==================== design 1
Fig. 1: design 1, floorplan with the power grid
Pins as bars on the die edge. Tap cells in grey.
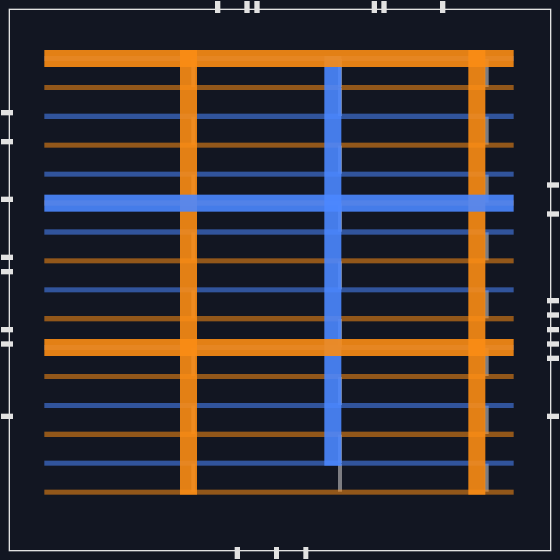

File: src/rtl/afifo_wr_ptr_ctrl_if.sv
// Write-side handshake/status bundle between the async FIFO write controller and its writer.
// ovf/ovf_clr exist only when OVERFLOW_STICKY_EN is defined.
interface afifo_wr_ptr_ctrl_if #(
    parameter int ADDR_W = 4
);
    logic              wr_req;
    logic              wr_en;
    logic [ADDR_W-1:0] waddr;
    logic [ADDR_W:0]   wptr_gray;
    logic [ADDR_W:0]   rptr_gray_async;
    logic              full;
    logic              almost_full;
    logic [ADDR_W:0]   wr_level;
`ifdef OVERFLOW_STICKY_EN
    logic              ovf;
    logic              ovf_clr;

    modport master (
        input  wr_req, rptr_gray_async, ovf_clr,
        output wr_en, waddr, wptr_gray, full, almost_full, wr_level, ovf
    );
    modport slave (
        output wr_req, rptr_gray_async, ovf_clr,
        input  wr_en, waddr, wptr_gray, full, almost_full, wr_level, ovf
    );
`else
    modport master (
        input  wr_req, rptr_gray_async,
        output wr_en, waddr, wptr_gray, full, almost_full, wr_level
    );
    modport slave (
        output wr_req, rptr_gray_async,
        input  wr_en, waddr, wptr_gray, full, almost_full, wr_level
    );
`endif
endinterface

File: src/rtl/afifo_wr_ptr_ctrl.sv
// Async FIFO write-domain pointer controller: binary/Gray write pointer, read-pointer synchroniser, full/almost_full/level.
// wr_en = wr_req & ~full combinationally (zero latency accept); flags settle the cycle after a write. OVERFLOW_STICKY_EN adds sticky ovf.
module afifo_wr_ptr_ctrl #(
    parameter int ADDR_W       = 4,
    parameter int SYNC_STAGES  = 2,
    parameter int AFULL_THRESH = 12
) (
    input  logic                 i_clk,
    input  logic                 i_rst_n,
    afifo_wr_ptr_ctrl_if.master  bus
);
    localparam logic [ADDR_W:0] LP_ONE   = (ADDR_W+1)'(1);
    localparam logic [ADDR_W:0] LP_AFULL = (ADDR_W+1)'(AFULL_THRESH);

    logic [ADDR_W:0] r_wbin;
    logic [ADDR_W:0] r_wptr_gray;
    logic [ADDR_W:0] r_rq [SYNC_STAGES];

    logic [ADDR_W:0] w_rs;
    logic [ADDR_W:0] w_rbin_s;
    logic [ADDR_W:0] w_wbin_nxt;
    logic [ADDR_W:0] w_level;
    logic            w_full;
    logic            w_wr_en;

    assign w_rs       = r_rq[SYNC_STAGES-1];
    assign w_wbin_nxt = r_wbin + LP_ONE;

    // Each binary bit is the XOR of all Gray bits at or above it.
    always_comb begin
        w_rbin_s = '0;
        for (int i = 0; i <= ADDR_W; i++) begin
            w_rbin_s[i] = ^(w_rs >> i);
        end
    end

    assign w_full  = (r_wptr_gray == {~w_rs[ADDR_W:ADDR_W-1], w_rs[ADDR_W-2:0]});
    assign w_level = r_wbin - w_rbin_s;
    assign w_wr_en = bus.wr_req & ~w_full;

    always_ff @(posedge i_clk or negedge i_rst_n) begin
        if (!i_rst_n) begin
            r_wbin      <= '0;
            r_wptr_gray <= '0;
        end else if (w_wr_en) begin
            r_wbin      <= w_wbin_nxt;
            r_wptr_gray <= w_wbin_nxt ^ (w_wbin_nxt >> 1);
        end
    end

    always_ff @(posedge i_clk or negedge i_rst_n) begin
        if (!i_rst_n) begin
            for (int i = 0; i < SYNC_STAGES; i++) begin
                r_rq[i] <= '0;
            end
        end else begin
            r_rq[0] <= bus.rptr_gray_async;
            for (int i = 1; i < SYNC_STAGES; i++) begin
                r_rq[i] <= r_rq[i-1];
            end
        end
    end

`ifdef OVERFLOW_STICKY_EN
    logic r_ovf;

    // A rejected request on the same edge as a clear keeps the flag set.
    always_ff @(posedge i_clk or negedge i_rst_n) begin
        if (!i_rst_n) begin
            r_ovf <= 1'b0;
        end else if (bus.wr_req & w_full) begin
            r_ovf <= 1'b1;
        end else if (bus.ovf_clr) begin
            r_ovf <= 1'b0;
        end
    end

    assign bus.ovf = r_ovf;
`endif

    assign bus.wr_en       = w_wr_en;
    assign bus.waddr       = r_wbin[ADDR_W-1:0];
    assign bus.wptr_gray   = r_wptr_gray;
    assign bus.full        = w_full;
    assign bus.wr_level    = w_level;
    assign bus.almost_full = (w_level >= LP_AFULL);
endmodule

File: src/flat_wrapper.sv
// flat-port wrapper written by rule: the top's interface ports become plain ports
module afifo_wr_ptr_ctrl_flat 
#(
    parameter int ADDR_W       = 4,
    parameter int SYNC_STAGES  = 2,
    parameter int AFULL_THRESH = 12
)
  (i_clk, i_rst_n, bus_wr_req, bus_rptr_gray_async, bus_wr_en, bus_waddr, bus_wptr_gray, bus_full, bus_almost_full, bus_wr_level);
  afifo_wr_ptr_ctrl_if #(.ADDR_W(ADDR_W)) bus_i ();
  input  logic i_clk;
  input  logic i_rst_n;
  input wire logic [$bits(bus_i.wr_req)-1:0] bus_wr_req;
  input wire logic [$bits(bus_i.rptr_gray_async)-1:0] bus_rptr_gray_async;
  output wire logic [$bits(bus_i.wr_en)-1:0] bus_wr_en;
  output wire logic [$bits(bus_i.waddr)-1:0] bus_waddr;
  output wire logic [$bits(bus_i.wptr_gray)-1:0] bus_wptr_gray;
  output wire logic [$bits(bus_i.full)-1:0] bus_full;
  output wire logic [$bits(bus_i.almost_full)-1:0] bus_almost_full;
  output wire logic [$bits(bus_i.wr_level)-1:0] bus_wr_level;
  assign bus_i.wr_req = bus_wr_req;
  assign bus_i.rptr_gray_async = bus_rptr_gray_async;
  assign bus_wr_en = bus_i.wr_en;
  assign bus_waddr = bus_i.waddr;
  assign bus_wptr_gray = bus_i.wptr_gray;
  assign bus_full = bus_i.full;
  assign bus_almost_full = bus_i.almost_full;
  assign bus_wr_level = bus_i.wr_level;
  afifo_wr_ptr_ctrl #(.ADDR_W(ADDR_W), .SYNC_STAGES(SYNC_STAGES), .AFULL_THRESH(AFULL_THRESH)) u_core (.i_clk(i_clk), .i_rst_n(i_rst_n), .bus(bus_i));
endmodule
File: config.mk
export PLATFORM = sky130hd
export DESIGN_NAME = afifo_wr_ptr_ctrl_flat
export DESIGN_NICKNAME = d
export VERILOG_FILES = /design/src/rtl/afifo_wr_ptr_ctrl_if.sv /design/src/rtl/afifo_wr_ptr_ctrl.sv /design/src/flat_wrapper.sv
export SDC_FILE = /design/constraint.sdc
export NUM_CORES = 1
export LEC_CHECK = 0
export CORE_MARGIN = 3
export CORE_UTILIZATION = 50
export CTS_BUF_LIST = sky130_fd_sc_hd__clkbuf_4 sky130_fd_sc_hd__clkbuf_8
export DETAILED_ROUTE_END_ITERATION = 10
export HOLD_SLACK_MARGIN = 0.1
export PLACE_DENSITY = 0.8
export RECOVER_POWER = 50
export SETUP_SLACK_MARGIN = 0.2
export SYNTH_ARGS = -nofsm -noshare
export SYNTH_HDL_FRONTEND = slang
export SYNTH_SLANG_ARGS = --single-unit
File: constraint.sdc
create_clock -name i_clk -period 4.42 [get_ports i_clk]
set_input_delay 0.884 -clock i_clk [delete_from_list [all_inputs] [get_ports i_clk]]
set_output_delay 0.884 -clock i_clk [all_outputs]
set_load 0.01 [all_outputs]
==================== design 2
[config.mk]
export PLATFORM = sky130hd
export DESIGN_NAME = frame_sync_monitor
export DESIGN_NICKNAME = d
export VERILOG_FILES = /design/src/rtl/frame_sync_monitor.sv
export SDC_FILE = /design/constraint.sdc
export NUM_CORES = 1
export LEC_CHECK = 0
export CORE_ASPECT_RATIO = 0.5
export CORE_MARGIN = 2
export CORE_UTILIZATION = 35
export CTS_BUF_LIST = sky130_fd_sc_hd__clkbuf_16
export DETAILED_ROUTE_END_ITERATION = 10
export GPL_ROUTABILITY_DRIVEN = 0
export HOLD_SLACK_MARGIN = 0.05
export PLACE_DENSITY = 0.61
export SYNTH_ARGS = -nofsm -noshare
export SYNTH_HDL_FRONTEND = slang
export SYNTH_SLANG_ARGS = --single-unit
[constraint.sdc]
create_clock -name clk -period 4.5 [get_ports clk]
set_input_delay 0.9 -clock clk [delete_from_list [all_inputs] [get_ports clk]]
set_output_delay 0.9 -clock clk [all_outputs]
set_load 0.01 [all_outputs]
[src/rtl/frame_sync_monitor.sv]
// frame_sync_monitor
//   Consumes per-window match / not_match verdicts from the upstream 6-bit
//   sequence detector. It runs a hunt/verify/lock/flywheel machine with
//   hysteresis, keeps saturating statistics, latches a protocol error and
//   watches for a stalled upstream.
//
// Ports
//   clk, rst      : clock; asynchronous active-high reset
//   match         : 1-cycle pulse, window matched
//   not_match     : 1-cycle pulse, window missed (dominates match)
//   clr_stats     : synchronous clear of match_cnt / miss_cnt / err_sticky
//   locked        : high in LOCKED or FLYWHEEL
//   state         : HUNT=0, VERIFY=1, LOCKED=2, FLYWHEEL=3
//   lock_pulse    : entry to LOCKED from HUNT/VERIFY
//   loss_pulse    : exit from LOCKED/FLYWHEEL to HUNT
//   stall_pulse   : idle watchdog expired
//   match_cnt     : saturating count of accepted matches
//   miss_cnt      : saturating count of accepted misses
//   err_sticky    : match and not_match seen high together
module frame_sync_monitor #(
  parameter int LOCK_CNT   = 3,
  parameter int UNLOCK_CNT = 2,
  parameter int TIMEOUT    = 12,
  parameter int CNT_W      = 16
) (
  input  logic             clk,
  input  logic             rst,
  input  logic             match,
  input  logic             not_match,
  input  logic             clr_stats,
  output logic             locked,
  output logic [1:0]       state,
  output logic             lock_pulse,
  output logic             loss_pulse,
  output logic             stall_pulse,
  output logic [CNT_W-1:0] match_cnt,
  output logic [CNT_W-1:0] miss_cnt,
  output logic             err_sticky
);

  localparam logic [1:0] S_HUNT     = 2'd0;
  localparam logic [1:0] S_VERIFY   = 2'd1;
  localparam logic [1:0] S_LOCKED   = 2'd2;
  localparam logic [1:0] S_FLYWHEEL = 2'd3;

  localparam logic [3:0]       LOCK_N    = 4'(LOCK_CNT);
  localparam logic [3:0]       UNLOCK_N  = 4'(UNLOCK_CNT);
  // Expiry is decided on the last idle cycle so the pulse lands exactly
  // TIMEOUT idle edges after the last verdict.
  localparam logic [7:0]       IDLE_LAST = 8'(TIMEOUT - 1);
  localparam logic [CNT_W-1:0] CNT_MAX   = '1;

  logic [1:0]       state_q, state_d;
  logic [3:0]       hit_run_q, hit_run_d;
  logic [3:0]       miss_run_q, miss_run_d;
  logic [7:0]       idle_cnt_q, idle_cnt_d;
  logic             locked_q, locked_d;
  logic             lock_pulse_q, lock_pulse_d;
  logic             loss_pulse_q, loss_pulse_d;
  logic             stall_pulse_q, stall_pulse_d;
  logic [CNT_W-1:0] match_cnt_q, match_cnt_d;
  logic [CNT_W-1:0] miss_cnt_q, miss_cnt_d;
  logic             err_q, err_d;

  logic verdict, is_hit, is_miss;

  // not_match dominates: both high is a miss plus a protocol error.
  assign is_miss = not_match;
  assign is_hit  = match & ~not_match;
  assign verdict = match | not_match;

  always_comb begin
    state_d       = state_q;
    hit_run_d     = hit_run_q;
    miss_run_d    = miss_run_q;
    idle_cnt_d    = idle_cnt_q + 8'd1;
    lock_pulse_d  = 1'b0;
    loss_pulse_d  = 1'b0;
    stall_pulse_d = 1'b0;
    if (verdict) begin
      // A verdict in the expiry cycle wins over the watchdog.
      idle_cnt_d = '0;
      unique case (state_q)
        S_HUNT: begin
          if (is_hit) begin
            if (LOCK_N == 4'd1) begin
              state_d      = S_LOCKED;
              hit_run_d    = '0;
              lock_pulse_d = 1'b1;
            end else begin
              state_d   = S_VERIFY;
              hit_run_d = 4'd1;
            end
          end
        end
        S_VERIFY: begin
          if (is_hit) begin
            if (hit_run_q + 4'd1 == LOCK_N) begin
              state_d      = S_LOCKED;
              hit_run_d    = '0;
              lock_pulse_d = 1'b1;
            end else begin
              hit_run_d = hit_run_q + 4'd1;
            end
          end else begin
            state_d   = S_HUNT;
            hit_run_d = '0;
          end
        end
        S_LOCKED: begin
          if (is_miss) begin
            if (UNLOCK_N == 4'd1) begin
              state_d      = S_HUNT;
              miss_run_d   = '0;
              loss_pulse_d = 1'b1;
            end else begin
              state_d    = S_FLYWHEEL;
              miss_run_d = 4'd1;
            end
          end
        end
        default: begin // S_FLYWHEEL
          if (is_hit) begin
            state_d    = S_LOCKED;
            miss_run_d = '0;
          end else if (miss_run_q + 4'd1 == UNLOCK_N) begin
            state_d      = S_HUNT;
            miss_run_d   = '0;
            loss_pulse_d = 1'b1;
          end else begin
            miss_run_d = miss_run_q + 4'd1;
          end
        end
      endcase
    end else if (idle_cnt_q == IDLE_LAST) begin
      idle_cnt_d    = '0;
      stall_pulse_d = 1'b1;
      loss_pulse_d  = state_q[1]; // LOCKED or FLYWHEEL
      state_d       = S_HUNT;
      hit_run_d     = '0;
      miss_run_d    = '0;
    end
    locked_d = state_d[1];
  end

  always_comb begin
    match_cnt_d = match_cnt_q;
    miss_cnt_d  = miss_cnt_q;
    err_d       = err_q;
    if (clr_stats) begin
      // Clear wins over a coincident verdict.
      match_cnt_d = '0;
      miss_cnt_d  = '0;
      err_d       = 1'b0;
    end else begin
      if (is_hit && match_cnt_q != CNT_MAX) match_cnt_d = match_cnt_q + CNT_W'(1);
      if (is_miss && miss_cnt_q != CNT_MAX) miss_cnt_d  = miss_cnt_q + CNT_W'(1);
      if (match && not_match)               err_d       = 1'b1;
    end
  end

  always_ff @(posedge clk or posedge rst) begin
    if (rst) begin
      state_q       <= S_HUNT;
      hit_run_q     <= '0;
      miss_run_q    <= '0;
      idle_cnt_q    <= '0;
      locked_q      <= 1'b0;
      lock_pulse_q  <= 1'b0;
      loss_pulse_q  <= 1'b0;
      stall_pulse_q <= 1'b0;
      match_cnt_q   <= '0;
      miss_cnt_q    <= '0;
      err_q         <= 1'b0;
    end else begin
      state_q       <= state_d;
      hit_run_q     <= hit_run_d;
      miss_run_q    <= miss_run_d;
      idle_cnt_q    <= idle_cnt_d;
      locked_q      <= locked_d;
      lock_pulse_q  <= lock_pulse_d;
      loss_pulse_q  <= loss_pulse_d;
      stall_pulse_q <= stall_pulse_d;
      match_cnt_q   <= match_cnt_d;
      miss_cnt_q    <= miss_cnt_d;
      err_q         <= err_d;
    end
  end

  assign state       = state_q;
  assign locked      = locked_q;
  assign lock_pulse  = lock_pulse_q;
  assign loss_pulse  = loss_pulse_q;
  assign stall_pulse = stall_pulse_q;
  assign match_cnt   = match_cnt_q;
  assign miss_cnt    = miss_cnt_q;
  assign err_sticky  = err_q;

endmodule

Fig. 2: design 2, cells coloured by class
Bar = 50 um. Fill, decap, tap and diode cells in grey.
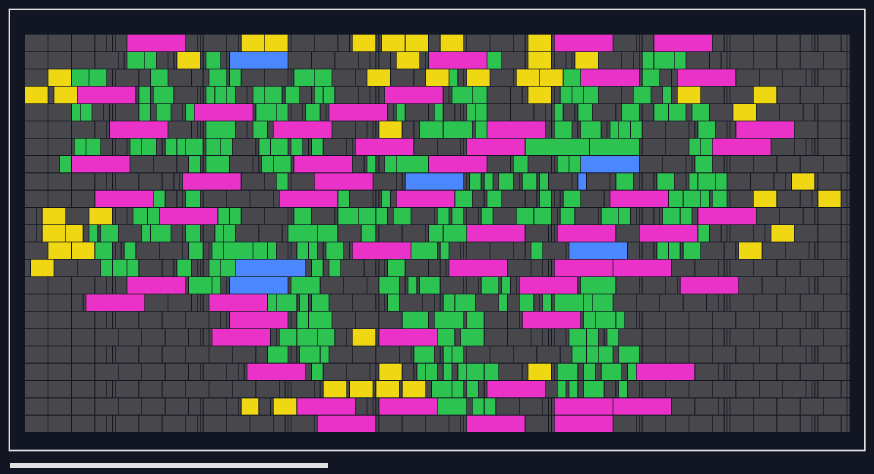
blue -> clock drivers and dummy loads  # cells 7
magenta -> flip-flops  # cells 54
yellow -> other buffers and delay cells  # cells 45
green -> all other logic  # cells 241
Rows: 23
sequential cell area share: 37.0%

==> flow_summary.json, design 2 <==
{
  "finalCritPeriodShare_pct": 64.5,
  "hold_violations": 0,
  "p_per_area_mw_per_mm2": 303,
  "syn_inst": 308,
  "synth-adder-area-share_pct": 2.95,
  "ys_sh_mux_pct": 1.05,
  "crit_path_end_kind": "flip-flop",
  "numCtsBuffers": 5,
  "path_clk_slew_ps": 70,
  "bufAreaShareNonClock_pct": 12.2,
  "synth_nets": 320,
  "grtUsageTotal_pct": 16.0,
  "slew_headroom_pct": 21.1,
  "final_layout_size_suffix_gt1_share_pct": 5.19,
  "clk_share_pct": 4.35,
  "ir_drop_mv": 0.196,
  "ant_nets": 0,
  "outcome": "finished, final reports clean",
  "synth_cell_type_count": 48,
  "drc": 0,
  "crit_path_start_kind": "input port",
  "layout_top_cells": "54 x dfrtp_1, 43 x clkdlybuf4s50_1, 32 x a21oi_1",
  "worst-path-max-fanout": 18
}
design 2: how the worst max path moves through the flow:
stage                     slack (ps)             to       from  cells past startpoint
after floorplan                 2290     err_sticky        rst                      1
after global placement          1380   match_cnt[8]  not_match                      5
after detailed placement        1260  match_cnt[15]  not_match                      5
after CTS                       1580  match_cnt[15]  not_match                      5
after global routing            1390  match_cnt[12]  not_match                      5
final                           1600  match_cnt[15]  not_match                      5
design 2: synthesized netlist by cell type (3+ instances only):
| cell | count |
|---|---|
| a21oi_1 | 32 |
| buf_2 | 5 |
| and3_1 | 7 |
| o41ai_1 | 4 |
| and2_1 | 3 |
| nor3_1 | 3 |
| nand4_1 | 9 |
| or3_1 | 13 |
| dfrtp_1 | 54 |
| o31ai_1 | 18 |
| and4_1 | 3 |
| or4_1 | 16 |
| nand3_1 | 24 |
| xor2_1 | 8 |
| nand2_1 | 19 |
| nor2_1 | 14 |
| o21ai_0 | 16 |
| a21boi_0 | 3 |
| inv_1 | 10 |
| clkbuf_1 | 6 |
| ha_1 | 7 |
design 2: power breakdown:
part | switching (mW) | internal, mW
registers | 0.0396 | 0.507
clock network | 0.177 | 0.258
logic | 0.0679 | 0.0588
total | 0.284 | 0.823
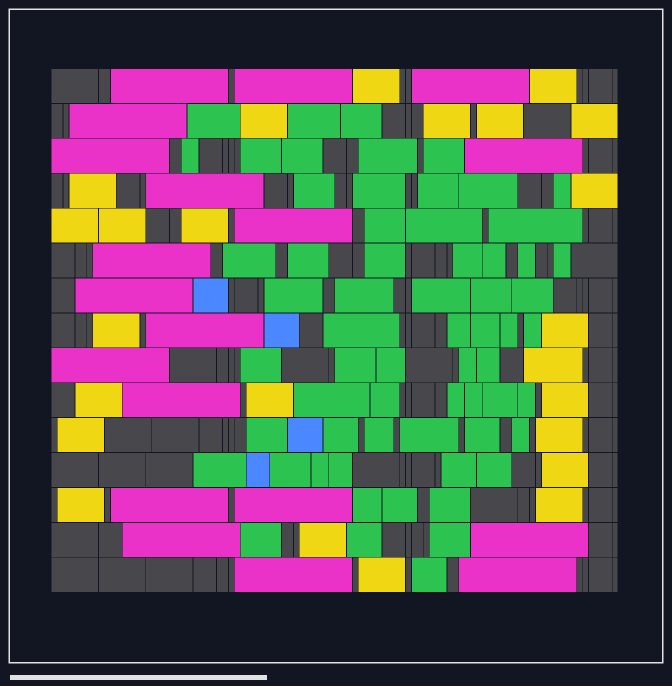
Fig. 3. Cells coloured by class (design 1).
Bar = 20 um. Fill, decap, tap and diode cells in grey.
green -> all other logic  # cells 63
magenta -> flip-flops  # cells 19
yellow -> other buffers and delay cells  # cells 24
blue -> clock drivers and dummy loads  # cells 4
Core Box Area: 0.00180 sq mm
Finished Cell Area: 0.00130 sq mm
post-layout util: 72.0%
sequential cell area share: 36.6%

About Fig. 1:
blue -> VDD
orange -> VSS
met5 straps = 3
rows = 15
met4 straps = 3
tap cells = 25
signal pins = 25
Peak VDD IR: 0.387 mV
Die W: 50.8 um

==> flow_summary.json, design 1 <==
{
  "outcome": "finished, final reports clean",
  "via_count": 664,
  "post-synth-top-area-fraction_pct": 47.4,
  "first_pass_iters": 2,
  "cp_num_buf_inv": 1,
  "dr_wl_met2_um": 892,
  "areaGrowthSynthToFinish_pct": 29.3,
  "fillers": 142,
  "r2r_setup_slack_ps": 2280,
  "synth-seq-cells": 19,
  "crit_path_end": "bus_wr_level[4]",
  "synth_cell_type_count": 22,
  "clock_power_mw": 0.0849,
  "crit_type": "flip-flop to primary output",
  "cts_tree": "built",
  "post-cts-setup-buffers": 0,
  "slew_headroom_pct": 33.8,
  "min_period_ps": 4010,
  "globalRouteOverflowTotal": 0,
  "port_buffers": 24,
  "finalSetupViolCount": 0,
  "ys.warnings.count": 0,
  "skew_ps": 6.83,
  "syn_inst": 83,
  "ys_cells": 83,
  "antennaDiodeCount": 0
}
[design 1: kinds of logic after synthesis]
logic type	Yosys count	synth area share, %
xor gates and xnor gates	20	19.0
DFF	19	47.4
AOI/OAI and AO/OA	12	9.10
and+or+nand+nor	11	6.98
buffers and inverters	10	3.74
adders and majority gates	6	8.23
muxes	5	5.61
[design 1: per-stage QoR]
stage,utilization [%],std cells,cell area [sq um]
5_1_grt,72.0,135,1300
3_3_place_gp,70.6,131,1270
2_1_floorplan,-,83,1000
3_5_place_dp,70.6,131,1270
6_report,72.0,135,1300
4_1_cts,72.1,135,1300
[design 1: state kept, by name (all words and copies together) (netlist names)]
name	count
u_core.bus.wptr_gray	5
u_core.r_rq	5
u_core.w_rs	5
u_core.r_wbin	4
[design 1: area by class of cell]
type | count | area share (%)
flip-flops and latches | 19 | 36.6
inverters | 9 | 2.60
multi-input cells | 54 | 37.5
clock buffers | 3 | 1.74
well taps | 25 | 2.41
clock inverters | 1 | 0.386
repair buffers | 24 | 18.7
[design 1: per-layer routing]
layer  GRT usage [%]  up-vias
met2            29.8       16
met1            19.2      317
li1                -      329
met4            8.07        0
met5               0        -
met3            3.26        2

==> notes/layouts.md <==
Pictures saved along the way, in no particular order.

Placed standard cells.
panel A
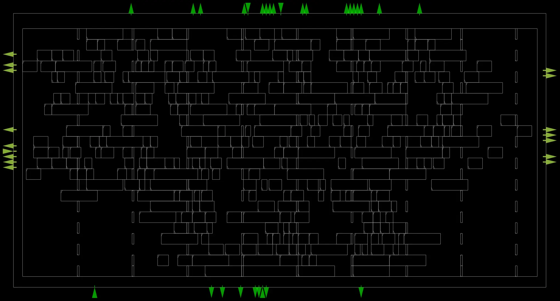
panel B
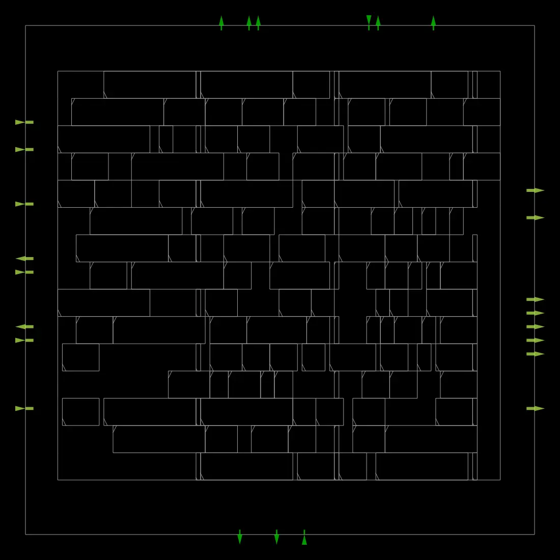
| from | picture |
|---|---|
| design 2 | panel A |
| design 1 | panel B |


==================== design 3
## src/rtl/fir_pkg.sv

```systemverilog
// fir_pkg: shared pacer FSM state enum and default sample width / rate divider.
package fir_pkg;
    typedef enum logic {ST_WAIT = 1'b0, ST_PRESENT = 1'b1} state_t;
    localparam int DEF_DATA_W   = 16;
    localparam int DEF_RATE_DIV = 1134;
endpackage

```

## src/rtl/sample_fifo.sv

```systemverilog
// sample_fifo: power-of-two sample FIFO; a pop frees a slot for a same-cycle push when full.
module sample_fifo
    import fir_pkg::*;
#(
    parameter int DATA_W = DEF_DATA_W,
    parameter int DEPTH  = 8
) (
    input  logic                     clk,
    input  logic                     rst_n,
    input  logic                     push,
    input  logic                     pop,
    input  logic [DATA_W-1:0]        din,
    output logic [DATA_W-1:0]        dout,
    output logic                     full,
    output logic                     empty,
    output logic [$clog2(DEPTH):0]   count
);
    localparam int AW = $clog2(DEPTH);
    localparam logic [AW-1:0] PTR_ONE  = AW'(1);
    localparam logic [AW:0]   CNT_ONE  = (AW+1)'(1);
    localparam logic [AW:0]   CNT_FULL = (AW+1)'(DEPTH);

    logic [DATA_W-1:0] mem_q [DEPTH];
    logic [AW-1:0]     wr_q, wr_d, rd_q, rd_d;
    logic [AW:0]       count_q, count_d;
    logic              do_push, do_pop;

    assign do_pop  = pop && !empty;
    assign do_push = push && (!full || do_pop);

    always_comb begin
        wr_d    = do_push ? wr_q + PTR_ONE : wr_q;
        rd_d    = do_pop ? rd_q + PTR_ONE : rd_q;
        count_d = (do_push == do_pop) ? count_q : do_push ? count_q + CNT_ONE : count_q - CNT_ONE;
    end

    always_ff @(posedge clk or negedge rst_n)
        if (!rst_n) begin
            wr_q    <= '0;
            rd_q    <= '0;
            count_q <= '0;
        end else begin
            wr_q    <= wr_d;
            rd_q    <= rd_d;
            count_q <= count_d;
        end

    always_ff @(posedge clk)
        if (do_push) mem_q[wr_q] <= din;

    assign dout  = mem_q[rd_q];
    assign full  = count_q == CNT_FULL;
    assign empty = count_q == '0;
    assign count = count_q;
endmodule

```

## src/rtl/axis_sample_pacer.sv

```systemverilog
// axis_sample_pacer: releases one queued sample per RATE_DIV cycles; AXIS_SAMPLE_PACER_UNDERRUN_CNT_EN adds underrun_cnt.
module axis_sample_pacer
    import fir_pkg::*;
#(
    parameter int DATA_W   = DEF_DATA_W,
    parameter int DEPTH    = 8,
    parameter int RATE_DIV = DEF_RATE_DIV
) (
    input  logic              aclk,
    input  logic              aresetn,
    input  logic              in_valid,
    input  logic [DATA_W-1:0] in_data,
    output logic              in_ready,
    output logic              m_axis_data_tvalid,
    output logic [DATA_W-1:0] m_axis_data_tdata,
    input  logic              m_axis_data_tready,
    output logic              underrun,
    output logic              late
`ifdef AXIS_SAMPLE_PACER_UNDERRUN_CNT_EN
    ,output logic [15:0]      underrun_cnt
`endif
);
    localparam int CW = RATE_DIV > 1 ? $clog2(RATE_DIV) : 1;
    localparam int AW = $clog2(DEPTH);
    localparam logic [CW-1:0] CNT_LAST = CW'(RATE_DIV - 1);
    localparam logic [CW-1:0] CNT_ONE  = CW'(1);

    state_t            state_q, state_d;
    logic [CW-1:0]     cnt_q, cnt_d;
    logic [DATA_W-1:0] tdata_q, tdata_d, fifo_dout;
    logic              underrun_q, underrun_d, late_q, late_d;
    logic              tick, pop, hs, fifo_full, fifo_empty;
    logic [AW:0]       fifo_count;

    sample_fifo #(.DATA_W(DATA_W), .DEPTH(DEPTH)) u_fifo (
        .clk   (aclk),
        .rst_n (aresetn),
        .push  (in_valid && in_ready),
        .pop   (pop),
        .din   (in_data),
        .dout  (fifo_dout),
        .full  (fifo_full),
        .empty (fifo_empty),
        .count (fifo_count)
    );

    assign tick     = cnt_q == CNT_LAST;
    assign cnt_d    = tick ? '0 : cnt_q + CNT_ONE;
    assign hs       = state_q == ST_PRESENT && m_axis_data_tready;
    // A pop on the same cycle frees the slot a full FIFO would otherwise refuse.
    assign in_ready = !fifo_full || pop;

    always_comb begin
        state_d    = state_q;
        tdata_d    = tdata_q;
        underrun_d = underrun_q;
        late_d     = late_q;
        pop        = 1'b0;
        if (state_q == ST_WAIT) begin
            if (tick && fifo_empty) underrun_d = 1'b1;
            if (tick && !fifo_empty) begin
                pop     = 1'b1;
                tdata_d = fifo_dout;
                state_d = ST_PRESENT;
            end
        end else begin
            state_d = hs ? ST_WAIT : ST_PRESENT;
            late_d  = late_q || (tick && !hs);
        end
    end

    always_ff @(posedge aclk or negedge aresetn)
        if (!aresetn) begin
            state_q    <= ST_WAIT;
            cnt_q      <= '0;
            tdata_q    <= '0;
            underrun_q <= 1'b0;
            late_q     <= 1'b0;
        end else begin
            state_q    <= state_d;
            cnt_q      <= cnt_d;
            tdata_q    <= tdata_d;
            underrun_q <= underrun_d;
            late_q     <= late_d;
        end

    always_ff @(posedge aclk)
        if (aresetn) assert (fifo_empty == (fifo_count == '0));

    assign m_axis_data_tvalid = state_q == ST_PRESENT;
    assign m_axis_data_tdata  = tdata_q;
    assign underrun           = underrun_q;
    assign late               = late_q;

`ifdef AXIS_SAMPLE_PACER_UNDERRUN_CNT_EN
    logic [15:0] ucnt_q, ucnt_d;
    assign ucnt_d = (tick && state_q == ST_WAIT && fifo_empty && ucnt_q != 16'hFFFF) ? ucnt_q + 16'd1 : ucnt_q;
    always_ff @(posedge aclk or negedge aresetn)
        if (!aresetn) ucnt_q <= '0;
        else ucnt_q <= ucnt_d;
    assign underrun_cnt = ucnt_q;
`endif
endmodule
```

## config.mk

```make
export PLATFORM = sky130hd
export DESIGN_NAME = axis_sample_pacer
export DESIGN_NICKNAME = d
export VERILOG_FILES = /design/src/rtl/fir_pkg.sv /design/src/rtl/sample_fifo.sv /design/src/rtl/axis_sample_pacer.sv
export SDC_FILE = /design/constraint.sdc
export NUM_CORES = 1
export LEC_CHECK = 0
export ABC_AREA = 1
export CAP_MARGIN = 5
export CORE_MARGIN = 5
export CORE_UTILIZATION = 45
export CTS_BUF_LIST = sky130_fd_sc_hd__clkbuf_8 sky130_fd_sc_hd__clkbuf_16
export DETAILED_ROUTE_END_ITERATION = 16
export GPL_TIMING_DRIVEN = 0
export PLACE_DENSITY_LB_ADDON = 0.1
export SLEW_MARGIN = 5
export SYNTH_ARGS = -nofsm -noshare
export SYNTH_HDL_FRONTEND = slang
export SYNTH_SLANG_ARGS = --single-unit
```

## constraint.sdc

```tcl
create_clock -name aclk -period 3.4 [get_ports aclk]
set_clock_uncertainty 0.15 [all_clocks]
set_input_delay 0.68 -clock aclk [delete_from_list [all_inputs] [get_ports aclk]]
set_output_delay 0.68 -clock aclk [all_outputs]
set_load 0.02 [all_outputs]
```

==================== design 4
## src/rtl/cpu_ctrl_pkg.sv

```systemverilog
// cpu_ctrl_pkg: FSM state encoding, opcode/op constants, vsel codes
// and the decoded operation classes shared by cpu_ctrl and instr_dec.
package cpu_ctrl_pkg;

   typedef enum logic [2:0] {
      S_WAIT,
      S_DECODE,
      S_WRITE_IMM,
      S_GET_A,
      S_GET_B,
      S_ALU,
      S_WRITE_REG
   } state_t;

   typedef enum logic [2:0] {
      C_ILL,
      C_MOVI,
      C_MOVR,
      C_MVN,
      C_ADD,
      C_CMP,
      C_AND
   } op_class_t;

   localparam logic [2:0] OPC_MOV = 3'b110;
   localparam logic [2:0] OPC_ALU = 3'b101;

   localparam logic [1:0] OP_MOVI = 2'b10;
   localparam logic [1:0] OP_MOVR = 2'b00;
   localparam logic [1:0] OP_ADD  = 2'b00;
   localparam logic [1:0] OP_CMP  = 2'b01;
   localparam logic [1:0] OP_AND  = 2'b10;
   localparam logic [1:0] OP_MVN  = 2'b11;

   localparam logic [3:0] VSEL_C     = 4'b0001;
   localparam logic [3:0] VSEL_PC    = 4'b0010;
   localparam logic [3:0] VSEL_IMM   = 4'b0100;
   localparam logic [3:0] VSEL_MDATA = 4'b1000;

   function automatic logic [15:0] sext8(input logic [7:0] v);
      return {{8{v[7]}}, v};
   endfunction

   function automatic logic [15:0] sext5(input logic [4:0] v);
      return {{11{v[4]}}, v};
   endfunction

endpackage

```

## src/rtl/cpu_ctrl_instr_dec.sv

```systemverilog
// instr_dec: splits the IR into fields, sign-extends the immediates
// and classifies opcode/op. Ports: ir in; rn, rd, rm, sh, op, sximm5, sximm8, cls out.
module instr_dec
   import cpu_ctrl_pkg::*;
(
   input  logic [15:0] ir,
   output logic [1:0]  op,
   output logic [2:0]  rn,
   output logic [2:0]  rd,
   output logic [1:0]  sh,
   output logic [2:0]  rm,
   output logic [15:0] sximm5,
   output logic [15:0] sximm8,
   output op_class_t   cls
);

   logic [2:0] opc;

   assign opc    = ir[15:13];
   assign op     = ir[12:11];
   assign rn     = ir[10:8];
   assign rd     = ir[7:5];
   assign sh     = ir[4:3];
   assign rm     = ir[2:0];
   assign sximm8 = sext8(ir[7:0]);
   assign sximm5 = sext5(ir[4:0]);

   always_comb begin
      cls = C_ILL;
      unique case (1'b1)
         (opc == OPC_MOV) && (op == OP_MOVI): cls = C_MOVI;
         (opc == OPC_MOV) && (op == OP_MOVR): cls = C_MOVR;
         (opc == OPC_ALU) && (op == OP_MVN):  cls = C_MVN;
         (opc == OPC_ALU) && (op == OP_ADD):  cls = C_ADD;
         (opc == OPC_ALU) && (op == OP_CMP):  cls = C_CMP;
         (opc == OPC_ALU) && (op == OP_AND):  cls = C_AND;
         default:                             cls = C_ILL;
      endcase
   end

endmodule

```

## src/rtl/cpu_ctrl.sv

```systemverilog
// cpu_ctrl: instruction register plus Moore FSM driving datapath strobes.
// Ports: clk, reset_n, in, load, s -> w, readnum, writenum, vsel, strobes,
// shift, ALUop, sximm8, sximm5; ill only when CPU_CTRL_ILLEGAL_EN is defined.
module cpu_ctrl
   import cpu_ctrl_pkg::*;
(
   input  logic        clk,
   input  logic        reset_n,
   input  logic [15:0] in,
   input  logic        load,
   input  logic        s,
   output logic        w,
   output logic [2:0]  readnum,
   output logic [2:0]  writenum,
   output logic [3:0]  vsel,
   output logic        loada,
   output logic        loadb,
   output logic        asel,
   output logic        bsel,
   output logic        loadc,
   output logic        loads,
   output logic        write,
   output logic [1:0]  shift,
   output logic [1:0]  ALUop,
`ifdef CPU_CTRL_ILLEGAL_EN
   output logic        ill,
`endif
   output logic [15:0] sximm8,
   output logic [15:0] sximm5
);

   state_t    state, nxt;
   logic [15:0] ir;
   logic [1:0]  op;
   logic [2:0]  rn, rd, rm;
   logic [1:0]  sh;
   op_class_t   cls;

   instr_dec u_dec (
      .ir     (ir),
      .op     (op),
      .rn     (rn),
      .rd     (rd),
      .sh     (sh),
      .rm     (rm),
      .sximm5 (sximm5),
      .sximm8 (sximm8),
      .cls    (cls)
   );

   // IR only accepts a new word while idle; DECODE then sees it
   // on the same edge that samples s.
   always_ff @(posedge clk or negedge reset_n) begin
      if (!reset_n)
         ir <= '0;
      else if (load && state == S_WAIT)
         ir <= in;
   end

   always_ff @(posedge clk or negedge reset_n) begin
      if (!reset_n)
         state <= S_WAIT;
      else
         state <= nxt;
   end

`ifdef CPU_CTRL_ILLEGAL_EN
   always_ff @(posedge clk or negedge reset_n) begin
      if (!reset_n)
         ill <= 1'b0;
      else if (state == S_WAIT && s)
         ill <= 1'b0;
      else if (state == S_DECODE && cls == C_ILL)
         ill <= 1'b1;
   end
`endif

   always_comb begin
      nxt      = state;
      w        = 1'b0;
      readnum  = 3'd0;
      writenum = 3'd0;
      vsel     = 4'd0;
      loada    = 1'b0;
      loadb    = 1'b0;
      asel     = 1'b0;
      bsel     = 1'b0;
      loadc    = 1'b0;
      loads    = 1'b0;
      write    = 1'b0;
      shift    = 2'd0;
      ALUop    = 2'd0;
      unique case (state)
         S_WAIT: begin
            w = 1'b1;
            if (s) nxt = S_DECODE;
         end
         S_DECODE: begin
            unique case (cls)
               C_MOVI:              nxt = S_WRITE_IMM;
               C_MOVR, C_MVN:       nxt = S_GET_B;
               C_ADD, C_CMP, C_AND: nxt = S_GET_A;
               default:             nxt = S_WAIT;
            endcase
         end
         S_WRITE_IMM: begin
            writenum = rn;
            vsel     = VSEL_IMM;
            write    = 1'b1;
            nxt      = S_WAIT;
         end
         S_GET_A: begin
            readnum = rn;
            loada   = 1'b1;
            nxt     = S_GET_B;
         end
         S_GET_B: begin
            readnum = rm;
            loadb   = 1'b1;
            nxt     = S_ALU;
         end
         S_ALU: begin
            shift = sh;
            ALUop = (cls == C_MOVR) ? 2'b00 : op;
            // Moves pass B through with A forced to zero.
            asel  = (cls == C_MOVR) || (cls == C_MVN);
            if (cls == C_CMP) begin
               loads = 1'b1;
               nxt   = S_WAIT;
            end else begin
               loadc = 1'b1;
               nxt   = S_WRITE_REG;
            end
         end
         S_WRITE_REG: begin
            writenum = rd;
            vsel     = VSEL_C;
            write    = 1'b1;
            nxt      = S_WAIT;
         end
         default: nxt = S_WAIT;
      endcase
   end

endmodule

```

## config.mk

```make
export PLATFORM = sky130hd
export DESIGN_NAME = cpu_ctrl
export DESIGN_NICKNAME = d
export VERILOG_FILES = /design/src/rtl/cpu_ctrl_pkg.sv /design/src/rtl/cpu_ctrl_instr_dec.sv /design/src/rtl/cpu_ctrl.sv
export SDC_FILE = /design/constraint.sdc
export NUM_CORES = 1
export LEC_CHECK = 0
export CAP_MARGIN = 0
export CORE_MARGIN = 2
export CORE_UTILIZATION = 25
export DETAILED_ROUTE_END_ITERATION = 12
export HOLD_SLACK_MARGIN = 0.1
export RECOVER_POWER = 50
export SETUP_SLACK_MARGIN = 0.4
export SLEW_MARGIN = 20
export SYNTH_ARGS = -nofsm -noshare
export SYNTH_HDL_FRONTEND = slang
export SYNTH_SLANG_ARGS = --single-unit
```

## constraint.sdc

```tcl
create_clock -name clk -period 1.8 [get_ports clk]
set_input_delay 0.54 -clock clk [delete_from_list [all_inputs] [get_ports clk]]
set_output_delay 0.54 -clock clk [all_outputs]
set_load 0.05 [all_outputs]
```


==> screenshots <==
Placed standard cells.
image #1
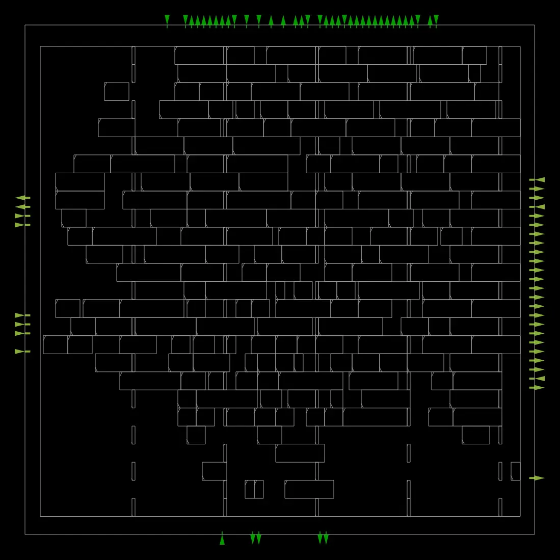
image #2
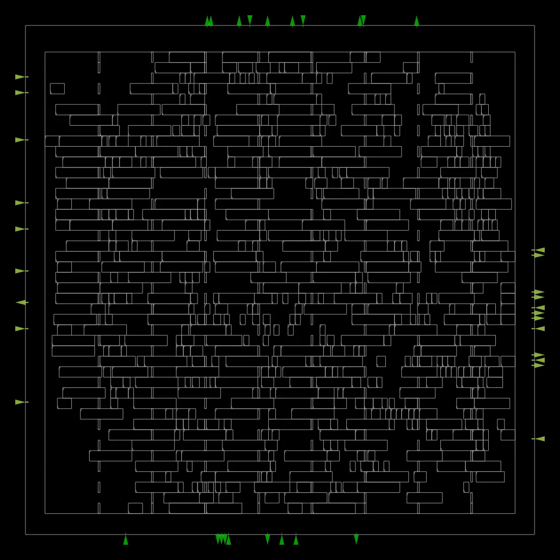
- image #1 = design 4
- image #2 = design 3
The one with the most sequential cells is image #2.
The one with the most cells is image #2.

Fig. 4: design 4, clock network drawn from the DEF
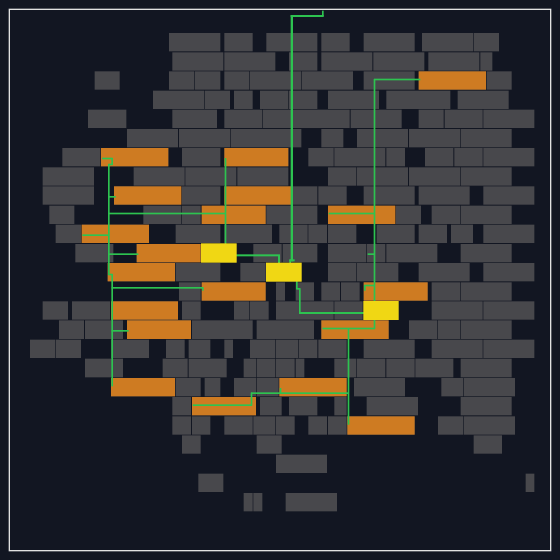
yellow -> cells driving clock nets  # count 3
green -> clock wires  # length 265 um
orange -> flip-flops  # count 19
routed clock nets = 4

==> flow_summary.json, design 4 <==
{
  "via_per_inst": 4.21,
  "cts_tree": "built",
  "grt_pass1_wl_um": 6960,
  "synth-edff-count": 0,
  "r2r_setup_slack_ps": 10,
  "setup_slack_ps": -210,
  "place.gp.congestion": 0.753,
  "final-instance-count-excl-fill": 270,
  "post-cts-setup-buffers": 27,
  "area_leaders": "dfrtp_1 36%, buf_4 20%, mux2_4 11%",
  "path_clk_slew_ps": 80,
  "ys.warnings.count": 0,
  "floorplan.core_util_pct": 25.8,
  "crit_type": "flip-flop to primary output",
  "ios": 74,
  "cap_violations": 0,
  "arrival_ps": 1470,
  "syn_area_sq_mm": 0.00132,
  "tool_warnings": 30,
  "dr.max_layer_used": "met4",
  "clockBufferDepth": 2,
  "drt_first_iter_violations": 26,
  "met1_usage_pct": 16.1,
  "synth-adder-area-share_pct": 0,
  "hold_violations": 0,
  "grt_max_degree": 20,
  "worst-path-max-fanout": 5,
  "finalSetupViolCount": 19,
  "simple_gate_area_share_pct": 14.1,
  "top_register": "ir",
  "violations": "negative setup slack",
  "hp-start": "ir[4]",
  "hold_class": "flip-flop to flip-flop",
  "yosys.area_share.aoi_pct": 5.88,
  "syn_avg_cell_area_sq_um": 11.0,
  "root_buffer": "clkbuf_8",
  "crit_path_start_kind": "flip-flop",
  "utilization_pct": 60.3,
  "outcome": "complete, but fails checks",
  "synth_cell_type_count": 31
}
[design 4: cell type report]
type | instances | area (sq um) | area share (%)
well taps | 70 | 87.6 | 2.84
clock buffers | 3 | 41.3 | 1.34
clock inverters | 1 | 7.51 | 0.244
flip-flops and latches | 19 | 489 | 15.9
multi-input cells | 62 | 727 | 23.6
inverters | 1 | 7.51 | 0.244
repair buffers | 114 | 1720 | 55.8
[design 4: critical path, stage by stage, from the launching register on]
cell	delay (ps)
dfrtp_2	450
and3b_2	220
and3b_2	250
and2_4	150
buf_12	140
[design 4: stage by stage]
stage               cell area [sq um]  setup slack (ps)
floorplan                        1490              -221
global placement                 2540              1.63
detailed placement               2540             -21.5
CTS                              3030              -196
global route                     3080              -252
finish                           3080              -210
[design 4: placed cells by master (no fill, tap or decap), drive strengths merged, types with 2 or more instances in the layout]
master         Yosys  routed
and2               9       9
dfrtp             19      19
buf               38      93
clkbuf             2       5
clkdlybuf4s50      0      18
clkinvlp           0       2
and3b              4       4
a22o               3       3
o21ai              2       2
conb               1       3
nand2              2       2
mux2              16      16
nor2               7       7
mux2i              3       3
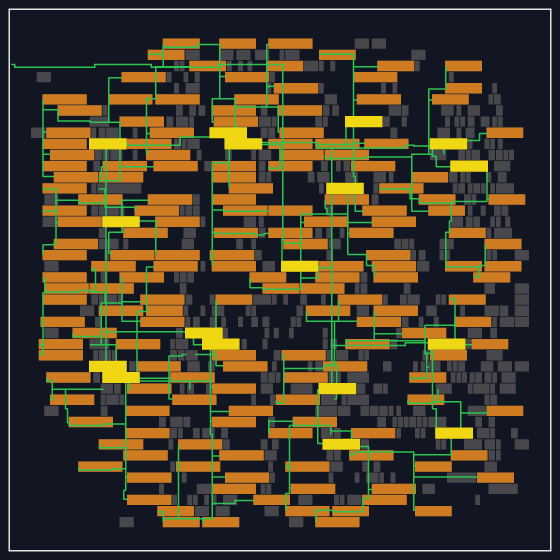
Fig. 5. Clock network drawn from the DEF (design 3).
green -> clock wires  # length 1930 um
orange -> flip-flops  # count 168
yellow -> cells driving clock nets  # count 17
flops lie = all over the die
routed clock nets = 18
clock latency on the worst-skew pair: 430 ps

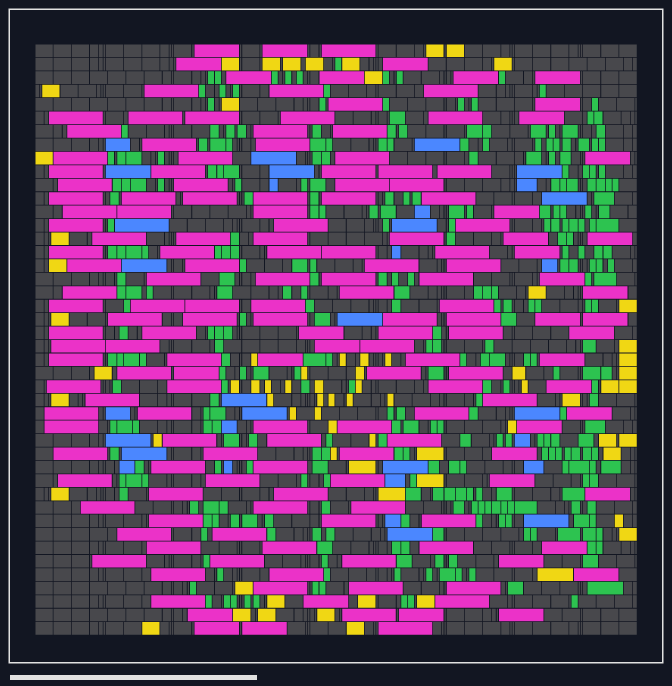
Fig. 6. Cells coloured by class (design 3).
Bar = 50 um. Fill, decap, tap and diode cells in grey.
yellow -> other buffers and delay cells  # cells 71
blue -> clock drivers and dummy loads  # cells 32
green -> all other logic  # cells 337
magenta -> flip-flops  # cells 168
Rows: 44
Core Box Area: 0.0146 sq mm
sequential cell area share: 60.6%
post-layout util: 54.8%

==> flow_summary.json, design 3 <==
{
  "clock-sinks": 168,
  "tool_warnings": 27,
  "hp-start": "late",
  "grtUsageTotal_pct": 18.6,
  "cp_slowest_cell": "clkdlybuf4s50_1",
  "layout_top_cell": "edfxtp_1",
  "crit_path_start_kind": "flip-flop",
  "required_ps": 2570,
  "crit_type": "flip-flop to primary output",
  "hold_violations": 0,
  "yosys.area.top_type": "edfxtp_1",
  "dp.cells": 759,
  "place.gp.congestion": 0.778,
  "ff2ff_path_depth": 11,
  "crit_path_end_kind": "primary output",
  "outcome": "finished, final reports clean",
  "cp_num_buf_inv": 3,
  "hold_end": "late",
  "arrival_ps": 2210,
  "grt_antenna_before_repair": 0,
  "syn_avg_cell_area_sq_um": 12.6,
  "clockBufferDepth": 2,
  "wl_met3_um": 797,
  "holdBufCountCts": 1
}
-- design 3: cells by family (layout without fill, tap and decap cells) --
logic type | Yosys count | in the layout | share of synthesized area, %
xor gates and xnor gates | 8 | 8 | 1.05
adders and majority gates | 7 | 7 | 1.42
DFF | 168 | 168 | 72.3
AOI/OAI and AO/OA | 115 | 115 | 10.6
and+or+nand+nor | 180 | 180 | 11.4
buffers and inverters | 53 | 130 | 3.18
-- design 3: Yosys cell counts (all sizes together) --
cell,count
fa,1
dfrtp,40
nor3,2
a21o,1
o21bai,1
xor2,8
nor2,88
a21oi,6
edfxtp,128
nand4,1
inv,25
o221ai,32
clkbuf,17
or2,2
nand2,64
a41o,1
clkinv,2
ha,6
buf,9
a31oi,1
nand3,23
o21ai,73
-- design 3: cell type report --
class / instances / area (sq um)
well taps: 184 / 230
flip-flops and latches: 168 / 4840
fillers: 1233 / 6590
repair buffers: 45 / 475
inverters: 27 / 101
clock buffers: 19 / 453
plain buffers: 26 / 111
multi-input cells: 310 / 1650
clock inverters: 13 / 131
-- design 3: per-layer routing --
layer,global-route usage (%),up-vias
met3,4.58,16
met5,0,-
met1,24.9,2138
met2,30.3,103
li1,-,2045
met4,5.66,0

==================== design 5
Fig. 7: design 5, floorplan with the power grid
Pins as bars on the die edge. Tap cells in grey.
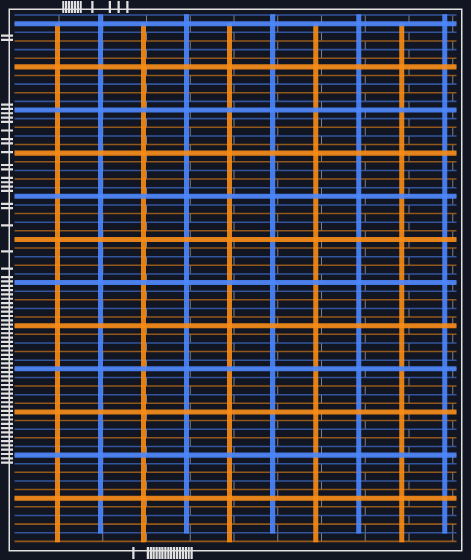

File: config.mk
export PLATFORM = sky130hd
export DESIGN_NAME = alu16_arbiter
export DESIGN_NICKNAME = d
export VERILOG_FILES = /design/src/rtl/alu16_arbiter_pkg.sv /design/src/rtl/alu16_arbiter_alu.sv /design/src/rtl/alu16_arbiter.sv
export SDC_FILE = /design/constraint.sdc
export NUM_CORES = 1
export LEC_CHECK = 0
export CAP_MARGIN = 20
export CORE_ASPECT_RATIO = 1.2
export CORE_UTILIZATION = 65
export DETAILED_ROUTE_END_ITERATION = 10
export PLACE_DENSITY = 0.86
export SETUP_SLACK_MARGIN = 0.2
export SLEW_MARGIN = 5
export SYNTH_ARGS = -nofsm -noshare
export SYNTH_HDL_FRONTEND = slang
export SYNTH_SLANG_ARGS = --single-unit
File: constraint.sdc
create_clock -name clk -period 17.6 [get_ports clk]
set_clock_uncertainty 0.05 [all_clocks]
set_input_delay 3.52 -clock clk [delete_from_list [all_inputs] [get_ports clk]]
set_output_delay 3.52 -clock clk [all_outputs]
set_load 0.02 [all_outputs]
File: src/rtl/alu16_arbiter_pkg.sv
// Shared opcode/state encodings and constants for the two-client ALU sequencer.
package alu16_arbiter_pkg;

  localparam int unsigned DIV_ITERS = 16;

  typedef enum logic [1:0] {
    OP_ADD = 2'b00,
    OP_SUB = 2'b01,
    OP_MUL = 2'b10,
    OP_DIV = 2'b11
  } op_e;

  typedef enum logic [1:0] {
    S_IDLE = 2'b00,
    S_EXEC = 2'b01,
    S_DIV  = 2'b10,
    S_RESP = 2'b11
  } state_e;

endpackage

File: src/rtl/alu16_arbiter_alu.sv
// Shared 16-bit ALU: add (ov = carry), sub (ov = borrow), mul (ov = high half nonzero).
module ALU16bit
  import alu16_arbiter_pkg::*;
#(
  parameter int unsigned W = 16
) (
  input  logic [W-1:0] a,
  input  logic [W-1:0] b,
  input  logic [1:0]   sel,
  output logic [W-1:0] alu_out,
  output logic         alu_ov
);

  logic [W:0]     sum_ext;
  logic [W:0]     diff_ext;
  logic [2*W-1:0] prod;

  assign sum_ext  = {1'b0, a} + {1'b0, b};
  assign diff_ext = {1'b0, a} - {1'b0, b};
  assign prod     = {{W{1'b0}}, a} * {{W{1'b0}}, b};

  // The divide leg is left idle; the sequencer performs division itself.
  always_comb begin
    alu_out = '0;
    alu_ov  = 1'b0;
    case (op_e'(sel))
      OP_ADD: begin
        alu_out = sum_ext[W-1:0];
        alu_ov  = sum_ext[W];
      end
      OP_SUB: begin
        alu_out = diff_ext[W-1:0];
        alu_ov  = diff_ext[W];
      end
      OP_MUL: begin
        alu_out = prod[W-1:0];
        alu_ov  = |prod[2*W-1:W];
      end
      default: begin
        alu_out = '0;
        alu_ov  = 1'b0;
      end
    endcase
  end

endmodule

File: src/rtl/alu16_arbiter.sv
// Round-robin two-requester sequencer around one shared ALU16bit,
// with a 16-iteration restoring divider built on the ALU subtract path.
module alu16_arbiter
  import alu16_arbiter_pkg::*;
#(
  parameter int unsigned W = 16
) (
  input  logic         clk,
  input  logic         rst_n,
  input  logic [1:0]   req_valid,
  output logic [1:0]   req_ready,
  input  logic [1:0]   req_op0,
  input  logic [1:0]   req_op1,
  input  logic [W-1:0] req_a0,
  input  logic [W-1:0] req_a1,
  input  logic [W-1:0] req_b0,
  input  logic [W-1:0] req_b1,
  output logic         rsp_valid,
  input  logic         rsp_ready,
  output logic         rsp_id,
  output logic [W-1:0] rsp_data,
  output logic         rsp_ov
);

  state_e       state, state_nxt;
  logic         rr;
  logic         lat_id;
  op_e          lat_op;
  logic [W-1:0] lat_a, lat_b;
  logic [W-1:0] rem, quo;
  logic [3:0]   cnt;

  logic         grant, gid;
  op_e          g_op;
  logic [W-1:0] g_a, g_b;

  logic [W-1:0] trial, alu_a, alu_out;
  logic [1:0]   alu_sel;
  logic         alu_ov, fits, last_iter;
  logic [W-1:0] rem_nxt, quo_nxt;

  // Requester at rr wins a tie; the other may take an uncontested slot.
  always_comb begin
    req_ready = '0;
    if (state == S_IDLE) begin
      req_ready[0] = req_valid[0] && (!rr || !req_valid[1]);
      req_ready[1] = req_valid[1] && ( rr || !req_valid[0]);
    end
  end

  assign grant = |req_ready;
  assign gid   = req_ready[1];
  assign g_op  = gid ? op_e'(req_op1) : op_e'(req_op0);
  assign g_a   = gid ? req_a1 : req_a0;
  assign g_b   = gid ? req_b1 : req_b0;

  assign last_iter = (cnt == 4'(DIV_ITERS - 1));
  assign rsp_valid = (state == S_RESP);

  always_comb begin
    state_nxt = state;
    case (state)
      S_IDLE:  if (grant) state_nxt = (g_op == OP_DIV && g_b != '0) ? S_DIV : S_EXEC;
      S_EXEC:  state_nxt = S_RESP;
      S_DIV:   if (last_iter) state_nxt = S_RESP;
      S_RESP:  if (rsp_ready) state_nxt = S_IDLE;
      default: state_nxt = S_IDLE;
    endcase
  end

  always_ff @(posedge clk or negedge rst_n) begin
    if (!rst_n) state <= S_IDLE;
    else        state <= state_nxt;
  end

  // Divider step: shift the next dividend bit into the partial remainder
  // and subtract the divisor on the ALU when it fits.
  assign trial   = {rem[W-2:0], quo[W-1]};
  assign fits    = (trial >= lat_b);
  assign rem_nxt = fits ? alu_out : trial;
  assign quo_nxt = {quo[W-2:0], fits};

  assign alu_a   = (state == S_DIV) ? trial : lat_a;
  assign alu_sel = (state == S_DIV) ? OP_SUB : lat_op;

  ALU16bit #(.W(W)) u_alu (
    .a       (alu_a),
    .b       (lat_b),
    .sel     (alu_sel),
    .alu_out (alu_out),
    .alu_ov  (alu_ov)
  );

  always_ff @(posedge clk or negedge rst_n) begin
    if (!rst_n) begin
      rr       <= 1'b0;
      lat_id   <= 1'b0;
      lat_op   <= OP_ADD;
      lat_a    <= '0;
      lat_b    <= '0;
      rem      <= '0;
      quo      <= '0;
      cnt      <= '0;
      rsp_id   <= 1'b0;
      rsp_data <= '0;
      rsp_ov   <= 1'b0;
    end else begin
      case (state)
        S_IDLE: begin
          if (grant) begin
            lat_id <= gid;
            lat_op <= g_op;
            lat_a  <= g_a;
            lat_b  <= g_b;
            rr     <= ~gid;
            if (g_op == OP_DIV && g_b != '0) begin
              rem <= '0;
              quo <= g_a;
              cnt <= '0;
            end
          end
        end
        S_EXEC: begin
          rsp_id <= lat_id;
          if (lat_op == OP_DIV) begin
            rsp_data <= '1;
            rsp_ov   <= 1'b1;
          end else begin
            rsp_data <= alu_out;
            rsp_ov   <= alu_ov;
          end
        end
        S_DIV: begin
          rem <= rem_nxt;
          quo <= quo_nxt;
          cnt <= cnt + 4'd1;
          if (last_iter) begin
            rsp_data <= quo_nxt;
            rsp_ov   <= 1'b0;
            rsp_id   <= lat_id;
          end
        end
        default: ;
      endcase
    end
  end

endmodule
==================== design 6
## config.mk

```make
export PLATFORM = sky130hd
export DESIGN_NAME = wt_mem_req_arbiter_flat
export DESIGN_NICKNAME = d
export VERILOG_FILES = /design/src/rtl/wt_mem_req_arbiter_if.sv /design/src/rtl/wt_mem_req_arbiter.sv /design/src/flat_wrapper.sv
export SDC_FILE = /design/constraint.sdc
export NUM_CORES = 1
export LEC_CHECK = 0
export CAP_MARGIN = 5
export CORE_AREA = 8 8 252 254
export DETAILED_ROUTE_END_ITERATION = 12
export DIE_AREA = 0 0 260 262
export PLACE_DENSITY = 0.45
export SLEW_MARGIN = 10
export SYNTH_ARGS = -nofsm -noshare
export SYNTH_HDL_FRONTEND = slang
export SYNTH_SLANG_ARGS = --single-unit
```

## constraint.sdc

```tcl
create_clock -name clk_i -period 4.72 [get_ports clk_i]
set_clock_uncertainty 0.15 [all_clocks]
set_input_delay 0.944 -clock clk_i [delete_from_list [all_inputs] [get_ports clk_i]]
set_output_delay 0.944 -clock clk_i [all_outputs]
set_load 0.005 [all_outputs]
```

## src/rtl/wt_mem_req_arbiter_if.sv

```systemverilog
// Cache-side request/return and memory-side port bundle for wt_mem_req_arbiter.
// "slave" is the arbiter view, "master" is the view of whatever drives it.
interface wt_mem_req_arbiter_if #(
    parameter int PayloadWidth = 128,
    parameter int RtrnWidth    = 128,
    parameter int TidWidth     = 2
);
    logic                    icache_data_req_i;
    logic                    icache_data_ack_o;
    logic [PayloadWidth-1:0] icache_data_i;
    logic [TidWidth-1:0]     icache_tid_i;
    logic                    dcache_data_req_i;
    logic                    dcache_data_ack_o;
    logic [PayloadWidth-1:0] dcache_data_i;
    logic [TidWidth-1:0]     dcache_tid_i;
    logic                    mem_req_valid_o;
    logic                    mem_req_ready_i;
    logic [PayloadWidth-1:0] mem_req_o;
    logic [TidWidth-1:0]     mem_req_tid_o;
    logic                    mem_req_src_o;
    logic                    mem_rtrn_vld_i;
    logic [TidWidth-1:0]     mem_rtrn_tid_i;
    logic [RtrnWidth-1:0]    mem_rtrn_i;
    logic                    icache_rtrn_vld_o;
    logic                    dcache_rtrn_vld_o;
    logic [RtrnWidth-1:0]    rtrn_data_o;
    logic                    busy_o;
    logic                    err_o;

    modport slave (
        input  icache_data_req_i, icache_data_i, icache_tid_i,
        input  dcache_data_req_i, dcache_data_i, dcache_tid_i,
        input  mem_req_ready_i, mem_rtrn_vld_i, mem_rtrn_tid_i, mem_rtrn_i,
        output icache_data_ack_o, dcache_data_ack_o,
        output mem_req_valid_o, mem_req_o, mem_req_tid_o, mem_req_src_o,
        output icache_rtrn_vld_o, dcache_rtrn_vld_o, rtrn_data_o, busy_o, err_o
    );

    modport master (
        output icache_data_req_i, icache_data_i, icache_tid_i,
        output dcache_data_req_i, dcache_data_i, dcache_tid_i,
        output mem_req_ready_i, mem_rtrn_vld_i, mem_rtrn_tid_i, mem_rtrn_i,
        input  icache_data_ack_o, dcache_data_ack_o,
        input  mem_req_valid_o, mem_req_o, mem_req_tid_o, mem_req_src_o,
        input  icache_rtrn_vld_o, dcache_rtrn_vld_o, rtrn_data_o, busy_o, err_o
    );
endinterface

```

## src/rtl/wt_mem_req_arbiter.sv

```systemverilog
// Round-robin arbiter of I$ (src 0) and D$ (src 1) requests onto one memory port.
// A per-TID table remembers which cache issued each in-flight transaction so
// returns can be steered back; per-source counters cap outstanding traffic.
module wt_mem_req_arbiter #(
    parameter int PayloadWidth   = 128,
    parameter int RtrnWidth      = 128,
    parameter int TidWidth       = 2,
    parameter int MaxOutstanding = 4
) (
    input  logic                  clk_i,
    input  logic                  rst_ni,
    wt_mem_req_arbiter_if.slave   bus
);
    localparam int Depth = 2 ** TidWidth;
    localparam int CntW  = $clog2(MaxOutstanding + 1);
    localparam logic [CntW-1:0] CntMax = CntW'(MaxOutstanding);
    localparam logic [CntW-1:0] CntOne = CntW'(1);

    logic                    out_vld_q,  out_vld_d;
    logic [PayloadWidth-1:0] out_data_q, out_data_d;
    logic [TidWidth-1:0]     out_tid_q,  out_tid_d;
    logic                    out_src_q,  out_src_d;
    logic [Depth-1:0]        tbl_vld_q,  tbl_vld_d;
    logic [Depth-1:0]        tbl_src_q,  tbl_src_d;
    logic [1:0][CntW-1:0]    cnt_q,      cnt_d;
    logic                    rr_q,       rr_d;

    logic                    rtrn_hit_s;
    logic                    rtrn_src_s;
    logic [1:0]              elig_s;
    logic                    gnt_vld_s;
    logic                    gnt_src_s;
    logic                    load_ok_s;
    logic                    ack_i_s, ack_d_s;
    logic                    rtrn_i_s, rtrn_d_s, err_s;
    logic [RtrnWidth-1:0]    rtrn_data_s;

    // Return routing first (it frees table/counter space), then grant and output-stage update.
    always_comb begin
        out_vld_d   = out_vld_q;
        out_data_d  = out_data_q;
        out_tid_d   = out_tid_q;
        out_src_d   = out_src_q;
        tbl_vld_d   = tbl_vld_q;
        tbl_src_d   = tbl_src_q;
        cnt_d       = cnt_q;
        rr_d        = rr_q;
        ack_i_s     = 1'b0;
        ack_d_s     = 1'b0;
        rtrn_i_s    = 1'b0;
        rtrn_d_s    = 1'b0;
        err_s       = 1'b0;
        rtrn_data_s = '0;
        gnt_vld_s   = 1'b0;
        gnt_src_s   = 1'b0;

        // Gating with rst_ni keeps the combinational outputs quiet while reset is held.
        rtrn_hit_s = rst_ni & bus.mem_rtrn_vld_i & tbl_vld_q[bus.mem_rtrn_tid_i];
        rtrn_src_s = tbl_src_q[bus.mem_rtrn_tid_i];
        if (rtrn_hit_s) begin
            tbl_vld_d[bus.mem_rtrn_tid_i] = 1'b0;
            cnt_d[rtrn_src_s]             = cnt_d[rtrn_src_s] - CntOne;
            rtrn_i_s                      = ~rtrn_src_s;
            rtrn_d_s                      = rtrn_src_s;
            rtrn_data_s                   = bus.mem_rtrn_i;
        end else if (rst_ni && bus.mem_rtrn_vld_i) begin
            err_s = 1'b1;
        end else begin
            err_s = 1'b0;
        end

        if (out_vld_q && bus.mem_req_ready_i) begin
            out_vld_d = 1'b0;
        end else begin
            out_vld_d = out_vld_q;
        end
        load_ok_s = ~out_vld_q | bus.mem_req_ready_i;

        // Eligibility uses post-return state so a freed slot/ID is reusable this cycle.
        elig_s[0] = rst_ni & bus.icache_data_req_i & (cnt_d[0] < CntMax)
                    & ~tbl_vld_d[bus.icache_tid_i];
        elig_s[1] = rst_ni & bus.dcache_data_req_i & (cnt_d[1] < CntMax)
                    & ~tbl_vld_d[bus.dcache_tid_i];

        case (elig_s)
            2'b11:   begin gnt_vld_s = load_ok_s; gnt_src_s = rr_q; end
            2'b01:   begin gnt_vld_s = load_ok_s; gnt_src_s = 1'b0; end
            2'b10:   begin gnt_vld_s = load_ok_s; gnt_src_s = 1'b1; end
            default: begin gnt_vld_s = 1'b0;      gnt_src_s = 1'b0; end
        endcase

        if (gnt_vld_s) begin
            ack_i_s    = ~gnt_src_s;
            ack_d_s    = gnt_src_s;
            out_vld_d  = 1'b1;
            out_src_d  = gnt_src_s;
            out_data_d = gnt_src_s ? bus.dcache_data_i : bus.icache_data_i;
            out_tid_d  = gnt_src_s ? bus.dcache_tid_i  : bus.icache_tid_i;
            tbl_vld_d[out_tid_d] = 1'b1;
            tbl_src_d[out_tid_d] = gnt_src_s;
            cnt_d[gnt_src_s]     = cnt_d[gnt_src_s] + CntOne;
            rr_d                 = ~gnt_src_s;
        end else begin
            rr_d = rr_q;
        end
    end

    // State registers: output stage, ID table, per-source counters, RR pointer.
    always_ff @(posedge clk_i or negedge rst_ni) begin
        if (!rst_ni) begin
            out_vld_q  <= 1'b0;
            out_data_q <= '0;
            out_tid_q  <= '0;
            out_src_q  <= 1'b0;
            tbl_vld_q  <= '0;
            tbl_src_q  <= '0;
            cnt_q      <= '0;
            rr_q       <= 1'b0;
        end else begin
            out_vld_q  <= out_vld_d;
            out_data_q <= out_data_d;
            out_tid_q  <= out_tid_d;
            out_src_q  <= out_src_d;
            tbl_vld_q  <= tbl_vld_d;
            tbl_src_q  <= tbl_src_d;
            cnt_q      <= cnt_d;
            rr_q       <= rr_d;
        end
    end

    assign bus.icache_data_ack_o = ack_i_s;
    assign bus.dcache_data_ack_o = ack_d_s;
    assign bus.mem_req_valid_o   = out_vld_q;
    assign bus.mem_req_o         = out_data_q;
    assign bus.mem_req_tid_o     = out_tid_q;
    assign bus.mem_req_src_o     = out_src_q;
    assign bus.icache_rtrn_vld_o = rtrn_i_s;
    assign bus.dcache_rtrn_vld_o = rtrn_d_s;
    assign bus.rtrn_data_o       = rtrn_data_s;
    assign bus.err_o             = err_s;
    assign bus.busy_o            = out_vld_q | (|tbl_vld_q);
endmodule
```

## src/flat_wrapper.sv

```systemverilog
// flat-port wrapper written by rule: the top's interface ports become plain ports
module wt_mem_req_arbiter_flat 
#(
    parameter int PayloadWidth   = 128,
    parameter int RtrnWidth      = 128,
    parameter int TidWidth       = 2,
    parameter int MaxOutstanding = 4
)
  (clk_i, rst_ni, bus_icache_data_req_i, bus_icache_data_i, bus_icache_tid_i, bus_dcache_data_req_i, bus_dcache_data_i, bus_dcache_tid_i, bus_mem_req_ready_i, bus_mem_rtrn_vld_i, bus_mem_rtrn_tid_i, bus_mem_rtrn_i, bus_icache_data_ack_o, bus_dcache_data_ack_o, bus_mem_req_valid_o, bus_mem_req_o, bus_mem_req_tid_o, bus_mem_req_src_o, bus_icache_rtrn_vld_o, bus_dcache_rtrn_vld_o, bus_rtrn_data_o, bus_busy_o, bus_err_o);
  wt_mem_req_arbiter_if #(.PayloadWidth(PayloadWidth), .RtrnWidth(RtrnWidth), .TidWidth(TidWidth)) bus_i ();
  input  logic clk_i;
  input  logic rst_ni;
  input wire logic [$bits(bus_i.icache_data_req_i)-1:0] bus_icache_data_req_i;
  input wire logic [$bits(bus_i.icache_data_i)-1:0] bus_icache_data_i;
  input wire logic [$bits(bus_i.icache_tid_i)-1:0] bus_icache_tid_i;
  input wire logic [$bits(bus_i.dcache_data_req_i)-1:0] bus_dcache_data_req_i;
  input wire logic [$bits(bus_i.dcache_data_i)-1:0] bus_dcache_data_i;
  input wire logic [$bits(bus_i.dcache_tid_i)-1:0] bus_dcache_tid_i;
  input wire logic [$bits(bus_i.mem_req_ready_i)-1:0] bus_mem_req_ready_i;
  input wire logic [$bits(bus_i.mem_rtrn_vld_i)-1:0] bus_mem_rtrn_vld_i;
  input wire logic [$bits(bus_i.mem_rtrn_tid_i)-1:0] bus_mem_rtrn_tid_i;
  input wire logic [$bits(bus_i.mem_rtrn_i)-1:0] bus_mem_rtrn_i;
  output wire logic [$bits(bus_i.icache_data_ack_o)-1:0] bus_icache_data_ack_o;
  output wire logic [$bits(bus_i.dcache_data_ack_o)-1:0] bus_dcache_data_ack_o;
  output wire logic [$bits(bus_i.mem_req_valid_o)-1:0] bus_mem_req_valid_o;
  output wire logic [$bits(bus_i.mem_req_o)-1:0] bus_mem_req_o;
  output wire logic [$bits(bus_i.mem_req_tid_o)-1:0] bus_mem_req_tid_o;
  output wire logic [$bits(bus_i.mem_req_src_o)-1:0] bus_mem_req_src_o;
  output wire logic [$bits(bus_i.icache_rtrn_vld_o)-1:0] bus_icache_rtrn_vld_o;
  output wire logic [$bits(bus_i.dcache_rtrn_vld_o)-1:0] bus_dcache_rtrn_vld_o;
  output wire logic [$bits(bus_i.rtrn_data_o)-1:0] bus_rtrn_data_o;
  output wire logic [$bits(bus_i.busy_o)-1:0] bus_busy_o;
  output wire logic [$bits(bus_i.err_o)-1:0] bus_err_o;
  assign bus_i.icache_data_req_i = bus_icache_data_req_i;
  assign bus_i.icache_data_i = bus_icache_data_i;
  assign bus_i.icache_tid_i = bus_icache_tid_i;
  assign bus_i.dcache_data_req_i = bus_dcache_data_req_i;
  assign bus_i.dcache_data_i = bus_dcache_data_i;
  assign bus_i.dcache_tid_i = bus_dcache_tid_i;
  assign bus_i.mem_req_ready_i = bus_mem_req_ready_i;
  assign bus_i.mem_rtrn_vld_i = bus_mem_rtrn_vld_i;
  assign bus_i.mem_rtrn_tid_i = bus_mem_rtrn_tid_i;
  assign bus_i.mem_rtrn_i = bus_mem_rtrn_i;
  assign bus_icache_data_ack_o = bus_i.icache_data_ack_o;
  assign bus_dcache_data_ack_o = bus_i.dcache_data_ack_o;
  assign bus_mem_req_valid_o = bus_i.mem_req_valid_o;
  assign bus_mem_req_o = bus_i.mem_req_o;
  assign bus_mem_req_tid_o = bus_i.mem_req_tid_o;
  assign bus_mem_req_src_o = bus_i.mem_req_src_o;
  assign bus_icache_rtrn_vld_o = bus_i.icache_rtrn_vld_o;
  assign bus_dcache_rtrn_vld_o = bus_i.dcache_rtrn_vld_o;
  assign bus_rtrn_data_o = bus_i.rtrn_data_o;
  assign bus_busy_o = bus_i.busy_o;
  assign bus_err_o = bus_i.err_o;
  wt_mem_req_arbiter #(.PayloadWidth(PayloadWidth), .RtrnWidth(RtrnWidth), .TidWidth(TidWidth), .MaxOutstanding(MaxOutstanding)) u_core (.clk_i(clk_i), .rst_ni(rst_ni), .bus(bus_i));
endmodule
```

==================== design 7
**src/rtl/seq_divider.sv**
```systemverilog
// Iterative radix-2 restoring divider for RV32M DIV/DIVU/REM/REMU.
// One quotient bit per cycle; divide-by-zero and signed overflow finish at accept.
module seq_divider #(
  parameter int XLEN = 32
) (
  input  logic            clk,
  input  logic            rst_n,
  input  logic            start,
  input  logic [1:0]      op,
  input  logic [XLEN-1:0] opr_1,
  input  logic [XLEN-1:0] opr_2,
  output logic            busy,
  output logic            done,
  output logic [XLEN-1:0] out
);

  typedef enum logic [1:0] {
    IDLE = 2'd0,
    CALC = 2'd1,
    DONE = 2'd2
  } state_t;

  localparam logic [XLEN-1:0] ALL_ONES = {XLEN{1'b1}};
  localparam logic [XLEN-1:0] ZERO     = {XLEN{1'b0}};
  localparam logic [XLEN-1:0] INT_MIN  = {1'b1, {(XLEN-1){1'b0}}};

  function automatic logic [XLEN-1:0] negate(input logic [XLEN-1:0] v);
    negate = ~v + {{(XLEN-1){1'b0}}, 1'b1};
  endfunction

  state_t          state_r;
  logic [4:0]      cnt_r;
  logic            rem_sel_r;
  logic            neg_q_r;
  logic            neg_r_r;
  logic [XLEN-1:0] dvd_r;
  logic [XLEN-1:0] dsr_r;
  logic [XLEN-1:0] rem_r;

  logic            accept_s;
  logic            signed_op_s;
  logic            a_neg_s;
  logic            b_neg_s;
  logic [XLEN-1:0] a_mag_s;
  logic [XLEN-1:0] b_mag_s;
  logic            div_zero_s;
  logic            ovf_s;
  logic            special_s;
  logic [XLEN-1:0] special_out_s;

  logic [XLEN:0]   part_s;
  logic            ge_s;
  logic [XLEN-1:0] rem_nx_s;
  logic [XLEN-1:0] dvd_nx_s;
  logic [XLEN-1:0] result_s;

  // Accept decode: operand magnitudes and the single-cycle special cases.
  always_comb begin
    accept_s      = start && (state_r != CALC);
    signed_op_s   = ~op[0];
    a_neg_s       = signed_op_s & opr_1[XLEN-1];
    b_neg_s       = signed_op_s & opr_2[XLEN-1];
    a_mag_s       = a_neg_s ? negate(opr_1) : opr_1;
    b_mag_s       = b_neg_s ? negate(opr_2) : opr_2;
    div_zero_s    = (opr_2 == ZERO);
    ovf_s         = signed_op_s && (opr_1 == INT_MIN) && (opr_2 == ALL_ONES);
    special_s     = div_zero_s || ovf_s;
    special_out_s = ZERO;
    if (div_zero_s) begin
      special_out_s = op[1] ? opr_1 : ALL_ONES;
    end else begin
      special_out_s = op[1] ? ZERO : INT_MIN;
    end
  end

  // One restoring step; the partial remainder is one bit wider so DIVU/REMU
  // divisors above 2^31 are handled without losing the top remainder bit.
  always_comb begin
    part_s   = {rem_r, dvd_r[XLEN-1]};
    ge_s     = (part_s >= {1'b0, dsr_r});
    rem_nx_s = part_s[XLEN-1:0];
    if (ge_s) begin
      rem_nx_s = part_s[XLEN-1:0] - dsr_r;
    end else begin
      rem_nx_s = part_s[XLEN-1:0];
    end
    dvd_nx_s = {dvd_r[XLEN-2:0], ge_s};
    result_s = ZERO;
    if (rem_sel_r) begin
      result_s = neg_r_r ? negate(rem_nx_s) : rem_nx_s;
    end else begin
      result_s = neg_q_r ? negate(dvd_nx_s) : dvd_nx_s;
    end
  end

  // Control FSM with datapath registers and registered outputs.
  always_ff @(posedge clk or negedge rst_n) begin
    if (!rst_n) begin
      state_r   <= IDLE;
      cnt_r     <= 5'd0;
      rem_sel_r <= 1'b0;
      neg_q_r   <= 1'b0;
      neg_r_r   <= 1'b0;
      dvd_r     <= ZERO;
      dsr_r     <= ZERO;
      rem_r     <= ZERO;
      busy      <= 1'b0;
      done      <= 1'b0;
      out       <= ZERO;
    end else begin
      case (state_r)
        CALC: begin
          rem_r <= rem_nx_s;
          dvd_r <= dvd_nx_s;
          cnt_r <= cnt_r + 5'd1;
          if (cnt_r == 5'd31) begin
            out     <= result_s;
            done    <= 1'b1;
            busy    <= 1'b0;
            state_r <= DONE;
          end else begin
            done    <= 1'b0;
            busy    <= 1'b1;
            state_r <= CALC;
          end
        end
        IDLE, DONE: begin
          if (accept_s) begin
            rem_sel_r <= op[1];
            neg_q_r   <= a_neg_s ^ b_neg_s;
            neg_r_r   <= a_neg_s;
            dvd_r     <= a_mag_s;
            dsr_r     <= b_mag_s;
            rem_r     <= ZERO;
            cnt_r     <= 5'd0;
            if (special_s) begin
              out     <= special_out_s;
              done    <= 1'b1;
              busy    <= 1'b0;
              state_r <= DONE;
            end else begin
              done    <= 1'b0;
              busy    <= 1'b1;
              state_r <= CALC;
            end
          end else begin
            done    <= 1'b0;
            busy    <= 1'b0;
            state_r <= IDLE;
          end
        end
        default: begin
          cnt_r   <= 5'd0;
          done    <= 1'b0;
          busy    <= 1'b0;
          state_r <= IDLE;
        end
      endcase
    end
  end

endmodule

```
**config.mk**
```make
export PLATFORM = sky130hd
export DESIGN_NAME = seq_divider
export DESIGN_NICKNAME = d
export VERILOG_FILES = /design/src/rtl/seq_divider.sv
export SDC_FILE = /design/constraint.sdc
export NUM_CORES = 1
export LEC_CHECK = 0
export ABC_CLOCK_PERIOD_IN_PS = 4900
export CAP_MARGIN = 25
export CORE_UTILIZATION = 54
export DETAILED_ROUTE_END_ITERATION = 6
export HOLD_SLACK_MARGIN = 0.08
export MAX_ROUTING_LAYER = met4
export PLACE_DENSITY = 0.78
export SLEW_MARGIN = 25
export SYNTH_ARGS = -nofsm -noshare
export SYNTH_HDL_FRONTEND = slang
export SYNTH_SLANG_ARGS = --single-unit
```
**constraint.sdc**
```tcl
create_clock -name clk -period 4.9 [get_ports clk]
set_input_delay 0.98 -clock clk [delete_from_list [all_inputs] [get_ports clk]]
set_output_delay 0.98 -clock clk [all_outputs]
set_load 0.01 [all_outputs]
```
==================== design 8
### config.mk
export PLATFORM = sky130hd
export DESIGN_NAME = mem_access_unit
export DESIGN_NICKNAME = d
export VERILOG_FILES = /design/src/rtl/mem_access_unit.sv
export SDC_FILE = /design/constraint.sdc
export NUM_CORES = 1
export LEC_CHECK = 0
export ABC_AREA = 1
export CORE_ASPECT_RATIO = 0.6
export CORE_MARGIN = 5
export CORE_UTILIZATION = 45
export CTS_CLUSTER_SIZE = 20
export DETAILED_ROUTE_END_ITERATION = 8
export PLACE_DENSITY = 0.82
export SLEW_MARGIN = 40
export SYNTH_ARGS = -nofsm -noshare
export SYNTH_HDL_FRONTEND = slang
export SYNTH_SLANG_ARGS = --single-unit
### constraint.sdc
create_clock -name clk -period 11 [get_ports clk]
set_clock_uncertainty 0.05 [all_clocks]
set_input_delay 2.2 -clock clk [delete_from_list [all_inputs] [get_ports clk]]
set_output_delay 2.2 -clock clk [all_outputs]
set_load 0.02 [all_outputs]
### src/rtl/mem_access_unit.sv
// mem_access_unit: load/store sequencer between the datapath and a synchronous single-port data memory
module mem_access_unit #(
   parameter int ADDR_WIDTH   = 32,
   parameter int READ_LATENCY = 1
) (
   input  logic                  clk,
   input  logic                  reset,
   input  logic                  req_valid,
   input  logic                  req_write,
   input  logic [2:0]            req_funct3,
   input  logic [ADDR_WIDTH-1:0] req_addr,
   input  logic [31:0]           req_wdata,
   output logic                  busy,
   output logic                  done,
   output logic                  fault,
   output logic [31:0]           rdata,
   output logic                  mem_en,
   output logic                  mem_we,
   output logic [3:0]            mem_be,
   output logic [ADDR_WIDTH-3:0] mem_addr,
   output logic [31:0]           mem_wdata,
   input  logic [31:0]           mem_rdata
);
   localparam logic [1:0] S_IDLE  = 2'd0;
   localparam logic [1:0] S_ISSUE = 2'd1;
   localparam logic [1:0] S_WAIT  = 2'd2;
   localparam logic [1:0] S_DONE  = 2'd3;
   localparam logic [1:0] CNT_INIT = 2'(READ_LATENCY - 1);
   logic [1:0]            state_q, state_d;
   logic                  write_q, fault_q;
   logic [2:0]            funct3_q;
   logic [ADDR_WIDTH-1:0] addr_q;
   logic [31:0]           wdata_q, rdata_q, ld_ext, st_wd;
   logic [1:0]            cnt_q;
   logic [3:0]            st_be;
   logic [7:0]            ld_b;
   logic [15:0]           ld_h;
   logic                  f3_ok, al_ok, req_ok, issue;
   assign f3_ok  = req_write ? (req_funct3 inside {3'b000, 3'b001, 3'b010})
                             : (req_funct3 inside {3'b000, 3'b001, 3'b010, 3'b100, 3'b101});
   assign al_ok  = (req_funct3[1:0] == 2'b00) ||
                   (req_funct3[1:0] == 2'b01 && !req_addr[0]) ||
                   (req_funct3[1:0] == 2'b10 && req_addr[1:0] == 2'b00);
   assign req_ok = f3_ok && al_ok;
   always_comb begin
      state_d = state_q;
      case (state_q)
         S_IDLE:  if (req_valid) state_d = req_ok ? S_ISSUE : S_DONE;
         S_ISSUE: state_d = write_q ? S_DONE : S_WAIT;
         S_WAIT:  if (cnt_q == 2'd0) state_d = S_DONE;
         default: state_d = S_IDLE;
      endcase
   end
   // Load data: pick the addressed lane, then extend per funct3.
   assign ld_b   = mem_rdata[{addr_q[1:0], 3'b000} +: 8];
   assign ld_h   = addr_q[1] ? mem_rdata[31:16] : mem_rdata[15:0];
   assign ld_ext = (funct3_q == 3'b000) ? {{24{ld_b[7]}}, ld_b} :
                   (funct3_q == 3'b001) ? {{16{ld_h[15]}}, ld_h} :
                   (funct3_q == 3'b100) ? {24'd0, ld_b} :
                   (funct3_q == 3'b101) ? {16'd0, ld_h} : mem_rdata;
   assign st_be  = (funct3_q[1:0] == 2'b00) ? 4'b0001 << addr_q[1:0] :
                   (funct3_q[1:0] == 2'b01) ? (addr_q[1] ? 4'b1100 : 4'b0011) : 4'b1111;
   assign st_wd  = (funct3_q[1:0] == 2'b00) ? {4{wdata_q[7:0]}} :
                   (funct3_q[1:0] == 2'b01) ? {2{wdata_q[15:0]}} : wdata_q;
   always_ff @(posedge clk or posedge reset) begin
      if (reset) begin
         state_q  <= S_IDLE;
         write_q  <= 1'b0;
         fault_q  <= 1'b0;
         funct3_q <= 3'd0;
         addr_q   <= '0;
         wdata_q  <= 32'd0;
         cnt_q    <= 2'd0;
         rdata_q  <= 32'd0;
      end else begin
         state_q <= state_d;
         if (state_q == S_IDLE && req_valid) begin
            write_q  <= req_write;
            funct3_q <= req_funct3;
            addr_q   <= req_addr;
            wdata_q  <= req_wdata;
            fault_q  <= !req_ok;
         end
         if (state_q == S_ISSUE) cnt_q <= CNT_INIT;
         else if (state_q == S_WAIT) cnt_q <= cnt_q - 2'd1;
         if (state_q == S_WAIT && cnt_q == 2'd0) rdata_q <= ld_ext;
      end
   end
   assign issue     = (state_q == S_ISSUE);
   assign busy      = (state_q != S_IDLE);
   assign done      = (state_q == S_DONE);
   assign fault     = done && fault_q;
   assign rdata     = rdata_q;
   assign mem_en    = issue;
   assign mem_we    = issue && write_q;
   assign mem_be    = issue ? (write_q ? st_be : 4'b1111) : 4'b0000;
   assign mem_wdata = (issue && write_q) ? st_wd : 32'd0;
   assign mem_addr  = addr_q[ADDR_WIDTH-1:2];
endmodule

Fig. 8: design 8, placed standard cells
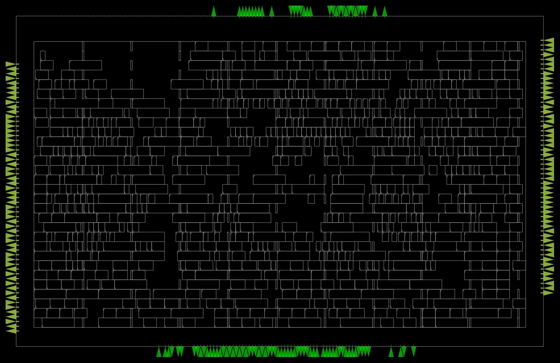
Final Non-Filler Cells: 916
Taps Inserted: 160
post-layout util: 66.1%
sequential cell area share: 34.7%

==> flow_summary.json, design 8 <==
{
  "setup_slack_ps": 5800,
  "crit_cells": 6,
  "dpl.hpwl_um": 12000,
  "r2r_setup_slack_ps": 8510,
  "arrival_ps": 2950,
  "synth-edff-count": 0,
  "simple_gate_area_share_pct": 13.4,
  "outcome": "finished, final reports clean",
  "tightest_slew_ps": 809,
  "cp_cell_sequence": "buf_4 -> clkinv_4 -> o21ai_1 -> inv_1 -> a21oi_1 -> clkdlybuf4s50_1",
  "final_layout_size_suffix_gt1_share_pct": 12.0,
  "worst-path-max-fanout": 27,
  "synthXorXnorAreaFrac_pct": 0,
  "reg2reg_to": "rdata[28]",
  "wl_per_cell_um": 17.4,
  "synth-adder-area-share_pct": 1.18,
  "synth-seq-cells": 105,
  "clock-sinks": 105,
  "layout_top_cell": "clkdlybuf4s50_1",
  "met1_usage_pct": 29.1,
  "post-cts-setup-buffers": 0,
  "finalSetupViolCount": 0,
  "dr_wl_met2_um": 7370,
  "port_buffers": 205,
  "dieArea_sq_mm": 0.0142,
  "max_stage_delay_ps": 750,
  "hp-start": "rdata[3]",
  "crit_path_end_kind": "primary output",
  "ant_nets": 0,
  "drc": 0,
  "holdBufCountCts": 0,
  "whs_path_depth": 2,
  "pre_cts_slack_ps": 5950,
  "core_area_sq_mm": 0.0114,
  "syn_avg_cell_area_sq_um": 8.98,
  "ff2ff_path_depth": 6
}
==> design 8: cells in the mapped netlist, types with 3 or more instances <==
cell type,instances,area (sq um)
o21ai_1,4,20.0
buf_6,4,45.0
clkbuf_1,13,48.8
inv_2,4,15.0
nand2_2,3,18.8
dfrtp_1,105,2630
o21ai_0,36,180
ha_1,5,62.6
a21oi_1,70,350
a22oi_1,7,52.6
mux2_2,47,529
nand2_1,102,383
nand3_1,6,30.0
nor2_1,65,244
a21oi_2,10,87.6
inv_1,47,176
a31oi_1,10,62.6
buf_2,12,60.1
buf_4,30,225
==> design 8: state kept, by name, indices dropped and copies added, names as in the netlist <==
register and count:
addr_q 32, rdata 32, wdata_q 32, funct3_q 3, cnt_q 2, state_q 2, fault_q 1, write_q 1
==> design 8: area by class of cell <==
| cell class | count | area, sq um | area share [%] |
|---|---|---|---|
| Timing Repair Buffer | 207 | 2070 | 27.4 |
| Sequential cell | 105 | 2630 | 34.7 |
| Clock buffer | 11 | 253 | 3.34 |
| Inverter | 54 | 210 | 2.78 |
| Multi-Input combinational cell | 375 | 2130 | 28.1 |
| Clock inverter | 4 | 76.3 | 1.01 |
| Tap cell | 160 | 200 | 2.65 |
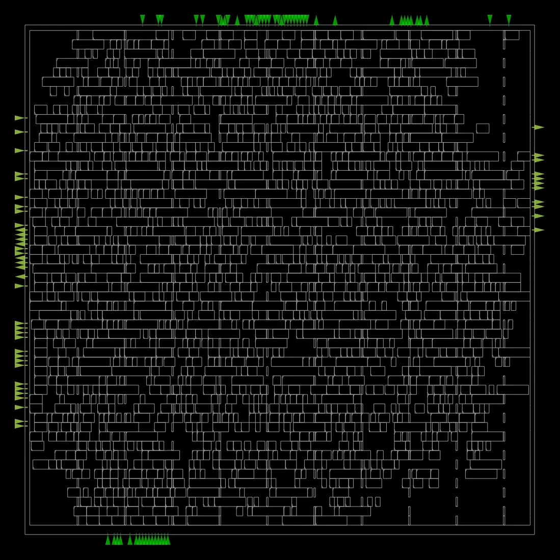
Fig. 9. Placed standard cells (design 7).
fill count: 1848
Final Non-Filler Cells: 1882
Taps Inserted: 275
sequential cell area share: 25.7%

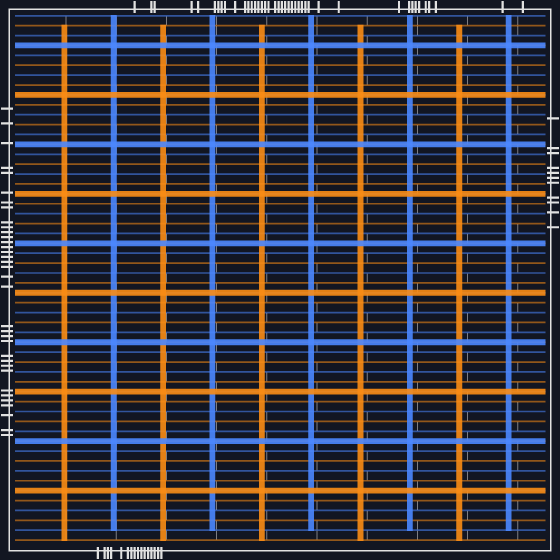
Fig. 10. Floorplan with the power grid (design 7).
Pins as bars on the die edge. Tap cells in grey.
blue -> VDD
orange -> VSS
rows = 53
met1 rails = 54
Die W: 148 um

==> flow_summary.json, design 7 <==
{
  "timing.rr.start": "rem_r[5]",
  "crit_path_end_kind": "flip-flop",
  "ys.flop_type": "dfrtp_1",
  "skew_ps": 15.9,
  "root_buffer": "clkbuf_16",
  "tightest_slew_ps": 1030,
  "wl_met3_um": 3680,
  "async_flop_share_pct": 100,
  "layout_top_cells": "206 x nand2_1, 203 x o21ai_0, 145 x nor2_1",
  "outcome": "finished, final reports clean",
  "finalMaxSlewViolations": 0,
  "flop_area_sq_mm": 0.00345,
  "floorplan.core_util_pct": 55.1,
  "ff_count": 138,
  "final_nets": 1703,
  "clockBufferDepth": 2,
  "nClkBuffers": 19,
  "ys_sh_mux_pct": 2.13,
  "largest_cell_class": "logic gates",
  "cp_slowest_cell": "or4_4",
  "inv_count": 54,
  "drt_first_iter_violations": 1223,
  "cp_num_buf_inv": 1,
  "ant_nets": 0,
  "numCtsBuffers": 17,
  "place.gp.congestion": 0.974,
  "seq_area_frac_synth_pct": 29.8,
  "synth-edff-count": 0,
  "cp_cell_sequence": "ha_1 -> a21oi_2 -> o21ai_1 -> a41oi_1 -> a31o_2 -> a31oi_4 -> inv_2 -> mux2i_1 -> ha_2 -> nand2_1 -> nor3_1 -> and4b_4 -> a41oi_2 -> or4_4 -> o211a_1 -> o21ai_1 -> a31oi_1",
  "ios": 103,
  "grtUsageMet2_pct": 53.4,
  "grtUsageTotal_pct": 36.7,
  "hold_end": "dsr_r[3]",
  "drc": 0,
  "ys_cells": 1518
}
==> design 7: synthesized netlist by cell type (21+ instances only) <==
| cell | count | area share, % |
|---|---|---|
| xor2_1 | 49 | 3.7 |
| a21oi_1 | 128 | 5.5 |
| nor3_1 | 30 | 1.3 |
| inv_1 | 51 | 1.7 |
| xnor2_1 | 84 | 6.4 |
| a31oi_1 | 26 | 1.4 |
| nand2_1 | 207 | 6.7 |
| nor2_1 | 146 | 4.7 |
| o31ai_1 | 29 | 1.9 |
| ha_1 | 39 | 4.2 |
| nand3_1 | 21 | 0.91 |
| dfrtp_1 | 138 | 30 |
| clkbuf_1 | 51 | 1.7 |
| o21ai_0 | 204 | 8.8 |
==> design 7: timing repair <==
item                       in CTS  in global routing
resized                         0                  3
setup buffers                   0                  0
hold buffers                    0                  0
setup endpoints to repair       0                  3
==> design 7: per-stage QoR <==
stage	utilization, %	cells
global route	64.0	1882
global placement	61.1	1850
CTS	64.0	1882
floorplan	-	1518
detailed placement	61.1	1850
finish	64.0	1882
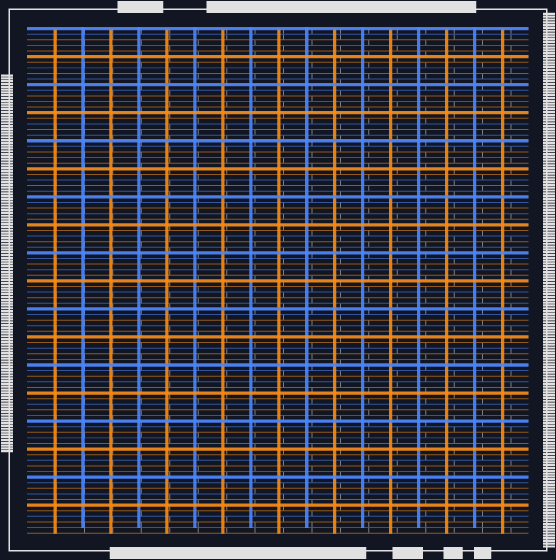
Fig. 11. Floorplan with the power grid (design 6).
Pins as bars on the die edge. Tap cells in grey.
orange -> VSS
blue -> VDD
met5 straps = 18
rows = 90
met1 rails = 91
tap cells = 782
Die W: 260 um
die height: 262 um
Core Box Area: 0.0596 sq mm

==> flow_summary.json, design 6 <==
{
  "cap_violations": 0,
  "nMultiInputCombCells": 611,
  "ys_cells": 839,
  "cts.repair.resized": 11,
  "post-cts-setup-buffers": 4,
  "grt_max_degree": 141,
  "hold_violations": 0,
  "finalCritPeriodShare_pct": 94.9,
  "seq_area_frac_synth_pct": 46.0,
  "crit_family": "multiplexers",
  "rows": 90,
  "outcome": "finished, final reports clean",
  "crit_path_start_kind": "input port",
  "synth-adder-area-share_pct": 0.313,
  "crit_path_end_kind": "primary output",
  "min_period_ps": 4480,
  "met3_usage_pct": 4.93,
  "root_buffer": "clkbuf_16"
}
## design 6: per-stage QoR
step / hold slack (ps) / setup slack [ps] / TNS (ps) / cells
4_1_cts: 72.3 / 18.9 / 0 / 2282
6_report: 136 / 241 / 0 / 2285
3_5_place_dp: 321 / -549 / -7240 / 2247
3_3_place_gp: 315 / -538 / -1810 / 2247
5_1_grt: 90.7 / 67.9 / 0 / 2284
2_1_floorplan: 317 / 474 / 0 / 839
## design 6: cell usage after synthesis, types with 3 or more instances
library cell	number	area, sq um
dfrtp_1	147	3680
nand2_1	145	544
mux2i_1	138	1380
and3_1	128	801
o21ai_1	72	360
o21ai_0	66	330
clkbuf_1	41	154
buf_2	17	85.1
nor2_1	10	37.5
buf_4	8	60.1
buf_6	8	90.1
a21oi_1	5	25.0
inv_1	5	18.8
xnor2_1	5	43.8
nor2b_1	4	25.0
nand2b_1	3	18.8
nor3_1	3	15.0
## design 6: kinds of logic after synthesis
logic type | count (synthesis)
and+or+nand+nor | 300
AOI/OAI and AO/OA | 161
DFF | 147
muxes | 142
buffers and inverters | 81
xor gates and xnor gates | 6
adders and majority gates | 2
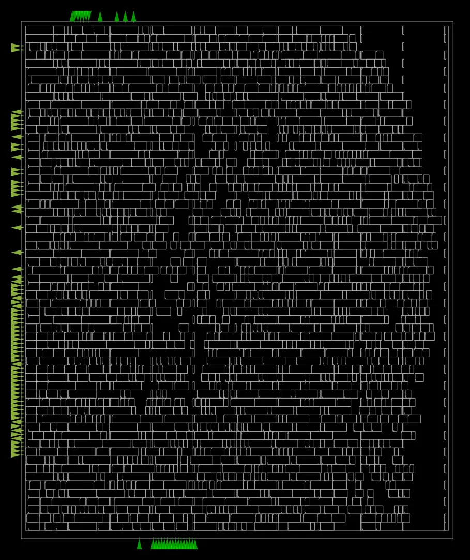
Fig. 12. Placed standard cells (design 5).
sequential cell area share: 13.6%
Final Non-Filler Cells: 2162
Core Box Area: 0.0231 sq mm
Rows: 61
fill count: 1750

About Fig. 7:
blue -> VDD
orange -> VSS
tap cells = 315
rows = 61
met4 straps = 10
Die W: 142 um
die height: 170 um

==> flow_summary.json, design 5 <==
{
  "cts.repair.resized": 0,
  "ys_cells": 1813,
  "r2r_setup_slack_ps": 8890,
  "yosys.area.top_type": "fa_1",
  "area_leaders": "fa_1 26%, dfrtp_1 15%, ha_1 13%",
  "finalSetupViolCount": 0,
  "hold_end": "rsp_data[9]",
  "yosys_area_sq_mm": 0.0153,
  "root_buffer": "clkbuf_16",
  "synth_cell_type_count": 77,
  "globalRouteOverflowTotal": 0,
  "timing.rr.start": "state[0]",
  "finalMaxSlewViolations": 0,
  "post-synth-top-area-fraction_pct": 25.6,
  "tightest_slew_ps": 1100,
  "synthXorXnorAreaFrac_pct": 1.66,
  "grtUsageTotal_pct": 38.2,
  "syn_inst": 1813,
  "via_count": 13556,
  "crit_family": "adder cells",
  "pre_cts_slack_ps": 8980,
  "place.gp.congestion": 0.949,
  "antennaDiodeCount": 0,
  "outcome": "finished, final reports clean",
  "grt_max_degree": 84,
  "slew_headroom_pct": 26.9,
  "timing.hold.ws_ps": 425,
  "clock-sinks": 91,
  "dieArea_sq_mm": 0.0242,
  "path_clk_slew_ps": 70
}
==> design 5: layer usage <==
layer | global-route usage [%] | part of all wire, % | vias to the layer above
met3 | 5.68 | 8.1 | 153
li1 | - | - | 6049
met5 | 0 | 0 | -
met4 | 19.5 | 5.3 | 0
met2 | 64.7 | 48 | 745
met1 | 47.5 | 39 | 6609
==> design 5: through the flow <==
stage	util (%)	instances
3_3_place_gp	71.0	2144
4_1_cts	72.2	2160
5_1_grt	72.4	2162
2_1_floorplan	-	1813
6_report	72.4	2162
3_5_place_dp	71.0	2144
==> design 5: synth_stat cells, types with 13 or more instances <==
library cell,count
nor2_1,161
fa_1,196
a21oi_1,82
nand4_1,14
o22ai_1,24
mux2_2,13
xnor2_1,19
o21ai_0,88
ha_1,158
dfrtp_1,91
and2_1,55
mux2i_1,62
clkbuf_1,75
a211oi_1,13
o21ai_1,20
nor3_1,15
nand3_1,34
nand2_1,234
inv_1,258
==> design 5: final cells by class <==
class                   instances  area [sq um]
clock buffers                   9           225
clock inverters                 7          62.6
fillers                      1750          6380
inverters                     264           992
multi-input cells            1369         11700
flip-flops and latches         91          2280
well taps                     315           394
repair buffers                107          1060

==================== design 9
Fig. 13: design 9, M2 wires
Bar = 20 um.
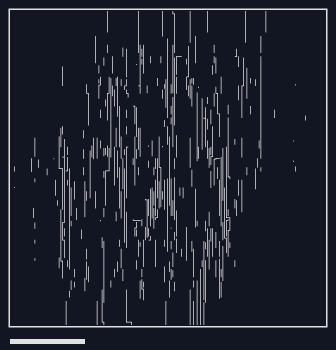

`config.mk`:
```
export PLATFORM = sky130hd
export DESIGN_NAME = serial_addsub
export DESIGN_NICKNAME = d
export VERILOG_FILES = /design/src/rtl/serial_addsub.sv
export SDC_FILE = /design/constraint.sdc
export NUM_CORES = 1
export LEC_CHECK = 0
export ABC_AREA = 1
export CAP_MARGIN = 15
export CORE_MARGIN = 5
export CORE_UTILIZATION = 30
export DETAILED_ROUTE_END_ITERATION = 12
export PLACE_DENSITY = 0.5
export SLEW_MARGIN = 20
export SYNTH_ARGS = -nofsm -noshare
export SYNTH_HDL_FRONTEND = slang
export SYNTH_SLANG_ARGS = --single-unit
```
`constraint.sdc`:
```
create_clock -name clk -period 1.8 [get_ports clk]
set_input_delay 0.18 -clock clk [delete_from_list [all_inputs] [get_ports clk]]
set_output_delay 0.18 -clock clk [all_outputs]
set_load 0.005 [all_outputs]
```
`src/rtl/serial_addsub.sv`:
```
// Bit-serial adder/subtractor: one full-add/full-subtract cell, LSB first,
// WIDTH cycles per operation behind a start/ready/done handshake.
module serial_addsub #(
  parameter int WIDTH = 8
) (
  input  logic             clk,
  input  logic             rst,
  input  logic             start,
  input  logic             mode,
  input  logic [WIDTH-1:0] a,
  input  logic [WIDTH-1:0] b,
  output logic             ready,
  output logic             busy,
  output logic             done,
  output logic [WIDTH-1:0] result,
  output logic             cout_bout,
  output logic             ovf
);

  localparam int CW = (WIDTH > 1) ? $clog2(WIDTH) : 1;

  typedef enum logic {IDLE, RUN} state_t;

  state_t           state_reg, state_next;
  logic [WIDTH-1:0] a_reg, a_next;
  logic [WIDTH-1:0] b_reg, b_next;
  logic             mode_reg, mode_next;
  logic             carry_reg, carry_next;
  logic [CW-1:0]    cnt_reg, cnt_next;
  logic [WIDTH-1:0] work_reg, work_next;
  logic [WIDTH-1:0] result_reg, result_next;
  logic             cout_reg, cout_next;
  logic             ovf_reg, ovf_next;
  logic             done_reg, done_next;

  logic             a_bit, b_bit, s_bit, carry_new, last_bit;
  logic             a_msb, b_msb;
  logic [WIDTH-1:0] shifted;

  assign a_bit    = a_reg[cnt_reg];
  assign b_bit    = b_reg[cnt_reg];
  assign a_msb    = a_reg[WIDTH-1];
  assign b_msb    = b_reg[WIDTH-1];
  assign s_bit    = a_bit ^ b_bit ^ carry_reg;
  assign last_bit = (cnt_reg == CW'(WIDTH - 1));
  assign carry_new = mode_reg ? ((~a_bit & b_bit) | (~(a_bit ^ b_bit) & carry_reg))
                              : ((a_bit & b_bit) | (carry_reg & (a_bit ^ b_bit)));

  // New bit enters at the MSB so that after WIDTH shifts bit 0 sits at the LSB.
  for (genvar gi = 0; gi < WIDTH - 1; gi++) begin : g_shift
    assign shifted[gi] = work_reg[gi+1];
  end
  assign shifted[WIDTH-1] = s_bit;

  always_comb begin
    state_next  = state_reg;
    a_next      = a_reg;
    b_next      = b_reg;
    mode_next   = mode_reg;
    carry_next  = carry_reg;
    cnt_next    = cnt_reg;
    work_next   = work_reg;
    result_next = result_reg;
    cout_next   = cout_reg;
    ovf_next    = ovf_reg;
    done_next   = 1'b0;
    case (state_reg)
      IDLE: begin
        if (start) begin
          a_next     = a;
          b_next     = b;
          mode_next  = mode;
          carry_next = 1'b0;
          cnt_next   = '0;
          work_next  = '0;
          state_next = RUN;
        end
      end
      RUN: begin
        carry_next = carry_new;
        work_next  = shifted;
        cnt_next   = cnt_reg + CW'(1);
        if (last_bit) begin
          state_next  = IDLE;
          cnt_next    = '0;
          result_next = shifted;
          cout_next   = carry_new;
          ovf_next    = mode_reg ? ((a_msb != b_msb) && (s_bit != a_msb))
                                 : ((a_msb == b_msb) && (s_bit != a_msb));
          done_next   = 1'b1;
        end
      end
      default: state_next = IDLE;
    endcase
  end

  always_ff @(posedge clk) begin
    if (rst) begin
      state_reg  <= IDLE;
      a_reg      <= '0;
      b_reg      <= '0;
      mode_reg   <= 1'b0;
      carry_reg  <= 1'b0;
      cnt_reg    <= '0;
      work_reg   <= '0;
      result_reg <= '0;
      cout_reg   <= 1'b0;
      ovf_reg    <= 1'b0;
      done_reg   <= 1'b0;
    end else begin
      state_reg  <= state_next;
      a_reg      <= a_next;
      b_reg      <= b_next;
      mode_reg   <= mode_next;
      carry_reg  <= carry_next;
      cnt_reg    <= cnt_next;
      work_reg   <= work_next;
      result_reg <= result_next;
      cout_reg   <= cout_next;
      ovf_reg    <= ovf_next;
      done_reg   <= done_next;
    end
  end

  assign ready     = (state_reg == IDLE);
  assign busy      = ~ready;
  assign done      = done_reg;
  assign result    = result_reg;
  assign cout_bout = cout_reg;
  assign ovf       = ovf_reg;

endmodule

```
==================== design 10
### src/rtl/piso_frame_serializer_pkg.sv
// Shared types and line levels for the framed PISO serializer.
//   state_e     : frame FSM states (PARITY is reachable only when PISO_PARITY_EN is defined)
//   *_LEVEL     : serial line levels for idle, start and stop bits
package piso_pkg;

  typedef enum logic [2:0] {
    IDLE   = 3'd0,
    START  = 3'd1,
    DATA   = 3'd2,
    PARITY = 3'd3,
    STOP   = 3'd4
  } state_e;

  localparam logic IDLE_LEVEL  = 1'b1;
  localparam logic START_LEVEL = 1'b0;
  localparam logic STOP_LEVEL  = 1'b1;

endpackage

### src/rtl/piso_frame_serializer_if.sv
// Load handshake plus serial output bundle of the framed serializer.
//   data_in/load_valid   : upstream word and its valid (master drives)
//   load_ready           : serializer can accept a word this cycle
//   data_out             : registered serial line, idles high
//   frame_active / done  : frame in progress / stop-bit pulse
// master = upstream producer / observer, slave = serializer.
interface piso_frame_serializer_if #(
  parameter int WIDTH = 8
);
  logic [WIDTH-1:0] data_in;
  logic             load_valid;
  logic             load_ready;
  logic             data_out;
  logic             frame_active;
  logic             done;

  modport master (
    output data_in, load_valid,
    input  load_ready, data_out, frame_active, done
  );

  modport slave (
    input  data_in, load_valid,
    output load_ready, data_out, frame_active, done
  );
endinterface

### src/rtl/piso_frame_serializer_shift_word.sv
// Loadable WIDTH-bit shift register feeding the serial line.
//   clk, reset   : clock, synchronous active-high reset
//   load_i       : capture data_i (wins over shift_i)
//   data_i       : parallel word
//   shift_i      : advance to the next serial bit
//   bit_o        : current head bit (bit 0 when LSB_FIRST, else bit WIDTH-1)
//   parity_o     : even parity (XOR) of the word captured at the last load
module piso_shift_word #(
  parameter int WIDTH     = 8,
  parameter bit LSB_FIRST = 1'b1
) (
  input  logic             clk,
  input  logic             reset,
  input  logic             load_i,
  input  logic [WIDTH-1:0] data_i,
  input  logic             shift_i,
  output logic             bit_o,
  output logic             parity_o
);

  logic [WIDTH-1:0] sreg_q, sreg_d, shifted;
  logic             par_q, par_d;

  // Parity is latched at load because the word is consumed as it shifts.
  generate
    if (LSB_FIRST) begin : g_lsb
      assign shifted = {1'b0, sreg_q[WIDTH-1:1]};
      assign bit_o   = sreg_q[0];
    end else begin : g_msb
      assign shifted = {sreg_q[WIDTH-2:0], 1'b0};
      assign bit_o   = sreg_q[WIDTH-1];
    end
  endgenerate

  always_comb begin
    sreg_d = sreg_q;
    par_d  = par_q;
    if (load_i) begin
      sreg_d = data_i;
      par_d  = ^data_i;
    end else if (shift_i) begin
      sreg_d = shifted;
    end
  end

  always_ff @(posedge clk) begin
    if (reset) begin
      sreg_q <= '0;
      par_q  <= 1'b0;
    end else begin
      sreg_q <= sreg_d;
      par_q  <= par_d;
    end
  end

  assign parity_o = par_q;

endmodule

### src/rtl/piso_frame_serializer.sv
// Framed parallel-in / serial-out serializer: start(0), WIDTH data bits,
// optional even-parity bit, stop(1); line idles high.
//   clk, reset : clock, synchronous active-high reset
//   bus        : slave side of piso_frame_serializer_if (load handshake, serial out)
// Build option: define PISO_PARITY_EN to insert a PARITY bit between DATA and STOP.
// data_out is a flop loaded with the level of the state being entered, so the
// start bit appears in the cycle right after the handshake edge.
module piso_frame_serializer
  import piso_pkg::*;
#(
  parameter int WIDTH     = 8,
  parameter bit LSB_FIRST = 1'b1
) (
  input  logic                    clk,
  input  logic                    reset,
  piso_frame_serializer_if.slave  bus
);

  localparam int CNT_W = $clog2(WIDTH);
  localparam logic [CNT_W-1:0] LAST = CNT_W'(WIDTH - 1);

  state_e           state_q, state_d;
  logic [CNT_W-1:0] cnt_q, cnt_d;
  logic             dout_q, dout_d;
  logic             ready, xfer, shift_en, ser_bit, parity;

  assign ready    = (state_q == IDLE) || (state_q == STOP);
  assign xfer     = bus.load_valid && ready;
  // A bit is consumed from the word on every edge that enters or stays in DATA.
  assign shift_en = (state_d == DATA);

  piso_shift_word #(
    .WIDTH     (WIDTH),
    .LSB_FIRST (LSB_FIRST)
  ) u_word (
    .clk      (clk),
    .reset    (reset),
    .load_i   (xfer),
    .data_i   (bus.data_in),
    .shift_i  (shift_en),
    .bit_o    (ser_bit),
    .parity_o (parity)
  );

  always_comb begin
    state_d = state_q;
    cnt_d   = cnt_q;
    dout_d  = IDLE_LEVEL;
    unique case (state_q)
      IDLE:   if (xfer) state_d = START;
      START:  state_d = DATA;
      DATA: begin
        if (cnt_q == LAST) begin
          cnt_d = '0;
`ifdef PISO_PARITY_EN
          state_d = PARITY;
`else
          state_d = STOP;
`endif
        end else begin
          cnt_d = cnt_q + 1'b1;
        end
      end
      PARITY: state_d = STOP;
      STOP:   state_d = xfer ? START : IDLE;
      default: state_d = IDLE;
    endcase

    unique case (state_d)
      START:   dout_d = START_LEVEL;
      DATA:    dout_d = ser_bit;
      PARITY:  dout_d = parity;
      STOP:    dout_d = STOP_LEVEL;
      default: dout_d = IDLE_LEVEL;
    endcase
  end

  always_ff @(posedge clk) begin
    if (reset) begin
      state_q <= IDLE;
      cnt_q   <= '0;
      dout_q  <= IDLE_LEVEL;
    end else begin
      state_q <= state_d;
      cnt_q   <= cnt_d;
      dout_q  <= dout_d;
    end
  end

  assign bus.load_ready   = ready;
  assign bus.data_out     = dout_q;
  assign bus.frame_active = (state_q != IDLE);
  assign bus.done         = (state_q == STOP);

endmodule

### src/flat_wrapper.sv
// flat-port wrapper written by rule: the top's interface ports become plain ports
module piso_frame_serializer_flat import piso_pkg::*;
#(
  parameter int WIDTH     = 8,
  parameter bit LSB_FIRST = 1'b1
)
  (clk, reset, bus_data_in, bus_load_valid, bus_load_ready, bus_data_out, bus_frame_active, bus_done);
  piso_frame_serializer_if #(.WIDTH(WIDTH)) bus_i ();
  input  logic clk;
  input  logic reset;
  input wire logic [$bits(bus_i.data_in)-1:0] bus_data_in;
  input wire logic [$bits(bus_i.load_valid)-1:0] bus_load_valid;
  output wire logic [$bits(bus_i.load_ready)-1:0] bus_load_ready;
  output wire logic [$bits(bus_i.data_out)-1:0] bus_data_out;
  output wire logic [$bits(bus_i.frame_active)-1:0] bus_frame_active;
  output wire logic [$bits(bus_i.done)-1:0] bus_done;
  assign bus_i.data_in = bus_data_in;
  assign bus_i.load_valid = bus_load_valid;
  assign bus_load_ready = bus_i.load_ready;
  assign bus_data_out = bus_i.data_out;
  assign bus_frame_active = bus_i.frame_active;
  assign bus_done = bus_i.done;
  piso_frame_serializer #(.WIDTH(WIDTH), .LSB_FIRST(LSB_FIRST)) u_core (.clk(clk), .reset(reset), .bus(bus_i));
endmodule
### config.mk
export PLATFORM = sky130hd
export DESIGN_NAME = piso_frame_serializer_flat
export DESIGN_NICKNAME = d
export VERILOG_FILES = /design/src/rtl/piso_frame_serializer_pkg.sv /design/src/rtl/piso_frame_serializer_if.sv /design/src/rtl/piso_frame_serializer_shift_word.sv /design/src/rtl/piso_frame_serializer.sv /design/src/flat_wrapper.sv
export SDC_FILE = /design/constraint.sdc
export NUM_CORES = 1
export LEC_CHECK = 0
export CAP_MARGIN = 20
export CORE_MARGIN = 4
export CORE_UTILIZATION = 25
export DETAILED_ROUTE_END_ITERATION = 6
export HOLD_SLACK_MARGIN = 0.12
export PLACE_DENSITY = 0.49
export SYNTH_ARGS = -nofsm -noshare
export SYNTH_HDL_FRONTEND = slang
export SYNTH_SLANG_ARGS = --single-unit
export TNS_END_PERCENT = 10
### constraint.sdc
create_clock -name clk -period 1.9 [get_ports clk]
set_clock_uncertainty 0.2 [all_clocks]
set_input_delay 0.38 -clock clk [delete_from_list [all_inputs] [get_ports clk]]
set_output_delay 0.38 -clock clk [all_outputs]
set_load 0.01 [all_outputs]
Fig. 14: design 9, clock network drawn from the DEF
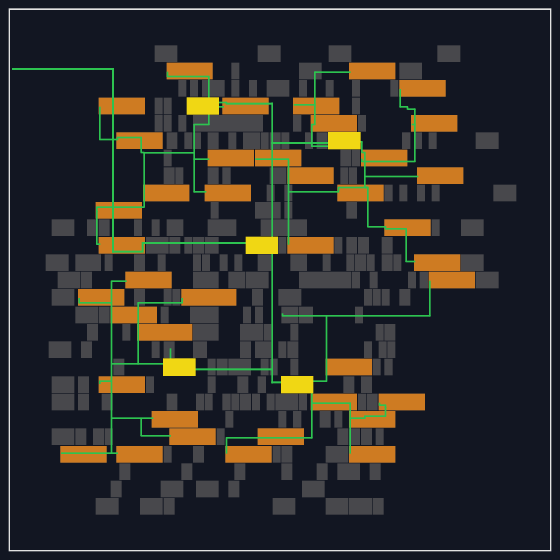
green -> clock wires  # length 535 um
orange -> flip-flops  # count 40
yellow -> cells driving clock nets  # count 5
routed clock nets = 6
clock latency on the worst-skew pair: 300 ps
P_clk: 0.732 mW
clock skew: 7.93 ps
Clock Power Share: 37.5%

About Fig. 13:
share of all routed wire = 46%
longest straight run = 27.2 um
nets with wire on the layer = 219
main direction = vertical
wire length on this layer = 1690 um
total number of vias: 1491
Routed WL: 3670 um
grt met2 use: 17.2%

==> flow_summary.json, design 9 <==
{
  "floorplan.core_util_pct": 30.5,
  "yosys.area_share.aoi_pct": 14.8,
  "worst-path-max-fanout": 7,
  "numCtsBuffers": 5,
  "clockBufferDepth": 2,
  "synth-edff-count": 0,
  "ys.flop_type": "dfxtp_1",
  "clk_share_pct": 4.95,
  "synth_cell_type_count": 17,
  "nonClockBufferCount": 41,
  "synth_nets": 250,
  "crit_path_end_kind": "flip-flop",
  "finalSetupViolCount": 0,
  "htreeDepth": 2,
  "dp.cells": 328,
  "setup.worst_path.start": "cnt_reg[0]",
  "final-instance-count-excl-fill": 338,
  "clock-sinks": 40,
  "crit_type": "flip-flop to flip-flop",
  "taps": 72,
  "slew_headroom_pct": 73.4,
  "antennaDiodeCount": 0,
  "ys_cells": 226,
  "outcome": "finished, final reports clean",
  "port_buffers": 32,
  "crit_path_start_kind": "flip-flop",
  "synth-adder-area-share_pct": 3.92,
  "path_clk_slew_ps": 80,
  "fillers": 590,
  "cts_tree": "built",
  "syn_avg_cell_area_sq_um": 7.34,
  "crit_path_end": "ovf",
  "bufAreaShareNonClock_pct": 17.6
}
==> design 9: power by group through the flow <==
stage | Clock (mW) | Combinational (mW) | Sequential [mW]
2_1_floorplan | 0 | 0.167 | 0.957
3_3_place_gp | 0 | 0.256 | 0.963
3_5_place_dp | 0 | 0.258 | 0.964
4_1_cts | 0.759 | 0.259 | 0.943
5_1_grt | 0.799 | 0.319 | 0.949
6_report | 0.732 | 0.279 | 0.943
==> design 9: critical path: cells and delay by family, from the launching register on <==
family | cells | cell delay, ps
fa+ha+maj | 1 | 550
buf+inv | 2 | 160
flops | 1 | 380
simple gates | 9 | 530
==> design 9: layer usage <==
metal,GRT usage (%),part of all wire [%]
met1,14.0,47
met5,0,0
met3,3.43,5.5
met2,17.2,46
met4,4.75,2.0
==> design 9: worst min path at each step <==
stage	from	endpoint	cells past startpoint
after floorplan	start	b_reg[4]	2
after global placement	work_reg[1]	result[0]	2
after detailed placement	work_reg[1]	result[0]	2
after CTS	work_reg[1]	result[0]	2
after global routing	result[5]	result[5]	2
final	work_reg[1]	result[0]	2
==> design 9: what timing repair did <==
item,in CTS,in global routing
buffers inserted,0,2
gates resized,0,17
setup endpoints to repair,0,11
hold buffers,0,0
endpoints found under the hold margin,0,0
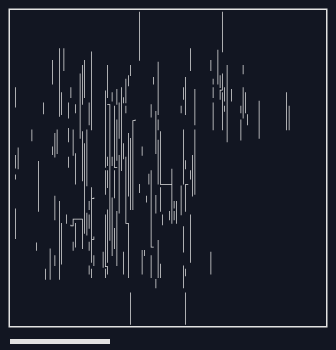
Fig. 15. M2 wires (design 10).
Bar = 20 um.
main direction = vertical
nets with wire on the layer = 111
total number of vias: 756
Routed WL: 1950 um
grt met2 use: 15.9%

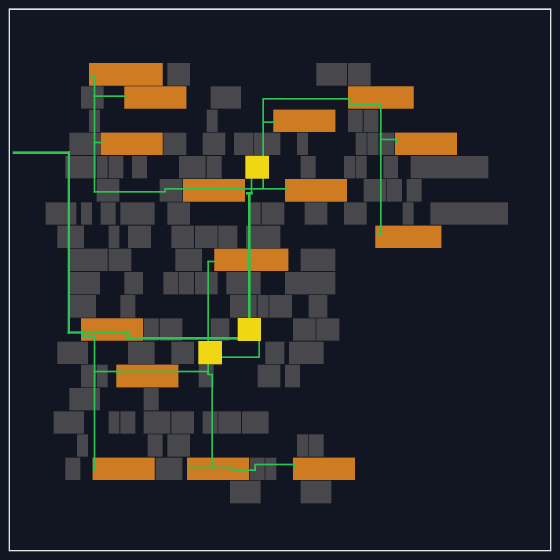
Fig. 16. Clock network drawn from the DEF (design 10).
yellow -> cells driving clock nets  # count 3
orange -> flip-flops  # count 15
green -> clock wires  # length 236 um
routed clock nets = 4
clock latency on the worst-skew pair: 280 ps
P_clk: 0.186 mW
Clock Power Share: 24.7%

==> flow_summary.json, design 10 <==
{
  "dpl.hpwl_um": 1470,
  "top_power_group": "sequential cells",
  "cpMostUsedCell": "ha_4",
  "pre_cts_slack_ps": -14.4,
  "areaGrowthSynthToFinish_pct": 47.8,
  "ys.flop_type": "dfxtp_1",
  "yosys.area_share.aoi_pct": 29.3,
  "ys.warnings.count": 0,
  "crit_family": "simple AND/OR/NAND/NOR gates",
  "outcome": "finished, final reports clean",
  "grtUsageTotal_pct": 9.81,
  "power_combinational_mw": 0.206,
  "slew_headroom_pct": 84.4,
  "finalCritPeriodShare_pct": 98.4,
  "arrival_ps": 1850,
  "core_area_sq_mm": 0.00283,
  "drc": 0,
  "p_per_area_mw_per_mm2": 665,
  "rsz0062_at_grt": "true",
  "setup.worst_path.start": "u_core.cnt_q[0]",
  "max_stage_delay_ps": 380,
  "antennaDiodeCount": 0,
  "yosys_area_sq_um": 764,
  "dp.cells": 147,
  "reg2reg_to": "u_core.bus.data_out",
  "numCtsBuffers": 3,
  "min_period_ps": 1870,
  "combPwrFrac_pct": 27.4,
  "p_switching_mw": 0.214,
  "ir_drop_mv": 0.361,
  "htreeDepth": 1
}
==> design 10: what timing repair did <==
action,CTS,global route
resized,7,6
buffers inserted,0,3
endpoints found under the setup margin,9,8
pin swaps,6,1
==> design 10: synthesized netlist by cell type (2+ instances only) <==
library cell and number:
nor2_1 14, dfxtp_1 15, ha_1 2, nor2b_1 2, o21ai_0 10, nand2b_1 2
clkbuf_1 2, nand3b_1 2, nor3_1 9, a2bb2oi_1 6, a21oi_1 4, a21boi_0 6
nand2_1 4, a31oi_1 2
==> design 10: layout make-up <==
| cell class | count | area, sq um |
|---|---|---|
| inverters | 1 | 3.75 |
| fillers | 297 | 1700 |
| multi-input cells | 73 | 485 |
| clock buffers | 3 | 22.5 |
| repair buffers | 30 | 264 |
| flip-flops and latches | 15 | 310 |
| clock inverters | 1 | 5.00 |
| well taps | 31 | 38.8 |
==> design 10: state kept, by name, summed over array words and instances, names as in the netlist <==
register / cells
u_core.cnt_q: 3
u_core.u_word.sreg_q: 8
u_core.bus.data_out: 1
u_core.state_q: 3
==> design 10: per-layer routing <==
layer	wire [um]	vias to the layer above	GRT usage [%]
met5	0	-	0
met4	36	0	4.85
met3	61	4	2.31
met2	881	13	15.9
met1	974	339	12.1
li1	-	400	-


## Gallery

Floorplan with the power grid.
Pins as bars on the die edge. Tap cells in grey.
picture 1
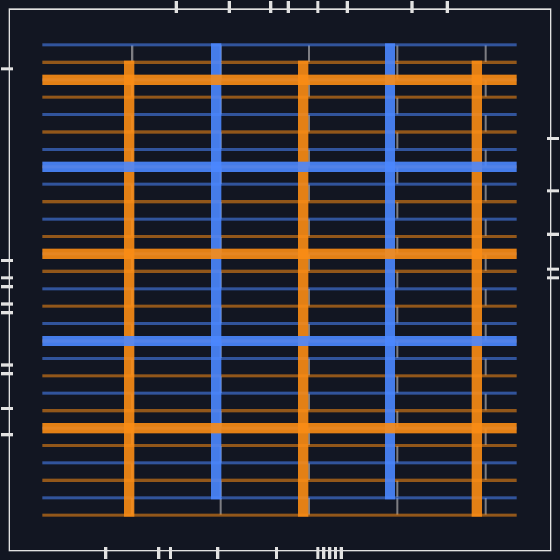
picture 2
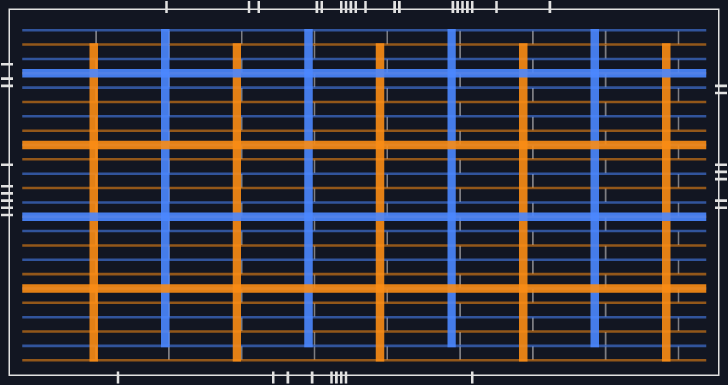
picture 3
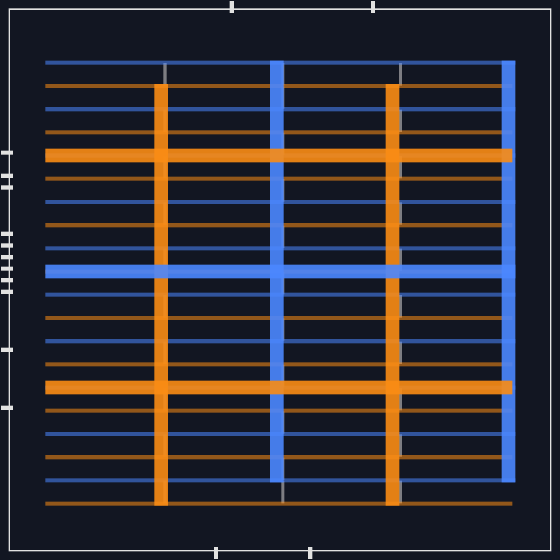
picture 4
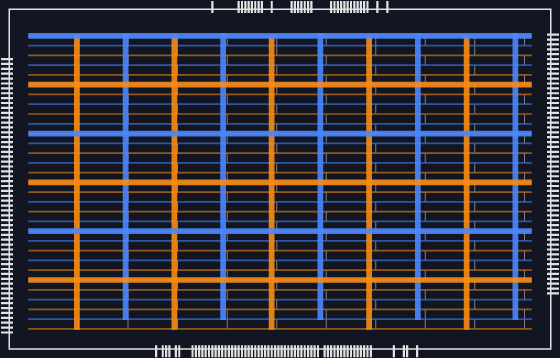
picture 5
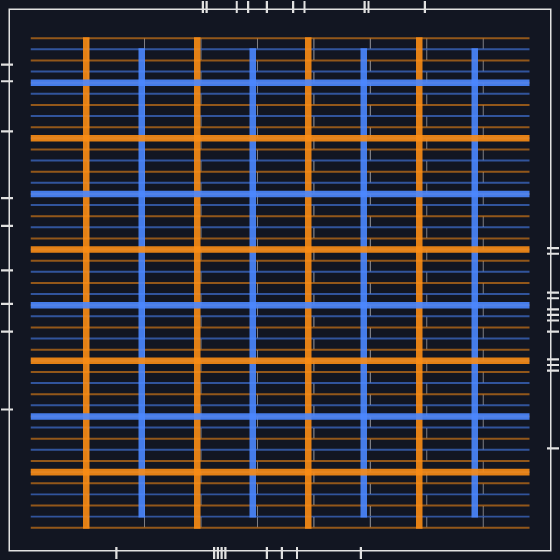
picture 6
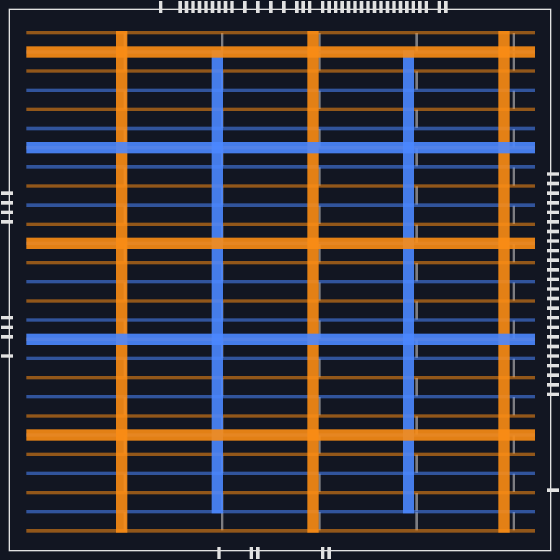
Design 2 is picture 2.
Design 10 is picture 3.
Design 3 is picture 5.
Design 9 is picture 1.
Design 8 is picture 4.
Design 4 is picture 6.
The one with the most pins is picture 4.
The one with the largest die is picture 5.


==> gallery <==
Clock network drawn from the DEF.
Plate I
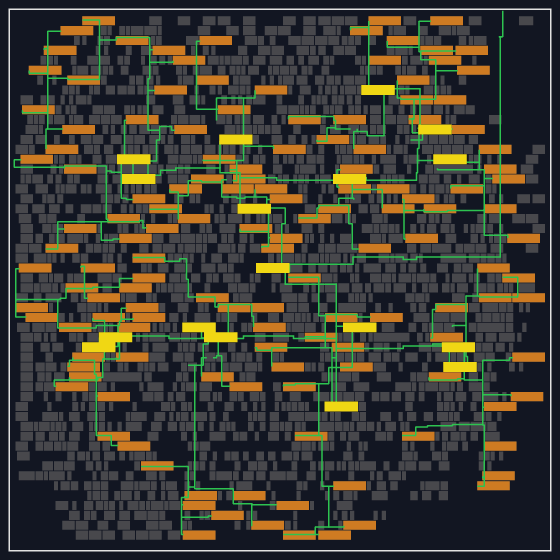
Plate II
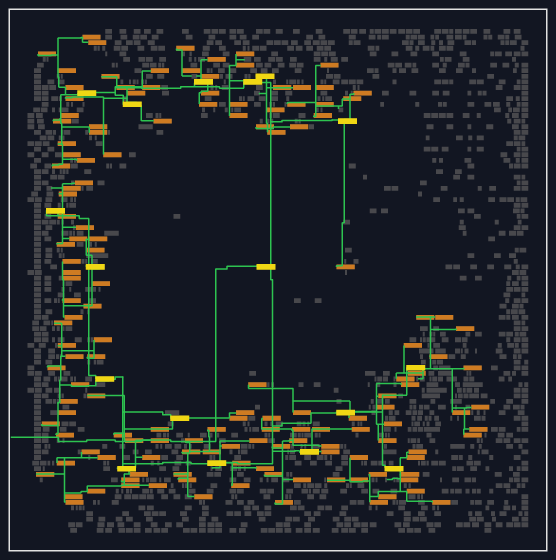
Plate III
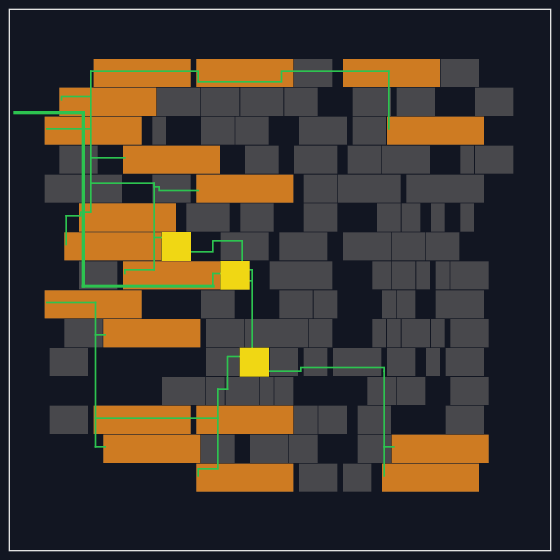
Plate IV
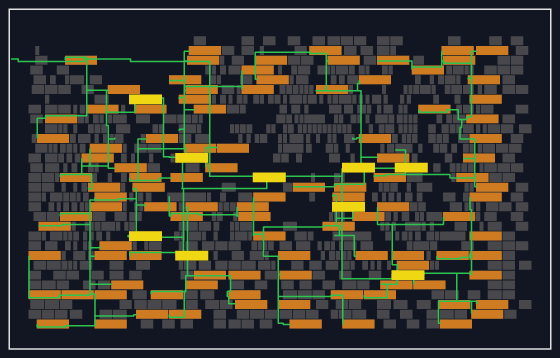
Plate V
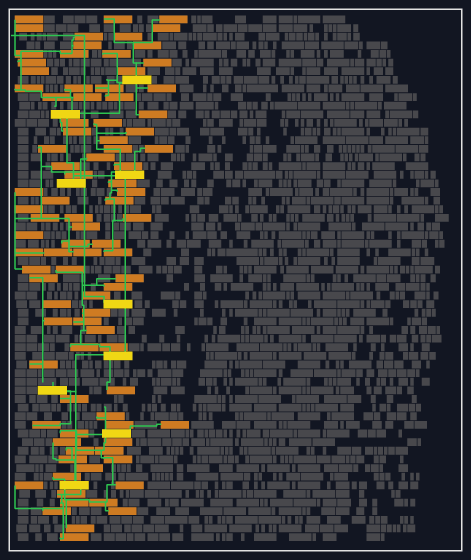
Plate VI
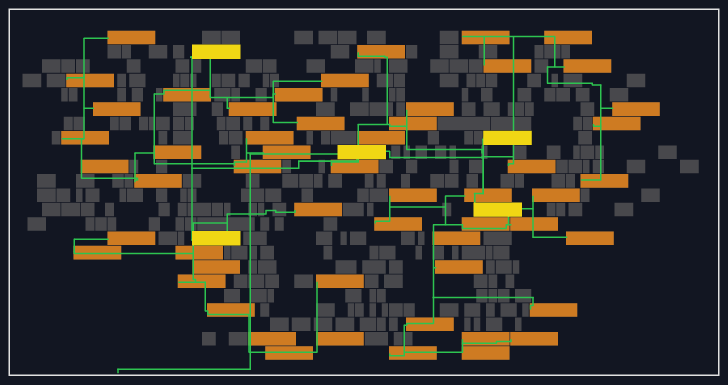
design 2: Plate VI
design 5: Plate V
design 1: Plate III
design 8: Plate IV
design 7: Plate I
design 6: Plate II
- fewest sequential cells: Plate III

Key to Plate II:
green -> clock wires  # length 2730 um
orange -> flip-flops  # count 147
yellow -> cells driving clock nets  # count 17
flops lie = all over the die

Power is estimated from default activity; no workload was simulated.
